# ---- sprite_compositor ----
**sprite_compositor: nets reached from selected ports**

Scale bar: 50 um.
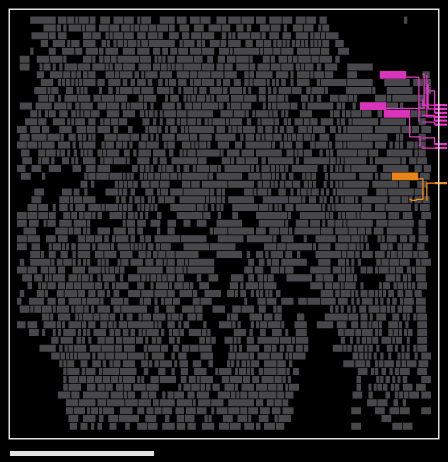

--- src/rtl/sprite_pkg.sv ---
// Shared sprite data for the compositor: 16x8 bitmaps, palette and projectile size.
// Bitmap rows are stored MSB-first, so bit 15 of a row is the leftmost pixel.
package sprite_pkg;

  localparam int SPR_W  = 16;
  localparam int SPR_H  = 8;
  localparam int PROJ_W = 2;
  localparam int PROJ_H = 8;

  localparam logic [7:0] GREEN = 8'h1C;
  localparam logic [7:0] WHITE = 8'hFF;
  localparam logic [7:0] RED   = 8'hE0;

  localparam logic [15:0] PLAYER [8] = '{
    16'b0000000110000000,
    16'b0000001111000000,
    16'b0000001111000000,
    16'b0111111111111110,
    16'b1111111111111111,
    16'b1111111111111111,
    16'b1111111111111111,
    16'b1111111111111111
  };

  localparam logic [15:0] INVADER [8] = '{
    16'b1100000000000011,
    16'b0011000000001100,
    16'b0011111111111100,
    16'b1111001111001111,
    16'b1111111111111111,
    16'b0011111111111100,
    16'b0011000000001100,
    16'b1100000000000011
  };

  typedef enum logic [0:0] {SPR_PLAYER, SPR_INVADER} sprite_e;

  function automatic logic sprite_bit(input sprite_e sel, input logic [2:0] row,
                                      input logic [3:0] col);
    logic [15:0] line;
    line = (sel == SPR_PLAYER) ? PLAYER[row] : INVADER[row];
    return line[4'd15 - col];
  endfunction

endpackage

--- src/rtl/proj_hit_unit.sv ---
// Per-slot projectile rectangle test; splits hits into player lasers and invader missiles.
module proj_hit_unit
  import sprite_pkg::*;
#(
  parameter int NUM_PROJ = 4
) (
  input  logic [9:0]            i_px,
  input  logic [9:0]            i_py,
  input  logic [NUM_PROJ-1:0]   i_active,
  input  logic [NUM_PROJ-1:0]   i_owner,
  input  logic [NUM_PROJ*10-1:0] i_proj_x,
  input  logic [NUM_PROJ*10-1:0] i_proj_y,
  output logic [NUM_PROJ-1:0]   o_laser,
  output logic [NUM_PROJ-1:0]   o_missile
);

  for (genvar k = 0; k < NUM_PROJ; k++) begin : g_slot
    logic [10:0] w_x0, w_y0, w_x1, w_y1;
    logic        w_in;

    // 11-bit bounds so a rectangle reaching past 1023 clips instead of wrapping
    assign w_x0 = {1'b0, i_proj_x[10*k +: 10]};
    assign w_y0 = {1'b0, i_proj_y[10*k +: 10]};
    assign w_x1 = w_x0 + 11'(PROJ_W - 1);
    assign w_y1 = w_y0 + 11'(PROJ_H - 1);
    assign w_in = i_active[k] &&
                  ({1'b0, i_px} >= w_x0) && ({1'b0, i_px} <= w_x1) &&
                  ({1'b0, i_py} >= w_y0) && ({1'b0, i_py} <= w_y1);
    assign o_laser[k]   = w_in && !i_owner[k];
    assign o_missile[k] = w_in &&  i_owner[k];
  end

endmodule

--- src/rtl/sprite_compositor.sv ---
// Two-stage layered pixel compositor (player, missiles, lasers, invader grid) with
// per-frame collision accumulation and a valid/ack report to the game FSM.
module sprite_compositor
  import sprite_pkg::*;
#(
  parameter int ROWS         = 5,
  parameter int COLS         = 11,
  parameter int NUM_PROJ     = 4,
  parameter int SCALE_LOG2   = 1,
  parameter int PITCH_X_LOG2 = 5,
  parameter int PITCH_Y_LOG2 = 5
) (
  input  logic                   clk,
  input  logic                   rst,
  input  logic [9:0]             px,
  input  logic [9:0]             py,
  input  logic                   de,
  input  logic                   frame,
  input  logic [9:0]             player_x,
  input  logic [9:0]             player_y,
  input  logic [ROWS*COLS-1:0]   invaders,
  input  logic [9:0]             invaders_x,
  input  logic [9:0]             invaders_y,
  input  logic [NUM_PROJ-1:0]    proj_active,
  input  logic [NUM_PROJ-1:0]    proj_owner,
  input  logic [NUM_PROJ*10-1:0] proj_x,
  input  logic [NUM_PROJ*10-1:0] proj_y,
  output logic [7:0]             vga_out,
  output logic                   hit_valid,
  input  logic                   hit_ack,
  output logic                   inv_hit,
  output logic [2:0]             hit_row,
  output logic [3:0]             hit_col,
  output logic [2:0]             hit_proj,
  output logic                   player_hit,
  output logic                   hit_overrun
);

  localparam int          NI     = ROWS * COLS;
  localparam logic [10:0] SPR_WS = 11'(SPR_W << SCALE_LOG2);
  localparam logic [10:0] SPR_HS = 11'(SPR_H << SCALE_LOG2);
  localparam logic [10:0] MASK_X = 11'((1 << PITCH_X_LOG2) - 1);
  localparam logic [10:0] MASK_Y = 11'((1 << PITCH_Y_LOG2) - 1);

  logic [10:0] w_px, w_py, w_pdx, w_pdy, w_idx, w_idy, w_col, w_row, w_ox, w_oy;
  logic [3:0]  w_pbx, w_ibx;
  logic [2:0]  w_pby, w_iby;
  logic        w_ply_in, w_inv_in;
  logic [NUM_PROJ-1:0] w_laser, w_missile;

  assign w_px  = {1'b0, px};
  assign w_py  = {1'b0, py};
  assign w_pdx = w_px - {1'b0, player_x};
  assign w_pdy = w_py - {1'b0, player_y};
  assign w_ply_in = (w_px >= {1'b0, player_x}) && (w_py >= {1'b0, player_y}) &&
                    (w_pdx < SPR_WS) && (w_pdy < SPR_HS);
  assign w_pbx = 4'(w_pdx >> SCALE_LOG2);
  assign w_pby = 3'(w_pdy >> SCALE_LOG2);

  assign w_idx = w_px - {1'b0, invaders_x};
  assign w_idy = w_py - {1'b0, invaders_y};
  assign w_col = w_idx >> PITCH_X_LOG2;
  assign w_row = w_idy >> PITCH_Y_LOG2;
  assign w_ox  = w_idx & MASK_X;
  assign w_oy  = w_idy & MASK_Y;
  assign w_inv_in = (w_px >= {1'b0, invaders_x}) && (w_py >= {1'b0, invaders_y}) &&
                    (w_col < 11'(COLS)) && (w_row < 11'(ROWS)) &&
                    (w_ox < SPR_WS) && (w_oy < SPR_HS);
  assign w_ibx = 4'(w_ox >> SCALE_LOG2);
  assign w_iby = 3'(w_oy >> SCALE_LOG2);

  proj_hit_unit #(.NUM_PROJ(NUM_PROJ)) u_proj (
    .i_px(px), .i_py(py), .i_active(proj_active), .i_owner(proj_owner),
    .i_proj_x(proj_x), .i_proj_y(proj_y), .o_laser(w_laser), .o_missile(w_missile)
  );

  // ---- stage 1: region hits, cell indices, bitmap addresses ----
  logic                r_vld_p1, r_frame_p1, r_ply_p1, r_inv_p1;
  logic [3:0]          r_pbx_p1, r_ibx_p1, r_col_p1;
  logic [2:0]          r_pby_p1, r_iby_p1, r_row_p1;
  logic [NUM_PROJ-1:0] r_laser_p1, r_missile_p1;

  always_ff @(posedge clk or posedge rst) begin
    if (rst) begin
      r_vld_p1     <= 1'b0;
      r_frame_p1   <= 1'b0;
      r_ply_p1     <= 1'b0;
      r_inv_p1     <= 1'b0;
      r_pbx_p1     <= '0;
      r_pby_p1     <= '0;
      r_ibx_p1     <= '0;
      r_iby_p1     <= '0;
      r_col_p1     <= '0;
      r_row_p1     <= '0;
      r_laser_p1   <= '0;
      r_missile_p1 <= '0;
    end else begin
      r_vld_p1     <= de;
      r_frame_p1   <= frame;
      r_ply_p1     <= w_ply_in;
      r_inv_p1     <= w_inv_in;
      r_pbx_p1     <= w_pbx;
      r_pby_p1     <= w_pby;
      r_ibx_p1     <= w_ibx;
      r_iby_p1     <= w_iby;
      r_col_p1     <= 4'(w_col);
      r_row_p1     <= 3'(w_row);
      r_laser_p1   <= w_laser;
      r_missile_p1 <= w_missile;
    end
  end

  // ---- stage 2: bitmap read, priority mux, collision test ----
  logic [7:0] w_ibit;
  logic       w_alive, w_ply_lit, w_inv_lit, w_inv_coll, w_ply_coll;
  logic [7:0] w_colour;
  logic [2:0] w_slot;

  assign w_ibit    = 8'(r_row_p1) * 8'(COLS) + 8'(r_col_p1);
  assign w_alive   = |(invaders & (NI'(1) << w_ibit));
  assign w_ply_lit = r_ply_p1 && sprite_bit(SPR_PLAYER, r_pby_p1, r_pbx_p1);
  assign w_inv_lit = r_inv_p1 && w_alive && sprite_bit(SPR_INVADER, r_iby_p1, r_ibx_p1);
  assign w_inv_coll = r_vld_p1 && (|r_laser_p1) && w_inv_lit;
  assign w_ply_coll = r_vld_p1 && (|r_missile_p1) && w_ply_lit;

  always_comb begin
    w_colour = 8'h00;
    if (w_ply_lit)                    w_colour = GREEN;
    else if (|r_missile_p1)           w_colour = RED;
    else if ((|r_laser_p1) || w_inv_lit) w_colour = WHITE;
  end

  always_comb begin
    w_slot = '0;
    for (int k = NUM_PROJ - 1; k >= 0; k--)
      if (r_laser_p1[k]) w_slot = 3'(k);
  end

  logic r_frame_p2;

  always_ff @(posedge clk or posedge rst) begin
    if (rst) begin
      vga_out    <= 8'h00;
      r_frame_p2 <= 1'b0;
    end else begin
      vga_out    <= r_vld_p1 ? w_colour : 8'h00;
      r_frame_p2 <= r_frame_p1;
    end
  end

  // ---- frame boundary: accumulators and report handshake ----
  logic       r_acc_inv, r_acc_ply;
  logic [2:0] r_acc_row, r_acc_proj;
  logic [3:0] r_acc_col;
  logic       w_acc_any, w_acked;

  assign w_acc_any = r_acc_inv || r_acc_ply;
  assign w_acked   = hit_ack && hit_valid;

  always_ff @(posedge clk or posedge rst) begin
    if (rst) begin
      r_acc_inv   <= 1'b0;
      r_acc_ply   <= 1'b0;
      r_acc_row   <= '0;
      r_acc_col   <= '0;
      r_acc_proj  <= '0;
      hit_valid   <= 1'b0;
      inv_hit     <= 1'b0;
      hit_row     <= '0;
      hit_col     <= '0;
      hit_proj    <= '0;
      player_hit  <= 1'b0;
      hit_overrun <= 1'b0;
    end else if (r_frame_p2) begin
      if (w_acc_any && (!hit_valid || hit_ack)) begin
        hit_valid   <= 1'b1;
        inv_hit     <= r_acc_inv;
        hit_row     <= r_acc_row;
        hit_col     <= r_acc_col;
        hit_proj    <= r_acc_proj;
        player_hit  <= r_acc_ply;
        hit_overrun <= 1'b0;
      end else if (w_acc_any) begin
        hit_overrun <= 1'b1;
      end else if (w_acked) begin
        hit_valid   <= 1'b0;
        hit_overrun <= 1'b0;
      end
      r_acc_inv  <= 1'b0;
      r_acc_ply  <= 1'b0;
      r_acc_row  <= '0;
      r_acc_col  <= '0;
      r_acc_proj <= '0;
    end else begin
      if (w_acked) begin
        hit_valid   <= 1'b0;
        hit_overrun <= 1'b0;
      end
      // only the first laser/invader overlap of the frame is reported
      if (w_inv_coll && !r_acc_inv) begin
        r_acc_inv  <= 1'b1;
        r_acc_row  <= r_row_p1;
        r_acc_col  <= r_col_p1;
        r_acc_proj <= w_slot;
      end
      if (w_ply_coll) r_acc_ply <= 1'b1;
    end
  end

endmodule

--- config.mk ---
export PLATFORM = sky130hd
export DESIGN_NAME = sprite_compositor
export DESIGN_NICKNAME = d
export VERILOG_FILES = /design/src/rtl/sprite_pkg.sv /design/src/rtl/proj_hit_unit.sv /design/src/rtl/sprite_compositor.sv
export SDC_FILE = /design/constraint.sdc
export NUM_CORES = 1
export LEC_CHECK = 0
export ABC_AREA = 1
export CORE_MARGIN = 2
export CORE_UTILIZATION = 47
export DETAILED_ROUTE_END_ITERATION = 7
export PLACE_DENSITY = 0.79
export SETUP_SLACK_MARGIN = 0.4
export SYNTH_ARGS = -nofsm -noshare
export SYNTH_HDL_FRONTEND = slang
export SYNTH_SLANG_ARGS = --single-unit
--- constraint.sdc ---
create_clock -name clk -period 3.2 [get_ports clk]
set_input_delay 0.8 -clock clk [delete_from_list [all_inputs] [get_ports clk]]
set_output_delay 0.8 -clock clk [all_outputs]
set_load 0.1 [all_outputs]
# ---- sha256_stream_core ----
`src/rtl/sha256_pkg.sv`:
```
// Shared SHA-256 constants, FSM state encoding and round primitives
// for the streaming core and its combinational round step.
package sha256_pkg;

  typedef enum logic [2:0] {
    ST_IDLE  = 3'd0,
    ST_LOAD  = 3'd1,
    ST_ROUND = 3'd2,
    ST_ADD   = 3'd3,
    ST_PAD2  = 3'd4,
    ST_OUT   = 3'd5
  } state_t;

  localparam logic [255:0] SHA256_IV = {
    32'h6a09e667, 32'hbb67ae85, 32'h3c6ef372, 32'ha54ff53a,
    32'h510e527f, 32'h9b05688c, 32'h1f83d9ab, 32'h5be0cd19
  };

  // Second block of SHA-256d after the 256-bit first digest: pad bit, zeros, length 256.
  localparam logic [255:0] PAD2_TAIL = {32'h80000000, 192'h0, 32'h00000100};

  localparam logic [31:0] K_TABLE [64] = '{
    32'h428a2f98, 32'h71374491, 32'hb5c0fbcf, 32'he9b5dba5,
    32'h3956c25b, 32'h59f111f1, 32'h923f82a4, 32'hab1c5ed5,
    32'hd807aa98, 32'h12835b01, 32'h243185be, 32'h550c7dc3,
    32'h72be5d74, 32'h80deb1fe, 32'h9bdc06a7, 32'hc19bf174,
    32'he49b69c1, 32'hefbe4786, 32'h0fc19dc6, 32'h240ca1cc,
    32'h2de92c6f, 32'h4a7484aa, 32'h5cb0a9dc, 32'h76f988da,
    32'h983e5152, 32'ha831c66d, 32'hb00327c8, 32'hbf597fc7,
    32'hc6e00bf3, 32'hd5a79147, 32'h06ca6351, 32'h14292967,
    32'h27b70a85, 32'h2e1b2138, 32'h4d2c6dfc, 32'h53380d13,
    32'h650a7354, 32'h766a0abb, 32'h81c2c92e, 32'h92722c85,
    32'ha2bfe8a1, 32'ha81a664b, 32'hc24b8b70, 32'hc76c51a3,
    32'hd192e819, 32'hd6990624, 32'hf40e3585, 32'h106aa070,
    32'h19a4c116, 32'h1e376c08, 32'h2748774c, 32'h34b0bcb5,
    32'h391c0cb3, 32'h4ed8aa4a, 32'h5b9cca4f, 32'h682e6ff3,
    32'h748f82ee, 32'h78a5636f, 32'h84c87814, 32'h8cc70208,
    32'h90befffa, 32'ha4506ceb, 32'hbef9a3f7, 32'hc67178f2
  };

  function automatic logic [31:0] sha256_k(input logic [5:0] idx);
    return K_TABLE[idx];
  endfunction

  function automatic logic [31:0] rotr(input logic [31:0] x, input int n);
    return (x >> n) | (x << (32 - n));
  endfunction

  function automatic logic [31:0] big_sigma0(input logic [31:0] x);
    return rotr(x, 2) ^ rotr(x, 13) ^ rotr(x, 22);
  endfunction

  function automatic logic [31:0] big_sigma1(input logic [31:0] x);
    return rotr(x, 6) ^ rotr(x, 11) ^ rotr(x, 25);
  endfunction

  function automatic logic [31:0] small_sigma0(input logic [31:0] x);
    return rotr(x, 7) ^ rotr(x, 18) ^ (x >> 3);
  endfunction

  function automatic logic [31:0] small_sigma1(input logic [31:0] x);
    return rotr(x, 17) ^ rotr(x, 19) ^ (x >> 10);
  endfunction

  function automatic logic [31:0] ch(input logic [31:0] e, input logic [31:0] f,
                                     input logic [31:0] g);
    return (e & f) ^ (~e & g);
  endfunction

  function automatic logic [31:0] maj(input logic [31:0] a, input logic [31:0] b,
                                      input logic [31:0] c);
    return (a & b) ^ (a & c) ^ (b & c);
  endfunction

endpackage

```
`src/rtl/sha256_stream_core_round_step.sv`:
```
// One combinational SHA-256 round: compresses one word and slides the
// 16-word schedule window (oldest word in the top 32 bits).
module sha256_round_step
  import sha256_pkg::*;
(
  input  logic [255:0] i_vars,
  input  logic [511:0] i_sched,
  input  logic [5:0]   i_round,
  output logic [255:0] o_vars,
  output logic [511:0] o_sched
);

  logic [31:0] a, b, c, d, e, f, g, h;
  logic [31:0] w0, w1, w9, w14;
  logic [31:0] t1, t2, w_new;

  assign {a, b, c, d, e, f, g, h} = i_vars;

  // Window word j lives at bits [511-32j -: 32].
  assign w0  = i_sched[511:480];
  assign w1  = i_sched[479:448];
  assign w9  = i_sched[223:192];
  assign w14 = i_sched[63:32];

  assign t1    = h + big_sigma1(e) + ch(e, f, g) + sha256_k(i_round) + w0;
  assign t2    = big_sigma0(a) + maj(a, b, c);
  assign w_new = small_sigma1(w14) + w9 + small_sigma0(w1) + w0;

  assign o_vars  = {t1 + t2, a, b, c, d + t1, e, f, g};
  assign o_sched = {i_sched[479:0], w_new};

endmodule

```
`src/rtl/sha256_stream_core.sv`:
```
// Streaming SHA-256 / SHA-256d engine: 16 words in over valid/ready,
// ROUNDS_PER_CYCLE rounds per clock, digest out over a held valid/ready.
module sha256_stream_core
  import sha256_pkg::*;
#(
  parameter int ROUNDS_PER_CYCLE = 1,
  parameter bit SUPPORT_DOUBLE   = 1'b1
) (
  input  logic         i_clk,
  input  logic         i_rst_n,
  input  logic         i_valid,
  output logic         o_ready,
  input  logic [31:0]  i_data,
  input  logic         i_first,
  input  logic         i_last,
  input  logic         i_double,
  output logic         o_digest_valid,
  input  logic         i_digest_ready,
  output logic [255:0] o_digest,
  output logic         o_busy
);

  localparam int RPC = ROUNDS_PER_CYCLE;
  localparam logic [5:0] LAST_GROUP = 6'(64 - RPC);
  localparam logic [5:0] RPC_STEP   = 6'(RPC);

  if (!(RPC == 1 || RPC == 2 || RPC == 4 || RPC == 8 || RPC == 16)) begin : g_bad_rpc
    $fatal(1, "sha256_stream_core: ROUNDS_PER_CYCLE must be 1, 2, 4, 8 or 16");
  end

  // Input handshake: a word moves when i_valid && o_ready at a rising edge;
  // output handshake: o_digest is held with o_digest_valid until i_digest_ready.
  state_t        state_q, state_d;
  logic [3:0]    word_cnt_q;
  logic [5:0]    round_q;
  logic [511:0]  sched_q;
  logic [255:0]  vars_q;
  logic [255:0]  h_q;
  logic [255:0]  h_sum;
  logic          last_q, double_q, second_q;
  logic [255:0]  digest_q;
  logic          digest_valid_q;
  logic          transfer;
  logic [255:0]  vars_next;
  logic [511:0]  sched_next;

  assign transfer = i_valid && o_ready;

  for (genvar gi = 0; gi < RPC; gi++) begin : g_round
    logic [255:0] v_in, v_out;
    logic [511:0] s_in, s_out;
    logic [5:0]   idx;
    if (gi == 0) begin : g_head
      assign v_in = vars_q;
      assign s_in = sched_q;
    end else begin : g_tail
      assign v_in = g_round[gi-1].v_out;
      assign s_in = g_round[gi-1].s_out;
    end
    assign idx = round_q + 6'(gi);
    sha256_round_step u_step (
      .i_vars  (v_in),
      .i_sched (s_in),
      .i_round (idx),
      .o_vars  (v_out),
      .o_sched (s_out)
    );
  end

  assign vars_next  = g_round[RPC-1].v_out;
  assign sched_next = g_round[RPC-1].s_out;

  always_comb begin
    h_sum = '0;
    for (int i = 0; i < 8; i++) begin
      h_sum[32*i +: 32] = h_q[32*i +: 32] + vars_q[32*i +: 32];
    end
  end

  always_ff @(posedge i_clk) begin
    if (!i_rst_n) state_q <= ST_IDLE;
    else          state_q <= state_d;
  end

  always_comb begin
    state_d = state_q;
    case (state_q)
      ST_IDLE:  if (transfer) state_d = ST_LOAD;
      ST_LOAD:  if (transfer && word_cnt_q == 4'd15) state_d = ST_ROUND;
      ST_ROUND: if (round_q == LAST_GROUP) state_d = ST_ADD;
      ST_ADD: begin
        if (!last_q)                   state_d = ST_IDLE;
        else if (double_q && !second_q) state_d = ST_PAD2;
        else                            state_d = ST_OUT;
      end
      ST_PAD2:  state_d = ST_ROUND;
      ST_OUT:   if (digest_valid_q && i_digest_ready) state_d = ST_IDLE;
      default:  state_d = ST_IDLE;
    endcase
  end

  always_comb begin
    o_ready = (state_q == ST_IDLE) || (state_q == ST_LOAD);
    o_busy  = (state_q != ST_IDLE);
  end

  always_ff @(posedge i_clk) begin
    if (!i_rst_n) begin
      word_cnt_q     <= '0;
      round_q        <= '0;
      sched_q        <= '0;
      vars_q         <= '0;
      h_q            <= SHA256_IV;
      last_q         <= 1'b0;
      double_q       <= 1'b0;
      second_q       <= 1'b0;
      digest_q       <= '0;
      digest_valid_q <= 1'b0;
    end else begin
      case (state_q)
        ST_IDLE: begin
          if (transfer) begin
            sched_q    <= {sched_q[479:0], i_data};
            word_cnt_q <= 4'd1;
            last_q     <= i_last;
            second_q   <= 1'b0;
            round_q    <= '0;
            if (i_first) begin
              double_q <= SUPPORT_DOUBLE && i_double;
              h_q      <= SHA256_IV;
              vars_q   <= SHA256_IV;
            end else begin
              vars_q   <= h_q;
            end
          end
        end
        ST_LOAD: begin
          if (transfer) begin
            sched_q    <= {sched_q[479:0], i_data};
            word_cnt_q <= word_cnt_q + 4'd1;
          end
        end
        ST_ROUND: begin
          vars_q  <= vars_next;
          sched_q <= sched_next;
          round_q <= round_q + RPC_STEP;
        end
        ST_ADD: h_q <= h_sum;
        ST_PAD2: begin
          sched_q  <= {h_q, PAD2_TAIL};
          h_q      <= SHA256_IV;
          vars_q   <= SHA256_IV;
          second_q <= 1'b1;
          round_q  <= '0;
        end
        ST_OUT: begin
          // First OUT cycle registers the digest; it then holds until accepted.
          if (!digest_valid_q) begin
            digest_valid_q <= 1'b1;
            digest_q       <= h_q;
          end else if (i_digest_ready) begin
            digest_valid_q <= 1'b0;
            last_q         <= 1'b0;
            double_q       <= 1'b0;
            second_q       <= 1'b0;
          end
        end
        default: ;
      endcase
    end
  end

  assign o_digest_valid = digest_valid_q;
  assign o_digest       = digest_q;

endmodule
```
`config.mk`:
```
export PLATFORM = sky130hd
export DESIGN_NAME = sha256_stream_core
export DESIGN_NICKNAME = d
export VERILOG_FILES = /design/src/rtl/sha256_pkg.sv /design/src/rtl/sha256_stream_core_round_step.sv /design/src/rtl/sha256_stream_core.sv
export SDC_FILE = /design/constraint.sdc
export NUM_CORES = 2
export LEC_CHECK = 0
export CAP_MARGIN = 20
export CORE_ASPECT_RATIO = 0.8
export CORE_MARGIN = 10
export CORE_UTILIZATION = 40
export DETAILED_ROUTE_END_ITERATION = 6
export MAX_ROUTING_LAYER = met4
export PLACE_DENSITY_LB_ADDON = 0.12
export SLEW_MARGIN = 5
export SYNTH_ARGS = -nofsm -noshare
export SYNTH_HDL_FRONTEND = slang
export SYNTH_SLANG_ARGS = --single-unit
```
`constraint.sdc`:
```
create_clock -name i_clk -period 8.1 [get_ports i_clk]
set_input_delay 0.81 -clock i_clk [delete_from_list [all_inputs] [get_ports i_clk]]
set_output_delay 0.81 -clock i_clk [all_outputs]
set_load 0.01 [all_outputs]
```
# ---- ahb_interconnect_param_flat ----
## src/rtl/ahb_map_pkg.sv

```systemverilog
// Address map and shared types for the M0 SoC AHB-Lite interconnect.
// Slots above the populated entries use a zero mask with an all-ones base,
// so they can never produce a decode hit.
package ahb_map_pkg;

   localparam int MAX_SLAVES = 16;

   localparam logic [31:0] MAP_BASE [MAX_SLAVES] = '{
      0:       32'h0000_0000,
      1:       32'h4000_0000,
      2:       32'h5000_0000,
      default: 32'hFFFF_FFFF
   };

   localparam logic [31:0] MAP_MASK [MAX_SLAVES] = '{
      0:       32'hF000_0000,
      1:       32'hF000_0000,
      2:       32'hF000_0000,
      default: 32'h0000_0000
   };

   typedef enum logic [1:0] {
      DS_IDLE = 2'd0,
      DS_ERR1 = 2'd1,
      DS_ERR2 = 2'd2
   } ds_state_t;

   localparam logic [1:0] HTRANS_IDLE   = 2'b00;
   localparam logic [1:0] HTRANS_BUSY   = 2'b01;
   localparam logic [1:0] HTRANS_NONSEQ = 2'b10;
   localparam logic [1:0] HTRANS_SEQ    = 2'b11;

   // NONSEQ and SEQ are the only transfer types that demand a real response.
   function automatic logic isActiveTrans(input logic [1:0] htrans);
      return htrans[1];
   endfunction

endpackage

```

## src/rtl/ahb_interconnect_param_if.sv

```systemverilog
// Bundle of master-side and slave-side AHB-Lite signals seen by the interconnect.
// The slave modport is the interconnect's view; master is the view of whoever
// drives the master address phase and the slave responses.
interface ahb_interconnect_param_if #(
   parameter int NUM_SLAVES = 3,
   parameter int DATA_WIDTH = 32,
   parameter int ADDR_WIDTH = 32
);

   logic [ADDR_WIDTH-1:0]            HADDR;
   logic [1:0]                       HTRANS;
   logic [NUM_SLAVES-1:0]            HSEL_SIGNALS;
   logic [NUM_SLAVES*DATA_WIDTH-1:0] HRDATA_SIGNALS;
   logic [NUM_SLAVES-1:0]            HREADYOUT_SIGNALS;
   logic [NUM_SLAVES-1:0]            HRESP_SIGNALS;
   logic [DATA_WIDTH-1:0]            HRDATA;
   logic                             HREADY;
   logic                             HRESP;
   logic [ADDR_WIDTH-1:0]            ERR_ADDR;

   modport master (
      output HADDR, HTRANS, HRDATA_SIGNALS, HREADYOUT_SIGNALS, HRESP_SIGNALS,
      input  HSEL_SIGNALS, HRDATA, HREADY, HRESP, ERR_ADDR
   );

   modport slave (
      input  HADDR, HTRANS, HRDATA_SIGNALS, HREADYOUT_SIGNALS, HRESP_SIGNALS,
      output HSEL_SIGNALS, HRDATA, HREADY, HRESP, ERR_ADDR
   );

endinterface

```

## src/rtl/ahb_default_slave.sv

```systemverilog
// Built-in default slave: answers unmapped NONSEQ/SEQ transfers with the
// two-cycle AHB ERROR response and remembers the faulting address.
module ahb_default_slave
   import ahb_map_pkg::*;
#(
   parameter int ADDR_WIDTH = 32
) (
   input  logic                  clk,
   input  logic                  rst_n,
   input  logic                  launch_i,
   input  logic [ADDR_WIDTH-1:0] haddr_i,
   output logic                  hready_o,
   output logic                  hresp_o,
   output logic [ADDR_WIDTH-1:0] errAddr_o
);

   ds_state_t             state_q, state_d;
   logic [ADDR_WIDTH-1:0] errAddr_q, errAddr_d;

   // State and fault-address registers, cleared immediately on reset.
   always_ff @(posedge clk or negedge rst_n) begin
      if (!rst_n) begin
         state_q   <= DS_IDLE;
         errAddr_q <= '0;
      end else begin
         state_q   <= state_d;
         errAddr_q <= errAddr_d;
      end
   end

   // Next state: ERR1 always moves to ERR2; IDLE and ERR2 start a new error when launched.
   always_comb begin
      state_d   = state_q;
      errAddr_d = errAddr_q;
      unique case (state_q)
         DS_IDLE, DS_ERR2: begin
            if (launch_i) begin
               state_d   = DS_ERR1;
               errAddr_d = haddr_i;
            end else begin
               state_d = DS_IDLE;
            end
         end
         DS_ERR1: state_d = DS_ERR2;
         default: state_d = DS_IDLE;
      endcase
   end

   // Outputs depend on state only, so the launch path never loops back through HREADY.
   assign hready_o  = (state_q != DS_ERR1);
   assign hresp_o   = (state_q != DS_IDLE);
   assign errAddr_o = errAddr_q;

endmodule

```

## src/rtl/ahb_interconnect_param.sv

```systemverilog
// AHB-Lite interconnect: priority address decoder, data-phase select register
// and response multiplexer for NUM_SLAVES slaves plus a default error slave.
module ahb_interconnect_param
   import ahb_map_pkg::*;
#(
   parameter int NUM_SLAVES = 3,
   parameter int DATA_WIDTH = 32,
   parameter int ADDR_WIDTH = 32
) (
   input  logic                    HCLK,
   input  logic                    HRESETn,
   ahb_interconnect_param_if.slave bus
);

   localparam int SEL_W = NUM_SLAVES + 1;
   localparam logic [SEL_W-1:0] SEL_RESET = {1'b1, {NUM_SLAVES{1'b0}}};

   logic [NUM_SLAVES-1:0] hit;
   logic [NUM_SLAVES-1:0] decodeSel;
   logic                  decodeDefault;
   logic                  found;
   logic [SEL_W-1:0]      sel_q, sel_d;
   logic                  launch;
   logic                  dsReady;
   logic                  dsResp;
   logic [ADDR_WIDTH-1:0] errAddr;
   logic [DATA_WIDTH-1:0] hrdataMux;
   logic                  hreadyMux;
   logic                  hrespMux;

   // Per-slave address match against the map table.
   always_comb begin
      hit = '0;
      for (int i = 0; i < NUM_SLAVES; i++) begin
         hit[i] = ((bus.HADDR & ADDR_WIDTH'(MAP_MASK[i])) == ADDR_WIDTH'(MAP_BASE[i]));
      end
   end

   // Lowest-index hit wins so the select stays one-hot even for overlapping entries.
   always_comb begin
      decodeSel = '0;
      found     = 1'b0;
      for (int i = 0; i < NUM_SLAVES; i++) begin
         if (hit[i] && !found) begin
            decodeSel[i] = 1'b1;
            found        = 1'b1;
         end
      end
   end

   assign decodeDefault    = ~|hit;
   assign bus.HSEL_SIGNALS = decodeSel;

   // Data-phase select follows the address phase only when the bus is ready.
   always_comb begin
      sel_d = sel_q;
      if (hreadyMux) begin
         sel_d = {decodeDefault, decodeSel};
      end
   end

   // Data-phase select register.
   always_ff @(posedge HCLK or negedge HRESETn) begin
      if (!HRESETn) begin
         sel_q <= SEL_RESET;
      end else begin
         sel_q <= sel_d;
      end
   end

   assign launch = hreadyMux & decodeDefault & isActiveTrans(bus.HTRANS);

   ahb_default_slave #(
      .ADDR_WIDTH (ADDR_WIDTH)
   ) u_defaultSlave (
      .clk       (HCLK),
      .rst_n     (HRESETn),
      .launch_i  (launch),
      .haddr_i   (bus.HADDR),
      .hready_o  (dsReady),
      .hresp_o   (dsResp),
      .errAddr_o (errAddr)
   );

   // Route the data-phase owner's data, ready and response back to the master.
   always_comb begin
      hrdataMux = '0;
      hreadyMux = 1'b1;
      hrespMux  = 1'b0;
      if (sel_q[NUM_SLAVES]) begin
         hreadyMux = dsReady;
         hrespMux  = dsResp;
      end
      for (int i = 0; i < NUM_SLAVES; i++) begin
         if (sel_q[i]) begin
            hrdataMux = bus.HRDATA_SIGNALS[i*DATA_WIDTH +: DATA_WIDTH];
            hreadyMux = bus.HREADYOUT_SIGNALS[i];
            hrespMux  = bus.HRESP_SIGNALS[i];
         end
      end
   end

   assign bus.HRDATA   = hrdataMux;
   assign bus.HREADY   = hreadyMux;
   assign bus.HRESP    = hrespMux;
   assign bus.ERR_ADDR = errAddr;

endmodule

```

## src/flat_wrapper.sv

```systemverilog
// flat-port wrapper written by rule: the top's interface ports become plain ports
module ahb_interconnect_param_flat import ahb_map_pkg::*;
#(
   parameter int NUM_SLAVES = 3,
   parameter int DATA_WIDTH = 32,
   parameter int ADDR_WIDTH = 32
)
  (HCLK, HRESETn, bus_HADDR, bus_HTRANS, bus_HRDATA_SIGNALS, bus_HREADYOUT_SIGNALS, bus_HRESP_SIGNALS, bus_HSEL_SIGNALS, bus_HRDATA, bus_HREADY, bus_HRESP, bus_ERR_ADDR);
  ahb_interconnect_param_if #(.NUM_SLAVES(NUM_SLAVES), .DATA_WIDTH(DATA_WIDTH), .ADDR_WIDTH(ADDR_WIDTH)) bus_i ();
  input  logic HCLK;
  input  logic HRESETn;
  input wire logic [$bits(bus_i.HADDR)-1:0] bus_HADDR;
  input wire logic [$bits(bus_i.HTRANS)-1:0] bus_HTRANS;
  input wire logic [$bits(bus_i.HRDATA_SIGNALS)-1:0] bus_HRDATA_SIGNALS;
  input wire logic [$bits(bus_i.HREADYOUT_SIGNALS)-1:0] bus_HREADYOUT_SIGNALS;
  input wire logic [$bits(bus_i.HRESP_SIGNALS)-1:0] bus_HRESP_SIGNALS;
  output wire logic [$bits(bus_i.HSEL_SIGNALS)-1:0] bus_HSEL_SIGNALS;
  output wire logic [$bits(bus_i.HRDATA)-1:0] bus_HRDATA;
  output wire logic [$bits(bus_i.HREADY)-1:0] bus_HREADY;
  output wire logic [$bits(bus_i.HRESP)-1:0] bus_HRESP;
  output wire logic [$bits(bus_i.ERR_ADDR)-1:0] bus_ERR_ADDR;
  assign bus_i.HADDR = bus_HADDR;
  assign bus_i.HTRANS = bus_HTRANS;
  assign bus_i.HRDATA_SIGNALS = bus_HRDATA_SIGNALS;
  assign bus_i.HREADYOUT_SIGNALS = bus_HREADYOUT_SIGNALS;
  assign bus_i.HRESP_SIGNALS = bus_HRESP_SIGNALS;
  assign bus_HSEL_SIGNALS = bus_i.HSEL_SIGNALS;
  assign bus_HRDATA = bus_i.HRDATA;
  assign bus_HREADY = bus_i.HREADY;
  assign bus_HRESP = bus_i.HRESP;
  assign bus_ERR_ADDR = bus_i.ERR_ADDR;
  ahb_interconnect_param #(.NUM_SLAVES(NUM_SLAVES), .DATA_WIDTH(DATA_WIDTH), .ADDR_WIDTH(ADDR_WIDTH)) u_core (.HCLK(HCLK), .HRESETn(HRESETn), .bus(bus_i));
endmodule
```

## config.mk

```make
export PLATFORM = sky130hd
export DESIGN_NAME = ahb_interconnect_param_flat
export DESIGN_NICKNAME = d
export VERILOG_FILES = /design/src/rtl/ahb_map_pkg.sv /design/src/rtl/ahb_interconnect_param_if.sv /design/src/rtl/ahb_default_slave.sv /design/src/rtl/ahb_interconnect_param.sv /design/src/flat_wrapper.sv
export SDC_FILE = /design/constraint.sdc
export NUM_CORES = 1
export LEC_CHECK = 0
export ABC_CLOCK_PERIOD_IN_PS = 2600
export CORE_AREA = 2 2 79 81
export DETAILED_ROUTE_END_ITERATION = 8
export DIE_AREA = 0 0 81 83
export DONT_BUFFER_PORTS = 1
export HOLD_SLACK_MARGIN = 0.06
export PLACE_DENSITY = 0.61
export SLEW_MARGIN = 15
export SYNTH_ARGS = -nofsm -noshare
export SYNTH_HDL_FRONTEND = slang
export SYNTH_HIERARCHICAL = 1
export SYNTH_SLANG_ARGS = --single-unit
```

## constraint.sdc

```tcl
create_clock -name HCLK -period 2.6 [get_ports HCLK]
set_clock_uncertainty 0.2 [all_clocks]
set_input_delay 0.52 -clock HCLK [delete_from_list [all_inputs] [get_ports HCLK]]
set_output_delay 0.52 -clock HCLK [all_outputs]
set_load 0.01 [all_outputs]
```

**ahb_interconnect_param_flat: cell classes on the final placement**

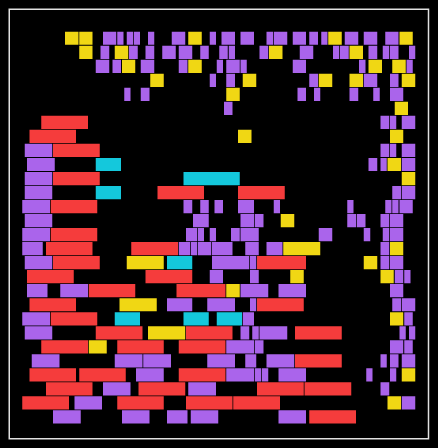
legend:
  clock drivers and dummy loads:
    color: cyan
    cells: 7
    share_of_their_area: 4.3%
  flip-flops:
    color: red
    cells: 38
    share_of_their_area: 36%
  all other logic:
    color: purple
    cells: 165
    share_of_their_area: 47%
  other buffers and delay cells:
    color: yellow
    cells: 38
    share_of_their_area: 13%

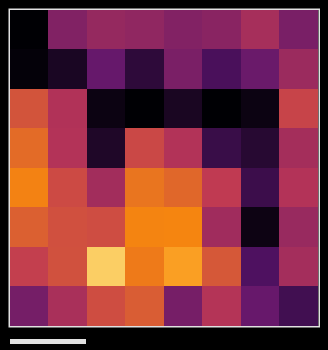
**Above:** ahb_interconnect_param_flat (cell density map).
Scale bar: 20 um. The die is cut into 8 by 8 equal tiles; black is low, pale yellow is high, 0 to 100% covered.
mean over tiles: 39%
densest ninth of the die: south
tiles over 75% full: 3.1%
fullest tile: 89%
nearly empty tiles: 6.2%

==> impl_metrics.tcl, ahb_interconnect_param_flat <==
# place-and-route summary
set metrics [dict create \
    wl_per_cell_um 18.4 \
    ys_seq_share_pct 41.3 \
    final_util_pct 47.1 \
    yosys_most_used_dff "dfrtp_1" \
    timing.final.crit_period_ns 2.47 \
    ys_sh_adder_pct 0 \
    endpoint_kind "flip-flop" \
    aoi_share_pct 20.6 \
    clk_path_buf_depth 2 \
    ant_nets 0 \
    antenna_found_initial 0 \
    nFillCells 553 \
    clkLatencyLatePin_ns 0.28 \
    arrival_ns 2.43 \
    placed_cells 314 \
    fp.dieArea_um2 6720 \
    maxSlewHeadroom_pct 50.8 \
    synthXorXnorAreaFrac_pct 0 \
    top_logic_kind "multiplexers" \
    holdWs_ns 0.182 \
    fin_cells 323 \
    synthesis.area_um2 2300 \
    core-area_um2 5820 \
    reg2regPathDepth 9 \
    yosys_area_um2 2300 \
    htreeDepth 2 \
    drtIter0Drc 47 \
    min_from "bus_HADDR[1]" \
    area_growth_pct 19.0 \
    comb_share_pct 44.7 \
    grt_pass1_vias 1771 \
    max_stage_delay_ns 0.41 \
    rr_startpoint "u_core/u_defaultSlave/state_q[0]" \
    clock.fmax_mhz 405 \
    routabilityCongestion 0.751 \
    die_w_um 81 \
    logic_area_um2 1220 \
    yosysCellCount 222 \
    slowest_stage "dfrtp_1" \
    cts.clk_slew.worst_paths_ns 0.07 \
    outcome "complete, no violations" \
]
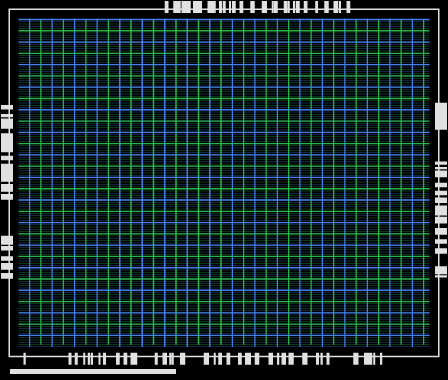
**Above:** sha256_stream_core (supply network).
Scale bar: 200 um. Pins as bars on the die edge.
legend:
  VDD:
    color: green
  VSS:
    color: blue
rows: 145
met5 straps: 29
met1 rails: 146

==> impl_metrics.tcl, sha256_stream_core <==
# place-and-route summary
set metrics [dict create \
    outcome "complete, no violations" \
    critical_path.top_delay_family "adder cells" \
    maxSlewHeadroom_pct 15.6 \
    yosys_most_used_dff "dfxtp_1" \
    synthesis.area_um2 78700 \
    fp.dieArea_um2 215000 \
    syn_inst 9698 \
    crit_buf_inv 8 \
    slew_violations 0 \
    wirelength_um 372000 \
    ctsResizeCount 13 \
    cts_hold_buf 0 \
    ff_count 1297 \
    nFillCells 19300 \
    clock-sinks 1297 \
    synthXorXnorAreaFrac_pct 6.47 \
    inverters 330 \
    worstMarginPinSlew_ns 1.27 \
    largest_reg_flops 512 \
    buffer_area_share_pct 7.56 \
]
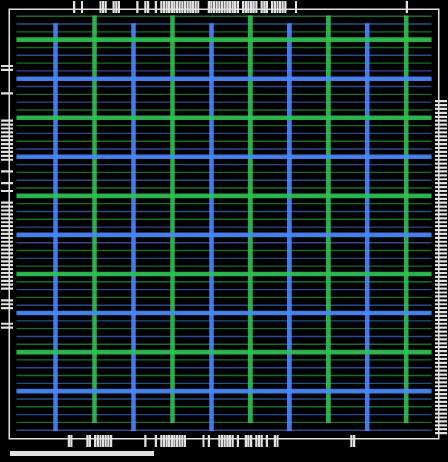
**Above:** sprite_compositor (supply network).
Scale bar: 50 um. Pins as bars on the die edge.
legend:
  VDD:
    color: green
  VSS:
    color: blue
rows: 53
signal pins: 230
met4 straps: 10
met5 straps: 10
met1 rails: 54

About 'nets reached from selected ports' of sprite_compositor:
legend:
  inv_hit:
    color: orange
    bits: 1
    direction: output
    edge: east
    end_cells: 1
    buffers: 1
    wire: 23.7 um
  vga_out:
    color: magenta
    bits: 8
    direction: output
    edge: east
    end_cells: 3
    buffers: 8
    wire: 132 um

==> impl_metrics.tcl, sprite_compositor <==
# place-and-route summary
set metrics [dict create \
    outcome "finished with violations" \
    violations "negative setup slack" \
    logic_area_um2 8270 \
    ctsResizeCount 165 \
    ant_nets 0 \
    drive_gt1_share_pct 25.4 \
    fp.dieArea_um2 22200 \
    grt-ovfl-total 0 \
    fin_ws_ns -0.284 \
    timing.final.crit_period_ns 3.48 \
    crit_buf_inv 1 \
    setup_violations 13 \
    clockRootBuffer "clkbuf_16" \
    tapCellCount 275 \
    r2r-end "r_acc_col[0]" \
    fp.dieH_um 149 \
    yosysTopAreaCellShare_pct 28.1 \
    area_leaders "ha_1, dfrtp_1, nand2_1, inv_1, xor2_1" \
    worst_hold_path_type "reg -> reg" \
    syn_avg_cell_area_um2 7.17 \
    tns_ns -3.24 \
    synth_area_leader_cell "ha_1" \
    crit_chain "ha_1, fa_1, fa_2, nand3_1, nor2_2, nand2_1, nand2_1, nor2_1, nand3_1, nand2_1, nand2_1, nor2_1, nand2_1, nand2_1, nand2_2, nand4_4, buf_12, nand3_2, nand2_2" \
    rsz0062_at_grt "yes" \
    min_from "r_frame_p1" \
]

# ---- mmio_arb ----
**mmio_arb: cell classes on the final placement**

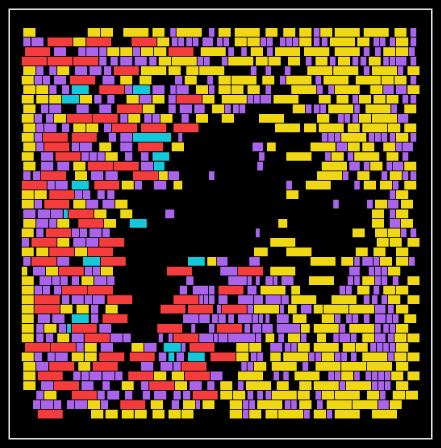

--- src/rtl/mmio_arb_pkg.sv ---
// Shared types and defaults for the two-master memory/MMIO arbiter.
package mmio_arb_pkg;

  localparam int unsigned DefAddrW   = 32;
  localparam int unsigned DefDataW   = 32;
  localparam int unsigned DefMaxHold = 8;
  localparam int unsigned HoldW      = 8;

  typedef enum logic [1:0] {
    StIdle = 2'd0,
    StOwn0 = 2'd1,
    StOwn1 = 2'd2
  } arb_state_e;

  typedef logic [0:0] mst_idx_t;

  // Increment that sticks at the ceiling instead of wrapping.
  function automatic logic [HoldW-1:0] sat_inc(input logic [HoldW-1:0] val,
                                               input logic [HoldW-1:0] ceil);
    return (val >= ceil) ? ceil : val + HoldW'(1);
  endfunction

endpackage

--- src/rtl/mmio_arb_pick.sv ---
// Combinational two-way round-robin picker: on a tie the master that was not granted last wins.
module rr_pick2
  import mmio_arb_pkg::*;
(
  input  logic [1:0] req_i,
  input  mst_idx_t   last_i,
  output logic [1:0] gnt_o,
  output mst_idx_t   idx_o
);

  always_comb begin
    gnt_o = 2'b00;
    idx_o = 1'b0;
    unique case (req_i)
      2'b01: idx_o = 1'b0;
      2'b10: idx_o = 1'b1;
      2'b11: idx_o = ~last_i;
      default: idx_o = 1'b0;
    endcase
    if (req_i != 2'b00) begin
      gnt_o = 2'b01 << idx_o;
    end
  end

endmodule

--- src/rtl/mmio_arb.sv ---
// Two-master arbiter for the single-ported data memory / MMIO block with round-robin on
// contention, bounded locked bursts and one-cycle registered read return.
module mmio_arb
  import mmio_arb_pkg::*;
#(
  parameter int unsigned ADDR_W   = DefAddrW,
  parameter int unsigned DATA_W   = DefDataW,
  parameter int unsigned MAX_HOLD = DefMaxHold
) (
  input  logic              clk,
  input  logic              reset,

  input  logic              m0_req,
  input  logic              m0_we,
  input  logic [ADDR_W-1:0] m0_addr,
  input  logic [DATA_W-1:0] m0_wdata,
  input  logic              m0_lock,
  output logic              m0_gnt,
  output logic              m0_rvalid,
  output logic [DATA_W-1:0] m0_rdata,

  input  logic              m1_req,
  input  logic              m1_we,
  input  logic [ADDR_W-1:0] m1_addr,
  input  logic [DATA_W-1:0] m1_wdata,
  input  logic              m1_lock,
  output logic              m1_gnt,
  output logic              m1_rvalid,
  output logic [DATA_W-1:0] m1_rdata,

  output logic              mem_memwrite,
  output logic              mem_memread,
  output logic [ADDR_W-1:0] mem_addr,
  output logic [DATA_W-1:0] mem_writedata,
  input  logic [DATA_W-1:0] mem_readdata
);

  localparam logic [HoldW-1:0] MaxHold = HoldW'(MAX_HOLD);

  arb_state_e       state_q, state_d;
  mst_idx_t         last_q, last_d;
  logic [HoldW-1:0] hold_q, hold_d;
  logic [1:0]       rvalid_q;
  logic [DATA_W-1:0] rdata0_q, rdata1_q;

  logic [1:0] req, lock, we;
  logic [1:0] pick_gnt;
  mst_idx_t   pick_idx;
  logic [1:0] gnt_vec;
  mst_idx_t   gnt_idx;
  mst_idx_t   own_idx;
  logic       use_pick;

  assign req  = {m1_req, m0_req};
  assign lock = {m1_lock, m0_lock};
  assign we   = {m1_we, m0_we};
  assign own_idx = mst_idx_t'(state_q == StOwn1);

  rr_pick2 u_pick (
    .req_i  (req),
    .last_i (last_q),
    .gnt_o  (pick_gnt),
    .idx_o  (pick_idx)
  );

  always_comb begin
    state_d  = state_q;
    last_d   = last_q;
    hold_d   = hold_q;
    gnt_vec  = 2'b00;
    gnt_idx  = 1'b0;
    use_pick = 1'b0;

    unique case (state_q)
      StIdle: use_pick = 1'b1;
      StOwn0, StOwn1: begin
        // Forced rotation beats both continuation and release of the lock.
        if (req[own_idx] && !((hold_q >= MaxHold) && req[~own_idx])) begin
          gnt_vec[own_idx] = 1'b1;
          gnt_idx          = own_idx;
          if (lock[own_idx]) begin
            hold_d = sat_inc(hold_q, MaxHold);
          end else begin
            state_d = StIdle;
            hold_d  = '0;
          end
        end else begin
          // Owner is last, so a tie in the picker hands over to the other master.
          use_pick = 1'b1;
        end
      end
      default: use_pick = 1'b1;
    endcase

    if (use_pick) begin
      state_d = StIdle;
      hold_d  = '0;
      if (pick_gnt != 2'b00) begin
        gnt_vec = pick_gnt;
        gnt_idx = pick_idx;
        if (lock[pick_idx]) begin
          state_d = pick_idx ? StOwn1 : StOwn0;
          hold_d  = HoldW'(1);
        end
      end
    end

    if (gnt_vec != 2'b00) begin
      last_d = gnt_idx;
    end
  end

  always_comb begin
    mem_memwrite  = 1'b0;
    mem_memread   = 1'b0;
    mem_addr      = '0;
    mem_writedata = '0;
    if (gnt_vec != 2'b00) begin
      mem_memwrite  = we[gnt_idx];
      mem_memread   = ~we[gnt_idx];
      mem_addr      = gnt_idx ? m1_addr : m0_addr;
      mem_writedata = gnt_idx ? m1_wdata : m0_wdata;
    end
  end

  always_ff @(posedge clk) begin
    if (reset) begin
      state_q  <= StIdle;
      last_q   <= 1'b1;
      hold_q   <= '0;
      rvalid_q <= 2'b00;
      rdata0_q <= '0;
      rdata1_q <= '0;
    end else begin
      state_q  <= state_d;
      last_q   <= last_d;
      hold_q   <= hold_d;
      rvalid_q <= gnt_vec & ~we;
      if (gnt_vec[0] && !m0_we) rdata0_q <= mem_readdata;
      if (gnt_vec[1] && !m1_we) rdata1_q <= mem_readdata;
    end
  end

  assign m0_gnt    = gnt_vec[0];
  assign m1_gnt    = gnt_vec[1];
  assign m0_rvalid = rvalid_q[0];
  assign m1_rvalid = rvalid_q[1];
  assign m0_rdata  = rdata0_q;
  assign m1_rdata  = rdata1_q;

endmodule

--- config.mk ---
export PLATFORM = sky130hd
export DESIGN_NAME = mmio_arb
export DESIGN_NICKNAME = d
export VERILOG_FILES = /design/src/rtl/mmio_arb_pkg.sv /design/src/rtl/mmio_arb_pick.sv /design/src/rtl/mmio_arb.sv
export SDC_FILE = /design/constraint.sdc
export NUM_CORES = 1
export LEC_CHECK = 0
export ABC_CLOCK_PERIOD_IN_PS = 3750
export CAP_MARGIN = 10
export CORE_AREA = 3 3 117 119
export CTS_BUF_LIST = sky130_fd_sc_hd__clkbuf_8
export DETAILED_ROUTE_END_ITERATION = 10
export DIE_AREA = 0 0 120 122
export PLACE_DENSITY = 0.89
export SETUP_SLACK_MARGIN = 0.3
export SKIP_LAST_GASP = 1
export SYNTH_ARGS = -nofsm -noshare
export SYNTH_HDL_FRONTEND = slang
export SYNTH_SLANG_ARGS = --single-unit
--- constraint.sdc ---
create_clock -name clk -period 3.75 [get_ports clk]
set_input_delay 0.75 -clock clk [delete_from_list [all_inputs] [get_ports clk]]
set_output_delay 0.75 -clock clk [all_outputs]
set_load 0.05 [all_outputs]
# ---- l1d_cache_param ----
File: src/rtl/l1d_cache_param.sv
// Direct-mapped, write-through, no-write-allocate L1 data cache.
// Refills read one word at a time with a single read outstanding; stores always go to memory.
module l1d_cache_param #(
   parameter int ADDR_W     = 32,
   parameter int DATA_W     = 32,
   parameter int SETS       = 16,
   parameter int LINE_WORDS = 4,
   parameter int CNT_W      = 16
) (
   input  logic              CLK,
   input  logic              RST_N,
   input  logic              cpu_req,
   input  logic              cpu_we,
   input  logic [ADDR_W-1:0] cpu_addr,
   input  logic [DATA_W-1:0] cpu_wdata,
   output logic [DATA_W-1:0] cpu_rdata,
   output logic              cpu_ack,
   output logic              cpu_busy,
   output logic              mem_valid,
   output logic              mem_we,
   output logic [ADDR_W-1:0] mem_addr,
   output logic [DATA_W-1:0] mem_wdata,
   input  logic              mem_ready,
   input  logic              mem_rvalid,
   input  logic [DATA_W-1:0] mem_rdata,
   output logic [CNT_W-1:0]  hit_cnt,
   output logic [CNT_W-1:0]  miss_cnt
);

   localparam int OFF_W = $clog2(LINE_WORDS);
   localparam int IDX_W = $clog2(SETS);
   localparam int LIN_W = OFF_W + IDX_W;
   localparam int TAG_W = ADDR_W - LIN_W;
   localparam logic [OFF_W-1:0] LAST_K = OFF_W'(LINE_WORDS - 1);

   typedef enum logic [2:0] {
      IDLE,
      HIT_RESP,
      RF_CMD,
      RF_WAIT,
      WR_CMD,
      DONE
   } state_t;

   state_t            r_state;
   state_t            w_next;

   logic [ADDR_W-1:0] r_addr;
   logic [DATA_W-1:0] r_wdata;
   logic [OFF_W-1:0]  r_k;
   logic [SETS-1:0]   r_valid;
   logic [TAG_W-1:0]  r_tag  [SETS];
   logic [DATA_W-1:0] r_data [SETS*LINE_WORDS];
   logic [DATA_W-1:0] r_rdata;
   logic [CNT_W-1:0]  r_hit_cnt;
   logic [CNT_W-1:0]  r_miss_cnt;

   logic [IDX_W-1:0]  w_req_idx;
   logic [TAG_W-1:0]  w_req_tag;
   logic              w_req_hit;
   logic [IDX_W-1:0]  w_lat_idx;
   logic [TAG_W-1:0]  w_lat_tag;
   logic              w_lat_hit;
   logic              w_accept;
   logic              w_rf_beat;
   logic              w_rf_last;
   logic              w_wr_fire;

   function automatic logic [CNT_W-1:0] sat_inc(input logic [CNT_W-1:0] v);
      return (&v) ? v : v + 1'b1;
   endfunction

   assign w_req_idx = cpu_addr[LIN_W-1:OFF_W];
   assign w_req_tag = cpu_addr[ADDR_W-1:LIN_W];
   assign w_req_hit = r_valid[w_req_idx] && (r_tag[w_req_idx] == w_req_tag);
   assign w_lat_idx = r_addr[LIN_W-1:OFF_W];
   assign w_lat_tag = r_addr[ADDR_W-1:LIN_W];
   assign w_lat_hit = r_valid[w_lat_idx] && (r_tag[w_lat_idx] == w_lat_tag);

   assign w_accept  = (r_state == IDLE) && cpu_req;
   assign w_rf_beat = (r_state == RF_WAIT) && mem_rvalid;
   assign w_rf_last = w_rf_beat && (r_k == LAST_K);
   assign w_wr_fire = (r_state == WR_CMD) && mem_ready;

   always_comb begin
      w_next = r_state;
      case (r_state)
         IDLE:     if (cpu_req) w_next = cpu_we ? WR_CMD : (w_req_hit ? HIT_RESP : RF_CMD);
         HIT_RESP: w_next = IDLE;
         RF_CMD:   if (mem_ready) w_next = RF_WAIT;
         RF_WAIT:  if (mem_rvalid) w_next = (r_k == LAST_K) ? DONE : RF_CMD;
         WR_CMD:   if (mem_ready) w_next = DONE;
         DONE:     w_next = IDLE;
         default:  w_next = IDLE;
      endcase
   end

   always_ff @(posedge CLK or negedge RST_N) begin
      if (!RST_N) begin
         r_state    <= IDLE;
         r_addr     <= '0;
         r_wdata    <= '0;
         r_k        <= '0;
         r_valid    <= '0;
         r_rdata    <= '0;
         r_hit_cnt  <= '0;
         r_miss_cnt <= '0;
      end else begin
         r_state <= w_next;
         if (w_accept) begin
            r_addr  <= cpu_addr;
            r_wdata <= cpu_wdata;
            r_k     <= '0;
            if (!cpu_we) begin
               if (w_req_hit) begin
                  r_rdata   <= r_data[cpu_addr[LIN_W-1:0]];
                  r_hit_cnt <= sat_inc(r_hit_cnt);
               end else begin
                  // The refill overwrites the line word by word, so it is invalid until complete.
                  r_valid[w_req_idx] <= 1'b0;
                  r_miss_cnt         <= sat_inc(r_miss_cnt);
               end
            end
         end
         if (w_rf_beat) r_k <= r_k + 1'b1;
         if (w_rf_last) begin
            r_valid[w_lat_idx] <= 1'b1;
            r_rdata <= (r_addr[OFF_W-1:0] == LAST_K) ? mem_rdata : r_data[r_addr[LIN_W-1:0]];
         end
         if (w_wr_fire) begin
            if (w_lat_hit) r_hit_cnt  <= sat_inc(r_hit_cnt);
            else           r_miss_cnt <= sat_inc(r_miss_cnt);
         end
      end
   end

   always_ff @(posedge CLK) begin
      if (w_rf_beat) r_data[{w_lat_idx, r_k}] <= mem_rdata;
      if (w_rf_last) r_tag[w_lat_idx] <= w_lat_tag;
      if (w_wr_fire && w_lat_hit) r_data[r_addr[LIN_W-1:0]] <= r_wdata;
   end

   assign cpu_ack   = (r_state == HIT_RESP) || (r_state == DONE);
   assign cpu_busy  = (r_state != IDLE);
   assign cpu_rdata = r_rdata;
   assign mem_valid = (r_state == RF_CMD) || (r_state == WR_CMD);
   assign mem_we    = (r_state == WR_CMD);
   assign mem_addr  = (r_state == WR_CMD) ? r_addr : {r_addr[ADDR_W-1:OFF_W], r_k};
   assign mem_wdata = r_wdata;
   assign hit_cnt   = r_hit_cnt;
   assign miss_cnt  = r_miss_cnt;

endmodule

File: config.mk
export PLATFORM = sky130hd
export DESIGN_NAME = l1d_cache_param
export DESIGN_NICKNAME = d
export VERILOG_FILES = /design/src/rtl/l1d_cache_param.sv
export SDC_FILE = /design/constraint.sdc
export NUM_CORES = 2
export LEC_CHECK = 0
export CAP_MARGIN = 25
export CORE_MARGIN = 2
export CORE_UTILIZATION = 40
export CTS_CLUSTER_DIAMETER = 120
export DETAILED_ROUTE_END_ITERATION = 8
export GPL_TIMING_DRIVEN = 1
export PLACE_DENSITY = 0.61
export SYNTH_ARGS = -nofsm -noshare
export SYNTH_HDL_FRONTEND = slang
export SYNTH_SLANG_ARGS = --single-unit
File: constraint.sdc
create_clock -name CLK -period 8.3 [get_ports CLK]
set_input_delay 1.66 -clock CLK [delete_from_list [all_inputs] [get_ports CLK]]
set_output_delay 1.66 -clock CLK [all_outputs]
set_load 0.01 [all_outputs]
# ---- myo_spi_responder ----
**src/rtl/myo_spi_responder.sv**
```systemverilog
// -----------------------------------------------------------------------------
// myo_spi_responder
//
// SPI mode-0 slave that stands in for a motor board at the far end of the
// myocontrol SPI master link, so the master can be exercised in loop-back
// without hardware. The SPI pins are asynchronous and are oversampled in the
// system clock domain; the system clock must run at least 8x SCK.
//
// A frame is nominally FRAME_WORDS words of WORD_BITS bits, MSB first. Each
// completed received word is reported on a one-cycle strobe interface. The
// response words are taken from tx_data, which is captured into a shadow
// register when the frame starts, so later changes to tx_data do not disturb
// the frame in flight.
//
// Ports:
//   clock          system clock
//   reset          synchronous, active-high reset
//   sck, mosi      SPI clock / data from the master (asynchronous)
//   ss_n           slave select, active low (asynchronous)
//   miso           SPI data to the master
//   miso_en        high while selected (drives the top-level tristate)
//   tx_data        response words, word k at [(k+1)*WORD_BITS-1 : k*WORD_BITS]
//   rx_word        last completed received word (held between strobes)
//   rx_word_valid  one-cycle strobe qualifying rx_word / rx_word_index
//   rx_word_index  position of rx_word in the frame, saturating at FRAME_WORDS
//   frame_active   high while a frame is in progress
//   frame_done     one-cycle strobe at frame end
//   frame_error    frame status, valid with frame_done, held until the next one
//   words_received complete words in the last frame, saturating at FRAME_WORDS+1
// -----------------------------------------------------------------------------
module myo_spi_responder #(
    parameter int WORD_BITS   = 16,
    parameter int FRAME_WORDS = 4,
    parameter int IDX_BITS    = 3
) (
    input  logic                             clock,
    input  logic                             reset,
    input  logic                             sck,
    input  logic                             mosi,
    input  logic                             ss_n,
    output logic                             miso,
    output logic                             miso_en,
    input  logic [WORD_BITS*FRAME_WORDS-1:0] tx_data,
    output logic [WORD_BITS-1:0]             rx_word,
    output logic                             rx_word_valid,
    output logic [IDX_BITS-1:0]              rx_word_index,
    output logic                             frame_active,
    output logic                             frame_done,
    output logic                             frame_error,
    output logic [IDX_BITS-1:0]              words_received
);

    localparam int                 BIT_W    = (WORD_BITS > 1) ? $clog2(WORD_BITS) : 1;
    localparam logic [BIT_W-1:0]   LAST_BIT = BIT_W'(WORD_BITS - 1);
    localparam logic [IDX_BITS-1:0] FULL_IDX = IDX_BITS'(FRAME_WORDS);
    localparam logic [IDX_BITS-1:0] SAT_IDX  = IDX_BITS'(FRAME_WORDS + 1);

    // ST_CLOSING covers the case where the slave select rises while a just
    // completed word is still waiting to be strobed: the word strobe goes out
    // first and frame_done follows one cycle later.
    typedef enum logic [1:0] {
        ST_IDLE    = 2'd0,
        ST_ACTIVE  = 2'd1,
        ST_CLOSING = 2'd2
    } state_t;

    // Select word idx of the shadowed response vector.
    function automatic logic [WORD_BITS-1:0] shadow_word(
        input logic [WORD_BITS*FRAME_WORDS-1:0] vec,
        input logic [IDX_BITS-1:0]              idx
    );
        logic [WORD_BITS-1:0] w;
        w = '0;
        for (int k = 0; k < FRAME_WORDS; k++) begin
            w = (idx == IDX_BITS'(k)) ? vec[k*WORD_BITS +: WORD_BITS] : w;
        end
        return w;
    endfunction

    // Synchroniser chains: meta -> sync, plus a prev copy for edge detection.
    logic sck_meta_r, sck_sync_r, sck_prev_r;
    logic mosi_meta_r, mosi_sync_r;
    logic ss_meta_r, ss_sync_r, ss_prev_r;
    logic [1:0] sync_fill_r;
    logic armed_r;

    state_t state_r, next_state_s;

    logic [WORD_BITS*FRAME_WORDS-1:0] shadow_r;
    logic [WORD_BITS-1:0]             tx_shift_r;
    logic [WORD_BITS-1:0]             rx_shift_r;
    logic [BIT_W-1:0]                 bit_cnt_r;
    logic [IDX_BITS-1:0]              word_idx_r;
    logic [IDX_BITS-1:0]              pend_idx_r;
    logic                             word_pend_r;
    logic                             seen_rise_r;

    logic sck_rise_s, sck_fall_s, ss_fall_s, ss_rise_s;
    logic start_s, finish_s, rise_act_s, fall_act_s;
    logic [WORD_BITS-1:0] boundary_word_s;

    // Two-flop synchronisers and the edge-detect copy; armed_r only goes high
    // once a genuine (post-reset) high level of ss_n has been seen, so a select
    // held low through reset release cannot start a frame.
    always_ff @(posedge clock) begin
        if (reset) begin
            sck_meta_r  <= 1'b0;
            sck_sync_r  <= 1'b0;
            sck_prev_r  <= 1'b0;
            mosi_meta_r <= 1'b0;
            mosi_sync_r <= 1'b0;
            ss_meta_r   <= 1'b1;
            ss_sync_r   <= 1'b1;
            ss_prev_r   <= 1'b1;
            sync_fill_r <= 2'd0;
            armed_r     <= 1'b0;
        end else begin
            sck_meta_r  <= sck;
            sck_sync_r  <= sck_meta_r;
            sck_prev_r  <= sck_sync_r;
            mosi_meta_r <= mosi;
            mosi_sync_r <= mosi_meta_r;
            ss_meta_r   <= ss_n;
            ss_sync_r   <= ss_meta_r;
            ss_prev_r   <= ss_sync_r;
            sync_fill_r <= (sync_fill_r == 2'd2) ? 2'd2 : sync_fill_r + 2'd1;
            armed_r     <= armed_r | ((sync_fill_r == 2'd2) & ss_sync_r);
        end
    end

    // Edge detection on the synchronised pins.
    always_comb begin
        sck_rise_s = sck_sync_r & ~sck_prev_r;
        sck_fall_s = ~sck_sync_r & sck_prev_r;
        ss_fall_s  = ~ss_sync_r & ss_prev_r & armed_r;
        ss_rise_s  = ss_sync_r & ~ss_prev_r;
    end

    // State register.
    always_ff @(posedge clock) begin
        if (reset) begin
            state_r <= ST_IDLE;
        end else begin
            state_r <= next_state_s;
        end
    end

    // Next-state logic and per-cycle action decode. A slave-select rise takes
    // priority over any sck edge seen in the same cycle.
    always_comb begin
        next_state_s = state_r;
        start_s      = 1'b0;
        finish_s     = 1'b0;
        rise_act_s   = 1'b0;
        fall_act_s   = 1'b0;
        case (state_r)
            ST_IDLE: begin
                if (ss_fall_s) begin
                    next_state_s = ST_ACTIVE;
                    start_s      = 1'b1;
                end else begin
                    next_state_s = ST_IDLE;
                end
            end
            ST_ACTIVE: begin
                if (ss_rise_s) begin
                    if (word_pend_r) begin
                        next_state_s = ST_CLOSING;
                    end else begin
                        next_state_s = ST_IDLE;
                        finish_s     = 1'b1;
                    end
                end else begin
                    next_state_s = ST_ACTIVE;
                    rise_act_s   = sck_rise_s;
                    // A fall before the first rise would skip word 0's MSB.
                    fall_act_s   = sck_fall_s & seen_rise_r;
                end
            end
            ST_CLOSING: begin
                next_state_s = ST_IDLE;
                finish_s     = 1'b1;
            end
            default: begin
                next_state_s = ST_IDLE;
            end
        endcase
    end

    // Word loaded at a word boundary: shadow word word_idx, or zeros once the
    // nominal frame length has been exceeded.
    always_comb begin
        if (word_idx_r < FULL_IDX) begin
            boundary_word_s = shadow_word(shadow_r, word_idx_r);
        end else begin
            boundary_word_s = {WORD_BITS{1'b0}};
        end
    end

    // Frame datapath: shift registers, counters and all registered outputs.
    // word_idx_r advances on the last-bit rise so that the following fall
    // loads the next response word and frame_done sees the final count even
    // when the strobe for the last word is still pending.
    always_ff @(posedge clock) begin
        if (reset) begin
            shadow_r       <= '0;
            tx_shift_r     <= '0;
            rx_shift_r     <= '0;
            bit_cnt_r      <= '0;
            word_idx_r     <= '0;
            pend_idx_r     <= '0;
            word_pend_r    <= 1'b0;
            seen_rise_r    <= 1'b0;
            miso           <= 1'b0;
            miso_en        <= 1'b0;
            rx_word        <= '0;
            rx_word_valid  <= 1'b0;
            rx_word_index  <= '0;
            frame_active   <= 1'b0;
            frame_done     <= 1'b0;
            frame_error    <= 1'b0;
            words_received <= '0;
        end else begin
            rx_word_valid <= 1'b0;
            frame_done    <= 1'b0;

            if (word_pend_r) begin
                rx_word       <= rx_shift_r;
                rx_word_valid <= 1'b1;
                rx_word_index <= pend_idx_r;
                word_pend_r   <= 1'b0;
            end

            if (start_s) begin
                shadow_r     <= tx_data;
                tx_shift_r   <= tx_data[WORD_BITS-1:0];
                miso         <= tx_data[WORD_BITS-1];
                miso_en      <= 1'b1;
                rx_shift_r   <= '0;
                bit_cnt_r    <= '0;
                word_idx_r   <= '0;
                seen_rise_r  <= 1'b0;
                frame_active <= 1'b1;
            end

            if (rise_act_s) begin
                rx_shift_r  <= {rx_shift_r[WORD_BITS-2:0], mosi_sync_r};
                seen_rise_r <= 1'b1;
                if (bit_cnt_r == LAST_BIT) begin
                    bit_cnt_r   <= '0;
                    word_pend_r <= 1'b1;
                    pend_idx_r  <= (word_idx_r >= FULL_IDX) ? FULL_IDX : word_idx_r;
                    word_idx_r  <= (word_idx_r >= SAT_IDX) ? SAT_IDX
                                                           : word_idx_r + IDX_BITS'(1);
                end else begin
                    bit_cnt_r <= bit_cnt_r + BIT_W'(1);
                end
            end

            if (fall_act_s) begin
                if (bit_cnt_r != '0) begin
                    tx_shift_r <= {tx_shift_r[WORD_BITS-2:0], 1'b0};
                    miso       <= tx_shift_r[WORD_BITS-2];
                end else begin
                    tx_shift_r <= boundary_word_s;
                    miso       <= boundary_word_s[WORD_BITS-1];
                end
            end

            if (finish_s) begin
                frame_done     <= 1'b1;
                miso           <= 1'b0;
                miso_en        <= 1'b0;
                frame_active   <= 1'b0;
                words_received <= word_idx_r;
                frame_error    <= (bit_cnt_r != '0) || (word_idx_r != FULL_IDX);
            end
        end
    end

endmodule

```
**config.mk**
```make
export PLATFORM = sky130hd
export DESIGN_NAME = myo_spi_responder
export DESIGN_NICKNAME = d
export VERILOG_FILES = /design/src/rtl/myo_spi_responder.sv
export SDC_FILE = /design/constraint.sdc
export NUM_CORES = 1
export LEC_CHECK = 0
export ABC_AREA = 1
export CAP_MARGIN = 0
export CORE_MARGIN = 5
export CORE_UTILIZATION = 50
export CTS_BUF_LIST = sky130_fd_sc_hd__clkbuf_16
export DETAILED_ROUTE_END_ITERATION = 10
export HOLD_SLACK_MARGIN = 0.15
export PLACE_DENSITY = 0.82
export SLEW_MARGIN = 25
export SYNTH_ARGS = -nofsm -noshare
export SYNTH_HDL_FRONTEND = slang
export SYNTH_SLANG_ARGS = --single-unit
```
**constraint.sdc**
```tcl
create_clock -name clock -period 2.38 [get_ports clock]
set_clock_uncertainty 0.1 [all_clocks]
set_input_delay 0.714 -clock clock [delete_from_list [all_inputs] [get_ports clock]]
set_output_delay 0.714 -clock clock [all_outputs]
set_load 0.02 [all_outputs]
```
# ---- pipeline_hazard_control ----
**src/rtl/pipeline_ctrl_pkg.sv**
```systemverilog
// Control-word layout, ALU encodings and the RAW match helper shared by the
// pipeline control block and its stage registers.
package pipeline_ctrl_pkg;

    localparam int CTRL_W      = 22;
    localparam int RS_A_MSB    = 21;
    localparam int RS_A_LSB    = 17;
    localparam int RS_B_MSB    = 16;
    localparam int RS_B_LSB    = 12;
    localparam int MUX_B_IMM   = 11;
    localparam int MUX_ALU_MUL = 10;
    localparam int ALU_OP_MSB  = 9;
    localparam int ALU_OP_LSB  = 8;
    localparam int MEM_WR      = 7;
    localparam int MUX_WB      = 6;
    localparam int RD_MSB      = 5;
    localparam int RD_LSB      = 1;
    localparam int WRITE_RF    = 0;

    localparam logic [CTRL_W-1:0] CTRL_NOP = 22'd0;

    typedef enum logic [1:0] {
        ALU_ADD = 2'b00,
        ALU_SUB = 2'b01,
        ALU_AND = 2'b10,
        ALU_OR  = 2'b11
    } alu_op_e;

    // r0 is hard-wired zero, so neither a zero source nor a zero destination can conflict
    function automatic logic raw_match(input logic [CTRL_W-1:0] word, input logic [4:0] src);
        return (src != 5'd0) && word[WRITE_RF] && (word[RD_MSB:RD_LSB] == src);
    endfunction

endpackage

```
**src/rtl/ctrl_stage_reg.sv**
```systemverilog
// One pipeline stage: a control word plus valid bit, with hold and bubble insertion.
module ctrl_stage_reg
    import pipeline_ctrl_pkg::*;
(
    input  logic              clk,
    input  logic              rst_n,
    input  logic              hold,
    input  logic              load_nop,
    input  logic [CTRL_W-1:0] d,
    input  logic              d_valid,
    output logic [CTRL_W-1:0] q,
    output logic              q_valid
);

    always_ff @(posedge clk or negedge rst_n) begin
        if (!rst_n) begin
            q       <= CTRL_NOP;
            q_valid <= 1'b0;
        end else if (!hold) begin
            if (load_nop) begin
                q       <= CTRL_NOP;
                q_valid <= 1'b0;
            end else begin
                q       <= d;
                q_valid <= d_valid;
            end
        end
    end

endmodule

```
**src/rtl/pipeline_hazard_control.sv**
```systemverilog
// Carries decoded control through EX/MEM/WB, stalls decode on RAW hazards by
// injecting bubbles into EX, and keeps saturating stall/retire counters.
module pipeline_hazard_control
    import pipeline_ctrl_pkg::*;
#(
    parameter bit BYPASS_WB = 1'b1,
    parameter int CNT_W     = 16
) (
    input  logic              clk,
    input  logic              rst_n,
    input  logic [CTRL_W-1:0] ctrl_in,
    input  logic              freeze,
    input  logic              flush,
    output logic              stall,
    output logic [3:0]        ex_ctrl,
    output logic              mem_wr,
    output logic              wb_mux,
    output logic [4:0]        wb_rd,
    output logic              wb_write_rf,
    output logic [CNT_W-1:0]  stall_count,
    output logic [CNT_W-1:0]  retire_count
);

    localparam logic [CNT_W-1:0] CNT_MAX = '1;

    logic [CTRL_W-1:0] ex_word, mem_word, wb_word;
    logic              ex_valid, mem_valid, wb_valid;
    logic [4:0]        rs_a, rs_b;
    logic              hazard;
    logic              bubble;
    logic              unused_wb_bits;

    assign rs_a = ctrl_in[RS_A_MSB:RS_A_LSB];
    assign rs_b = ctrl_in[RS_B_MSB:RS_B_LSB];

    // With a bypassing register file the WB writer is visible to same-cycle reads
    always_comb begin
        hazard = raw_match(ex_word, rs_a)  || raw_match(ex_word, rs_b) ||
                 raw_match(mem_word, rs_a) || raw_match(mem_word, rs_b);
        if (BYPASS_WB == 1'b0) begin
            hazard = hazard || raw_match(wb_word, rs_a) || raw_match(wb_word, rs_b);
        end
    end

    assign bubble = flush || hazard;
    assign stall  = freeze || (!flush && hazard);

    ctrl_stage_reg u_ex (
        .clk      (clk),
        .rst_n    (rst_n),
        .hold     (freeze),
        .load_nop (bubble),
        .d        (ctrl_in),
        .d_valid  (ctrl_in != CTRL_NOP),
        .q        (ex_word),
        .q_valid  (ex_valid)
    );

    ctrl_stage_reg u_mem (
        .clk      (clk),
        .rst_n    (rst_n),
        .hold     (freeze),
        .load_nop (1'b0),
        .d        (ex_word),
        .d_valid  (ex_valid),
        .q        (mem_word),
        .q_valid  (mem_valid)
    );

    ctrl_stage_reg u_wb (
        .clk      (clk),
        .rst_n    (rst_n),
        .hold     (freeze),
        .load_nop (1'b0),
        .d        (mem_word),
        .d_valid  (mem_valid),
        .q        (wb_word),
        .q_valid  (wb_valid)
    );

    assign ex_ctrl        = ex_word[MUX_B_IMM:ALU_OP_LSB];
    assign mem_wr         = mem_word[MEM_WR];
    assign wb_mux         = wb_word[MUX_WB];
    assign wb_rd          = wb_word[RD_MSB:RD_LSB];
    assign wb_write_rf    = wb_word[WRITE_RF];
    assign unused_wb_bits = ^wb_word[CTRL_W-1:MEM_WR];

    // A flushed hazard is not a stall, so it must not be counted as one
    always_ff @(posedge clk or negedge rst_n) begin
        if (!rst_n) begin
            stall_count  <= '0;
            retire_count <= '0;
        end else if (!freeze) begin
            if (!flush && hazard && (stall_count != CNT_MAX)) begin
                stall_count <= stall_count + 1'b1;
            end
            if (wb_valid && (retire_count != CNT_MAX)) begin
                retire_count <= retire_count + 1'b1;
            end
        end
    end

endmodule
```
**config.mk**
```make
export PLATFORM = sky130hd
export DESIGN_NAME = pipeline_hazard_control
export DESIGN_NICKNAME = d
export VERILOG_FILES = /design/src/rtl/pipeline_ctrl_pkg.sv /design/src/rtl/ctrl_stage_reg.sv /design/src/rtl/pipeline_hazard_control.sv
export SDC_FILE = /design/constraint.sdc
export NUM_CORES = 1
export LEC_CHECK = 0
export CORE_ASPECT_RATIO = 0.6
export CORE_MARGIN = 1.5
export CORE_UTILIZATION = 60
export CTS_CLUSTER_SIZE = 20
export DETAILED_ROUTE_END_ITERATION = 12
export PLACE_DENSITY = 0.91
export SYNTH_ARGS = -nofsm -noshare
export SYNTH_HDL_FRONTEND = slang
export SYNTH_HIERARCHICAL = 1
export SYNTH_SLANG_ARGS = --single-unit
```
**constraint.sdc**
```tcl
create_clock -name clk -period 5.6 [get_ports clk]
set_input_delay 1.68 -clock clk [delete_from_list [all_inputs] [get_ports clk]]
set_output_delay 1.68 -clock clk [all_outputs]
set_load 0.05 [all_outputs]
```

==> notes/layouts.md <==
Pictures saved along the way, in no particular order.

Cell classes on the final placement.
shot_01.png
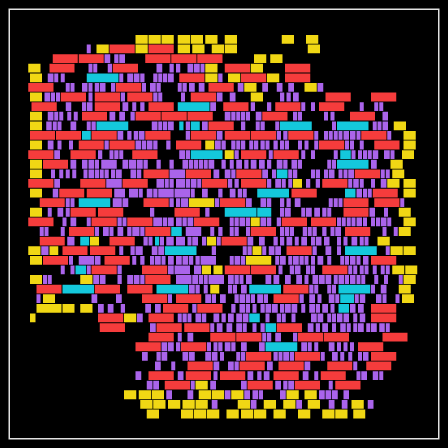
shot_02.png
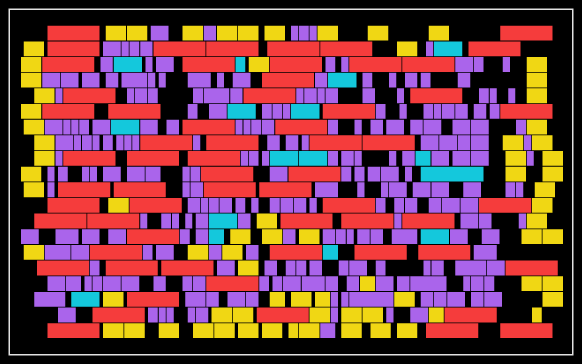
shot_03.png
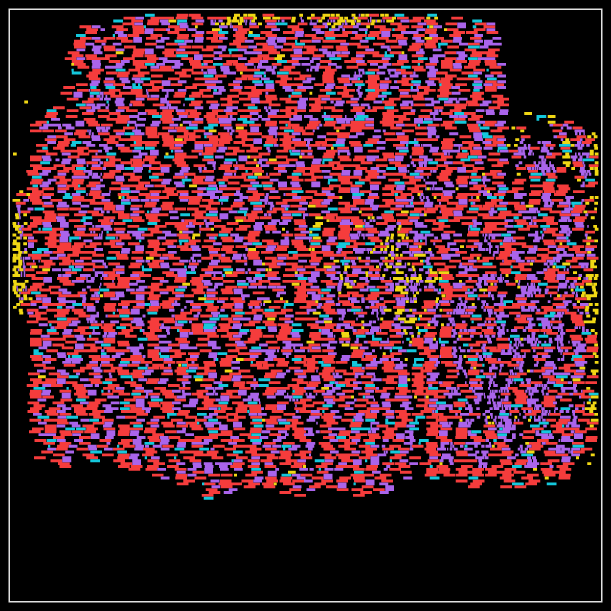
shot_02.png -> pipeline_hazard_control
shot_03.png -> l1d_cache_param
shot_01.png -> myo_spi_responder
- fewest sequential cells: shot_02.png
- highest utilization: shot_02.png

Key to shot_01.png:
legend:
  all other logic:
    color: purple
    cells: 675
    share_of_their_area: 39%
  flip-flops:
    color: red
    cells: 147
    share_of_their_area: 39%
  other buffers and delay cells:
    color: yellow
    cells: 110
    share_of_their_area: 15%
  clock drivers and dummy loads:
    color: cyan
    cells: 32
    share_of_their_area: 7.2%

**mmio_arb: track usage over the die**

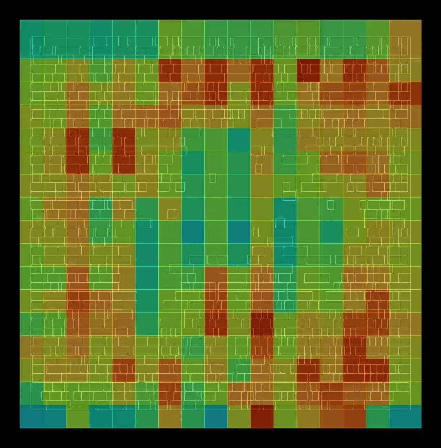
grt met3 use: 8.17%
M1 GR Usage: 27.2%
Core Util, Final: 67.4%
DR WL/cell: 18.7 um

## Picture notes: 'cell classes on the final placement' of mmio_arb
legend:
  flip-flops:
    color: red
    cells: 77
    share_of_their_area: 19%
  other buffers and delay cells:
    color: yellow
    cells: 318
    share_of_their_area: 47%
  clock drivers and dummy loads:
    color: cyan
    cells: 16
    share_of_their_area: 2.4%
  all other logic:
    color: purple
    cells: 411
    share_of_their_area: 33%

==> impl_metrics.tcl, mmio_arb <==
# place-and-route summary
set metrics [dict create \
    outcome "complete, no violations" \
    reg2regPathDepth 6 \
    top_layer "met4" \
    netlist_top_cells_count "nand2b_1, dfxtp_1, a21oi_1, nand3_1, mux2i_1" \
    path_max_fanout 39 \
    seq_area_um2 1540 \
    clockRootBuffer "clkbuf_8" \
    logic_area_um2 2690 \
    firstDrtPassIters 5 \
    power_leader "combinational cells" \
    crit_start "m1_req" \
    clock.fmax_mhz 295 \
    worst_hold_path_type "reg -> reg" \
    routabilityCongestion 0.892 \
    grt_first_pass_wirelength_um 27700 \
    die_w_um 120 \
    crit_required_ns 3.00 \
    area_leaders "dfxtp_1, mux2i_1, nand2b_1, a21oi_1, nand3_1" \
    ios 302 \
    holdPathStages 2 \
    tns_ns 0 \
    ys.flops 77 \
    via_count 5085 \
    hpwl_um 13400 \
    most-common-layout-cells "clkdlybuf4s50_1, nand2b_1, dfxtp_1" \
    track_usage_pct 23.7 \
    max_stage_delay_ns 0.50 \
    ir_drop_mv 0.261 \
    vias_per_cell 5.12 \
    diodes 0 \
    comb_cells 407 \
    n_all_buffers 318 \
    grt_max_degree 76 \
    power_sequential_uw 886 \
    r2r-end "m1_rdata[4]" \
    async_reset_ff_share_pct 0 \
    p_per_area_nw_per_um2 334 \
    ant_nets 0 \
    ys_sh_mux_pct 15.7 \
]
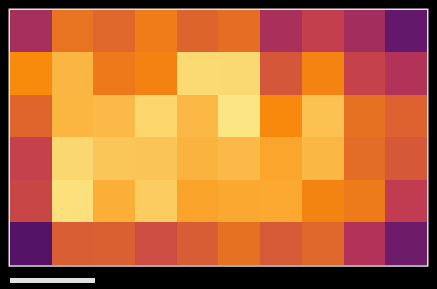
**Above:** pipeline_hazard_control (cell density map).
Scale bar: 20 um. The die is cut into 10 by 6 equal tiles; black is low, pale yellow is high, 0 to 100% covered.
densest ninth of the die: center
fullest tile: 95%
mean over tiles: 69%
emptiest ninth of the die: north-east

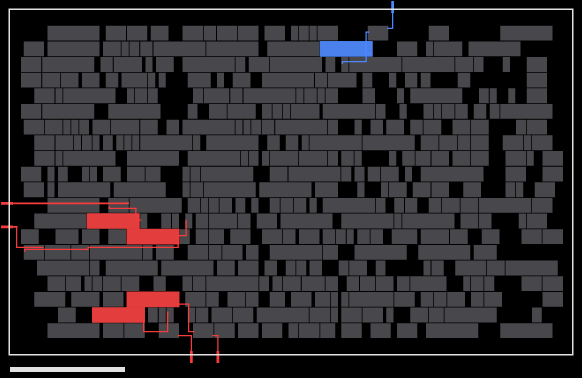
**Above:** pipeline_hazard_control (nets reached from selected ports).
Scale bar: 20 um.
legend:
  wb_mux:
    color: blue
    bits: 1
    direction: output
    edge: north
    end_cells: 1
    buffers: 1
    wire: 14.8 um
  ex_ctrl:
    color: red
    bits: 4
    direction: output
    edge: 2 south, 2 west
    end_cells: 4
    buffers: 4
    wire: 96.9 um

==> impl_metrics.tcl, pipeline_hazard_control <==
# place-and-route summary
set metrics [dict create \
    regToRegSetupSlack_ns 3.42 \
    grt_use_met1_pct 38.1 \
    outcome "complete, no violations" \
    fp.dieH_um 59.8 \
    drc 0 \
    most-common-layout-cells "clkdlybuf4s50_1, dfrtp_1, nand2_1" \
    n_all_buffers 73 \
    cp-endpoint "stall" \
    p_int_uw 790 \
    nFillCells 316 \
    yosys_warnings 6 \
    routabilityCongestion 0.855 \
    skew_ns 0.00585 \
    maxSlewHeadroom_pct 56.5 \
    power_leader "sequential cells" \
    cellLeakagePower_uw 0.00175 \
    ctsResizeCount 0 \
    seq_area_um2 1550 \
    power_sequential_uw 511 \
    placed_cells 446 \
    antenna_found_initial 0 \
    total_power_uw 1130 \
    synthesis.area_um2 3220 \
    place_area_um2 3880 \
    top_layer "met4" \
    powerComb_uw 216 \
    p_seq_share_pct 45.1 \
    max_stage_delay_ns 0.55 \
    slew_violations 0 \
    cts.clk_slew.worst_paths_ns 0.07 \
    postCtsSetupRepairBufs 0 \
    cts_hold_buf 0 \
    sh_seq_area_pct 37.9 \
    wl_met3_um 552 \
    p_clk_uw 407 \
    path_depth 7 \
    via_count 2527 \
    grt-ovfl-total 0 \
]
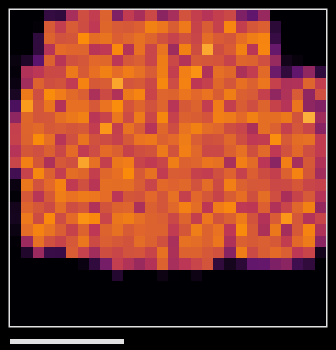
**Above:** l1d_cache_param (cell density map).
Scale bar: 200 um. The die is cut into 28 by 28 equal tiles; black is low, pale yellow is high, 0 to 100% covered.
mean over tiles: 44%
nearly empty tiles: 23%
emptiest ninth of the die: south-west
tiles over 75% full: 1.5%
fullest tile: 83%

==> impl_metrics.tcl, l1d_cache_param <==
# place-and-route summary
set metrics [dict create \
    yosys_warnings 0 \
    critPathKind "reg -> reg" \
    vias_per_cell 6.84 \
    most-common-layout-cells "edfxtp_1, mux4_2, nand2_1" \
    inverters 34 \
    combPwrFrac_pct 28.3 \
    clockRootBuffer "clkbuf_16" \
    outcome "complete, no violations" \
    max_stage_delay_ns 1.02 \
    slew_violations 0 \
    ant_nets 0 \
    use_met2_pct 41.1 \
    wl_per_cell_um 40.3 \
    postCtsSetupRepairBufs 0 \
    portBuffers 233 \
    ff_count 2613 \
]
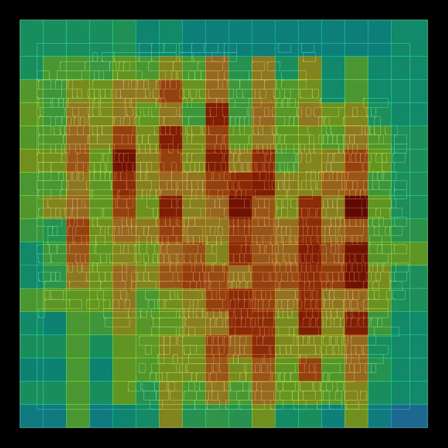
**Above:** myo_spi_responder (track usage over the die).
GRT met2 Usage: 37.9%
gr busiest metal: met2
grt met3 use: 6.53%

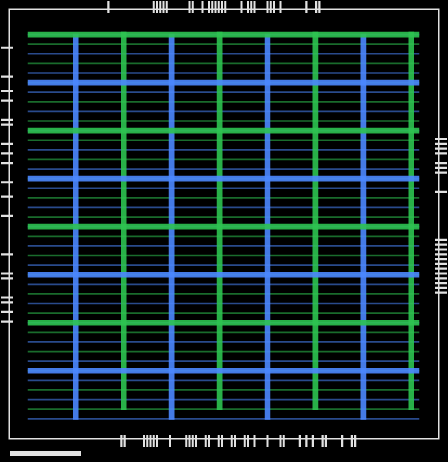
**Above:** myo_spi_responder (supply network).
Scale bar: 20 um. Pins as bars on the die edge.
legend:
  VSS:
    color: blue
  VDD:
    color: green
met1 rails: 41
rows: 40
met4 straps: 8

==> impl_metrics.tcl, myo_spi_responder <==
# place-and-route summary
set metrics [dict create \
    final_util_pct 64.5 \
    drc 0 \
    p_per_area_nw_per_um2 677 \
    simple_gate_share_pct 24.7 \
    track_usage_pct 22.3 \
    fin_ws_ns 0.128 \
    edf_count 0 \
    ant_nets 0 \
    reg.largest.list "shadow_r: 64 flops, rx_shift_r: 16 flops, rx_word: 16 flops" \
    endpoint_kind "primary output" \
    holdWs_ns 0.308 \
    final_hold_viol_count 0 \
    critPathKind "reg -> out" \
    sh_seq_area_pct 37.8 \
    outcome "complete, no violations" \
    inverters 78 \
    ctsResizeCount 0 \
    core-area_um2 12100 \
    tns_ns 0 \
    largest_class "flip-flops and latches" \
    placed_cells 1100 \
    ys_sh_adder_pct 2.23 \
    power_leader "sequential cells" \
]


==> screenshots <==
Cell density map.
(a)
Scale bar: 200 um. The die is cut into 26 by 21 equal tiles; black is low, pale yellow is high, 0 to 100% covered.
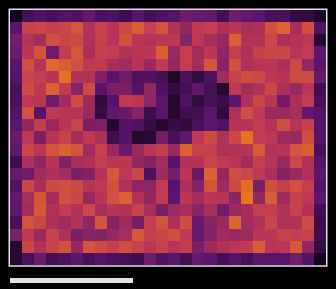
(b)
Scale bar: 20 um. The die is cut into 12 by 12 equal tiles; black is low, pale yellow is high, 0 to 100% covered.
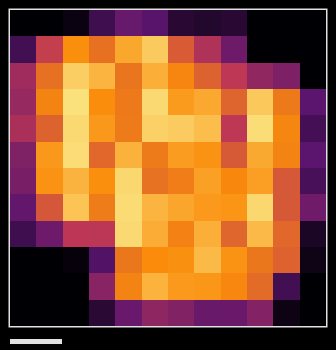
(c)
Scale bar: 20 um. The die is cut into 12 by 12 equal tiles; black is low, pale yellow is high, 0 to 100% covered.
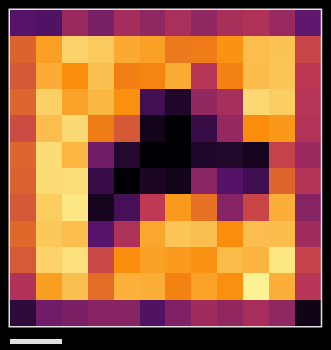
(d)
Scale bar: 50 um. The die is cut into 15 by 15 equal tiles; black is low, pale yellow is high, 0 to 100% covered.
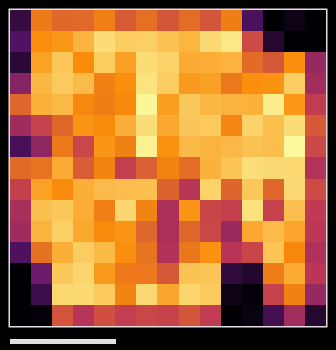
(a) comes from sha256_stream_core.
(b) comes from myo_spi_responder.
(c) comes from mmio_arb.
(d) comes from sprite_compositor.

Key to (c):
tiles over 75% full: 40%
emptiest ninth of the die: center
fullest tile: 97%
nearly empty tiles: 2.8%


## Gallery

Nets reached from selected ports.
Plate I
Scale bar: 200 um.
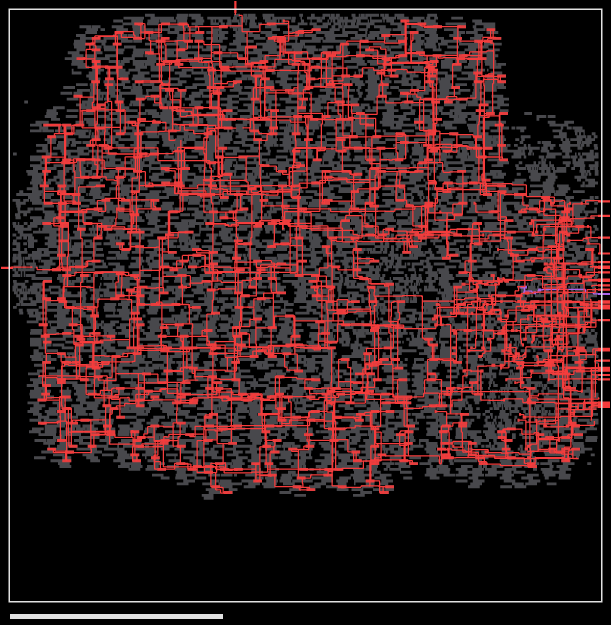
Plate II
Scale bar: 20 um.
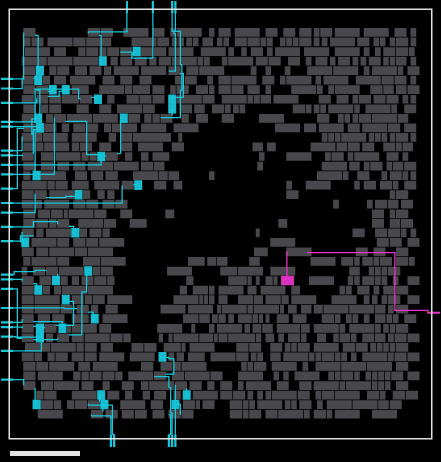
Plate III
Scale bar: 200 um.
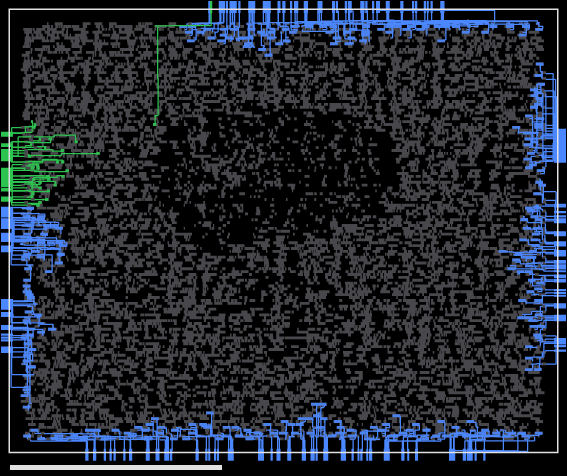
Plate IV
Scale bar: 20 um.
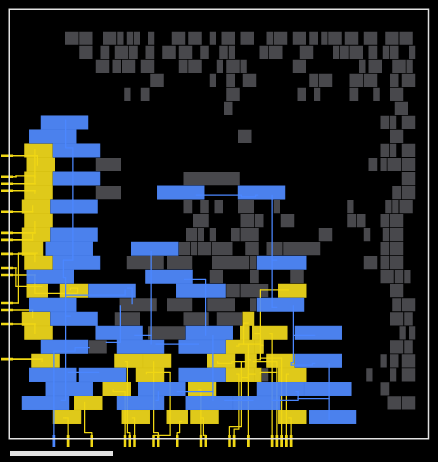
Plate V
Scale bar: 20 um.
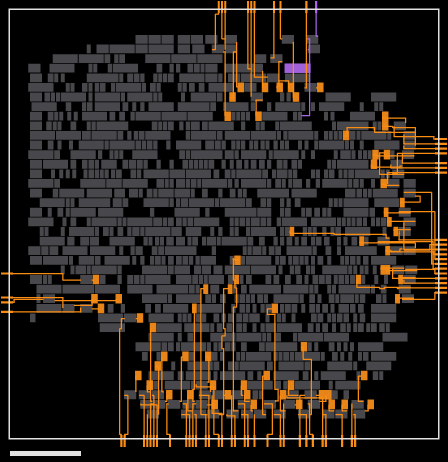
| picture | from |
|---|---|
| Plate III | sha256_stream_core |
| Plate IV | ahb_interconnect_param_flat |
| Plate V | myo_spi_responder |
| Plate II | mmio_arb |
| Plate I | l1d_cache_param |
The one with the largest die is Plate I.

Key to Plate II:
legend:
  mem_readdata:
    color: cyan
    bits: 32
    direction: input
    edge: 23 west, 5 south, 4 north
    end_cells: 32
    buffers: 32
    wire: 715 um
  m0_gnt:
    color: magenta
    bits: 1
    direction: output
    edge: east
    end_cells: 1
    buffers: 1
    wire: 60.6 um

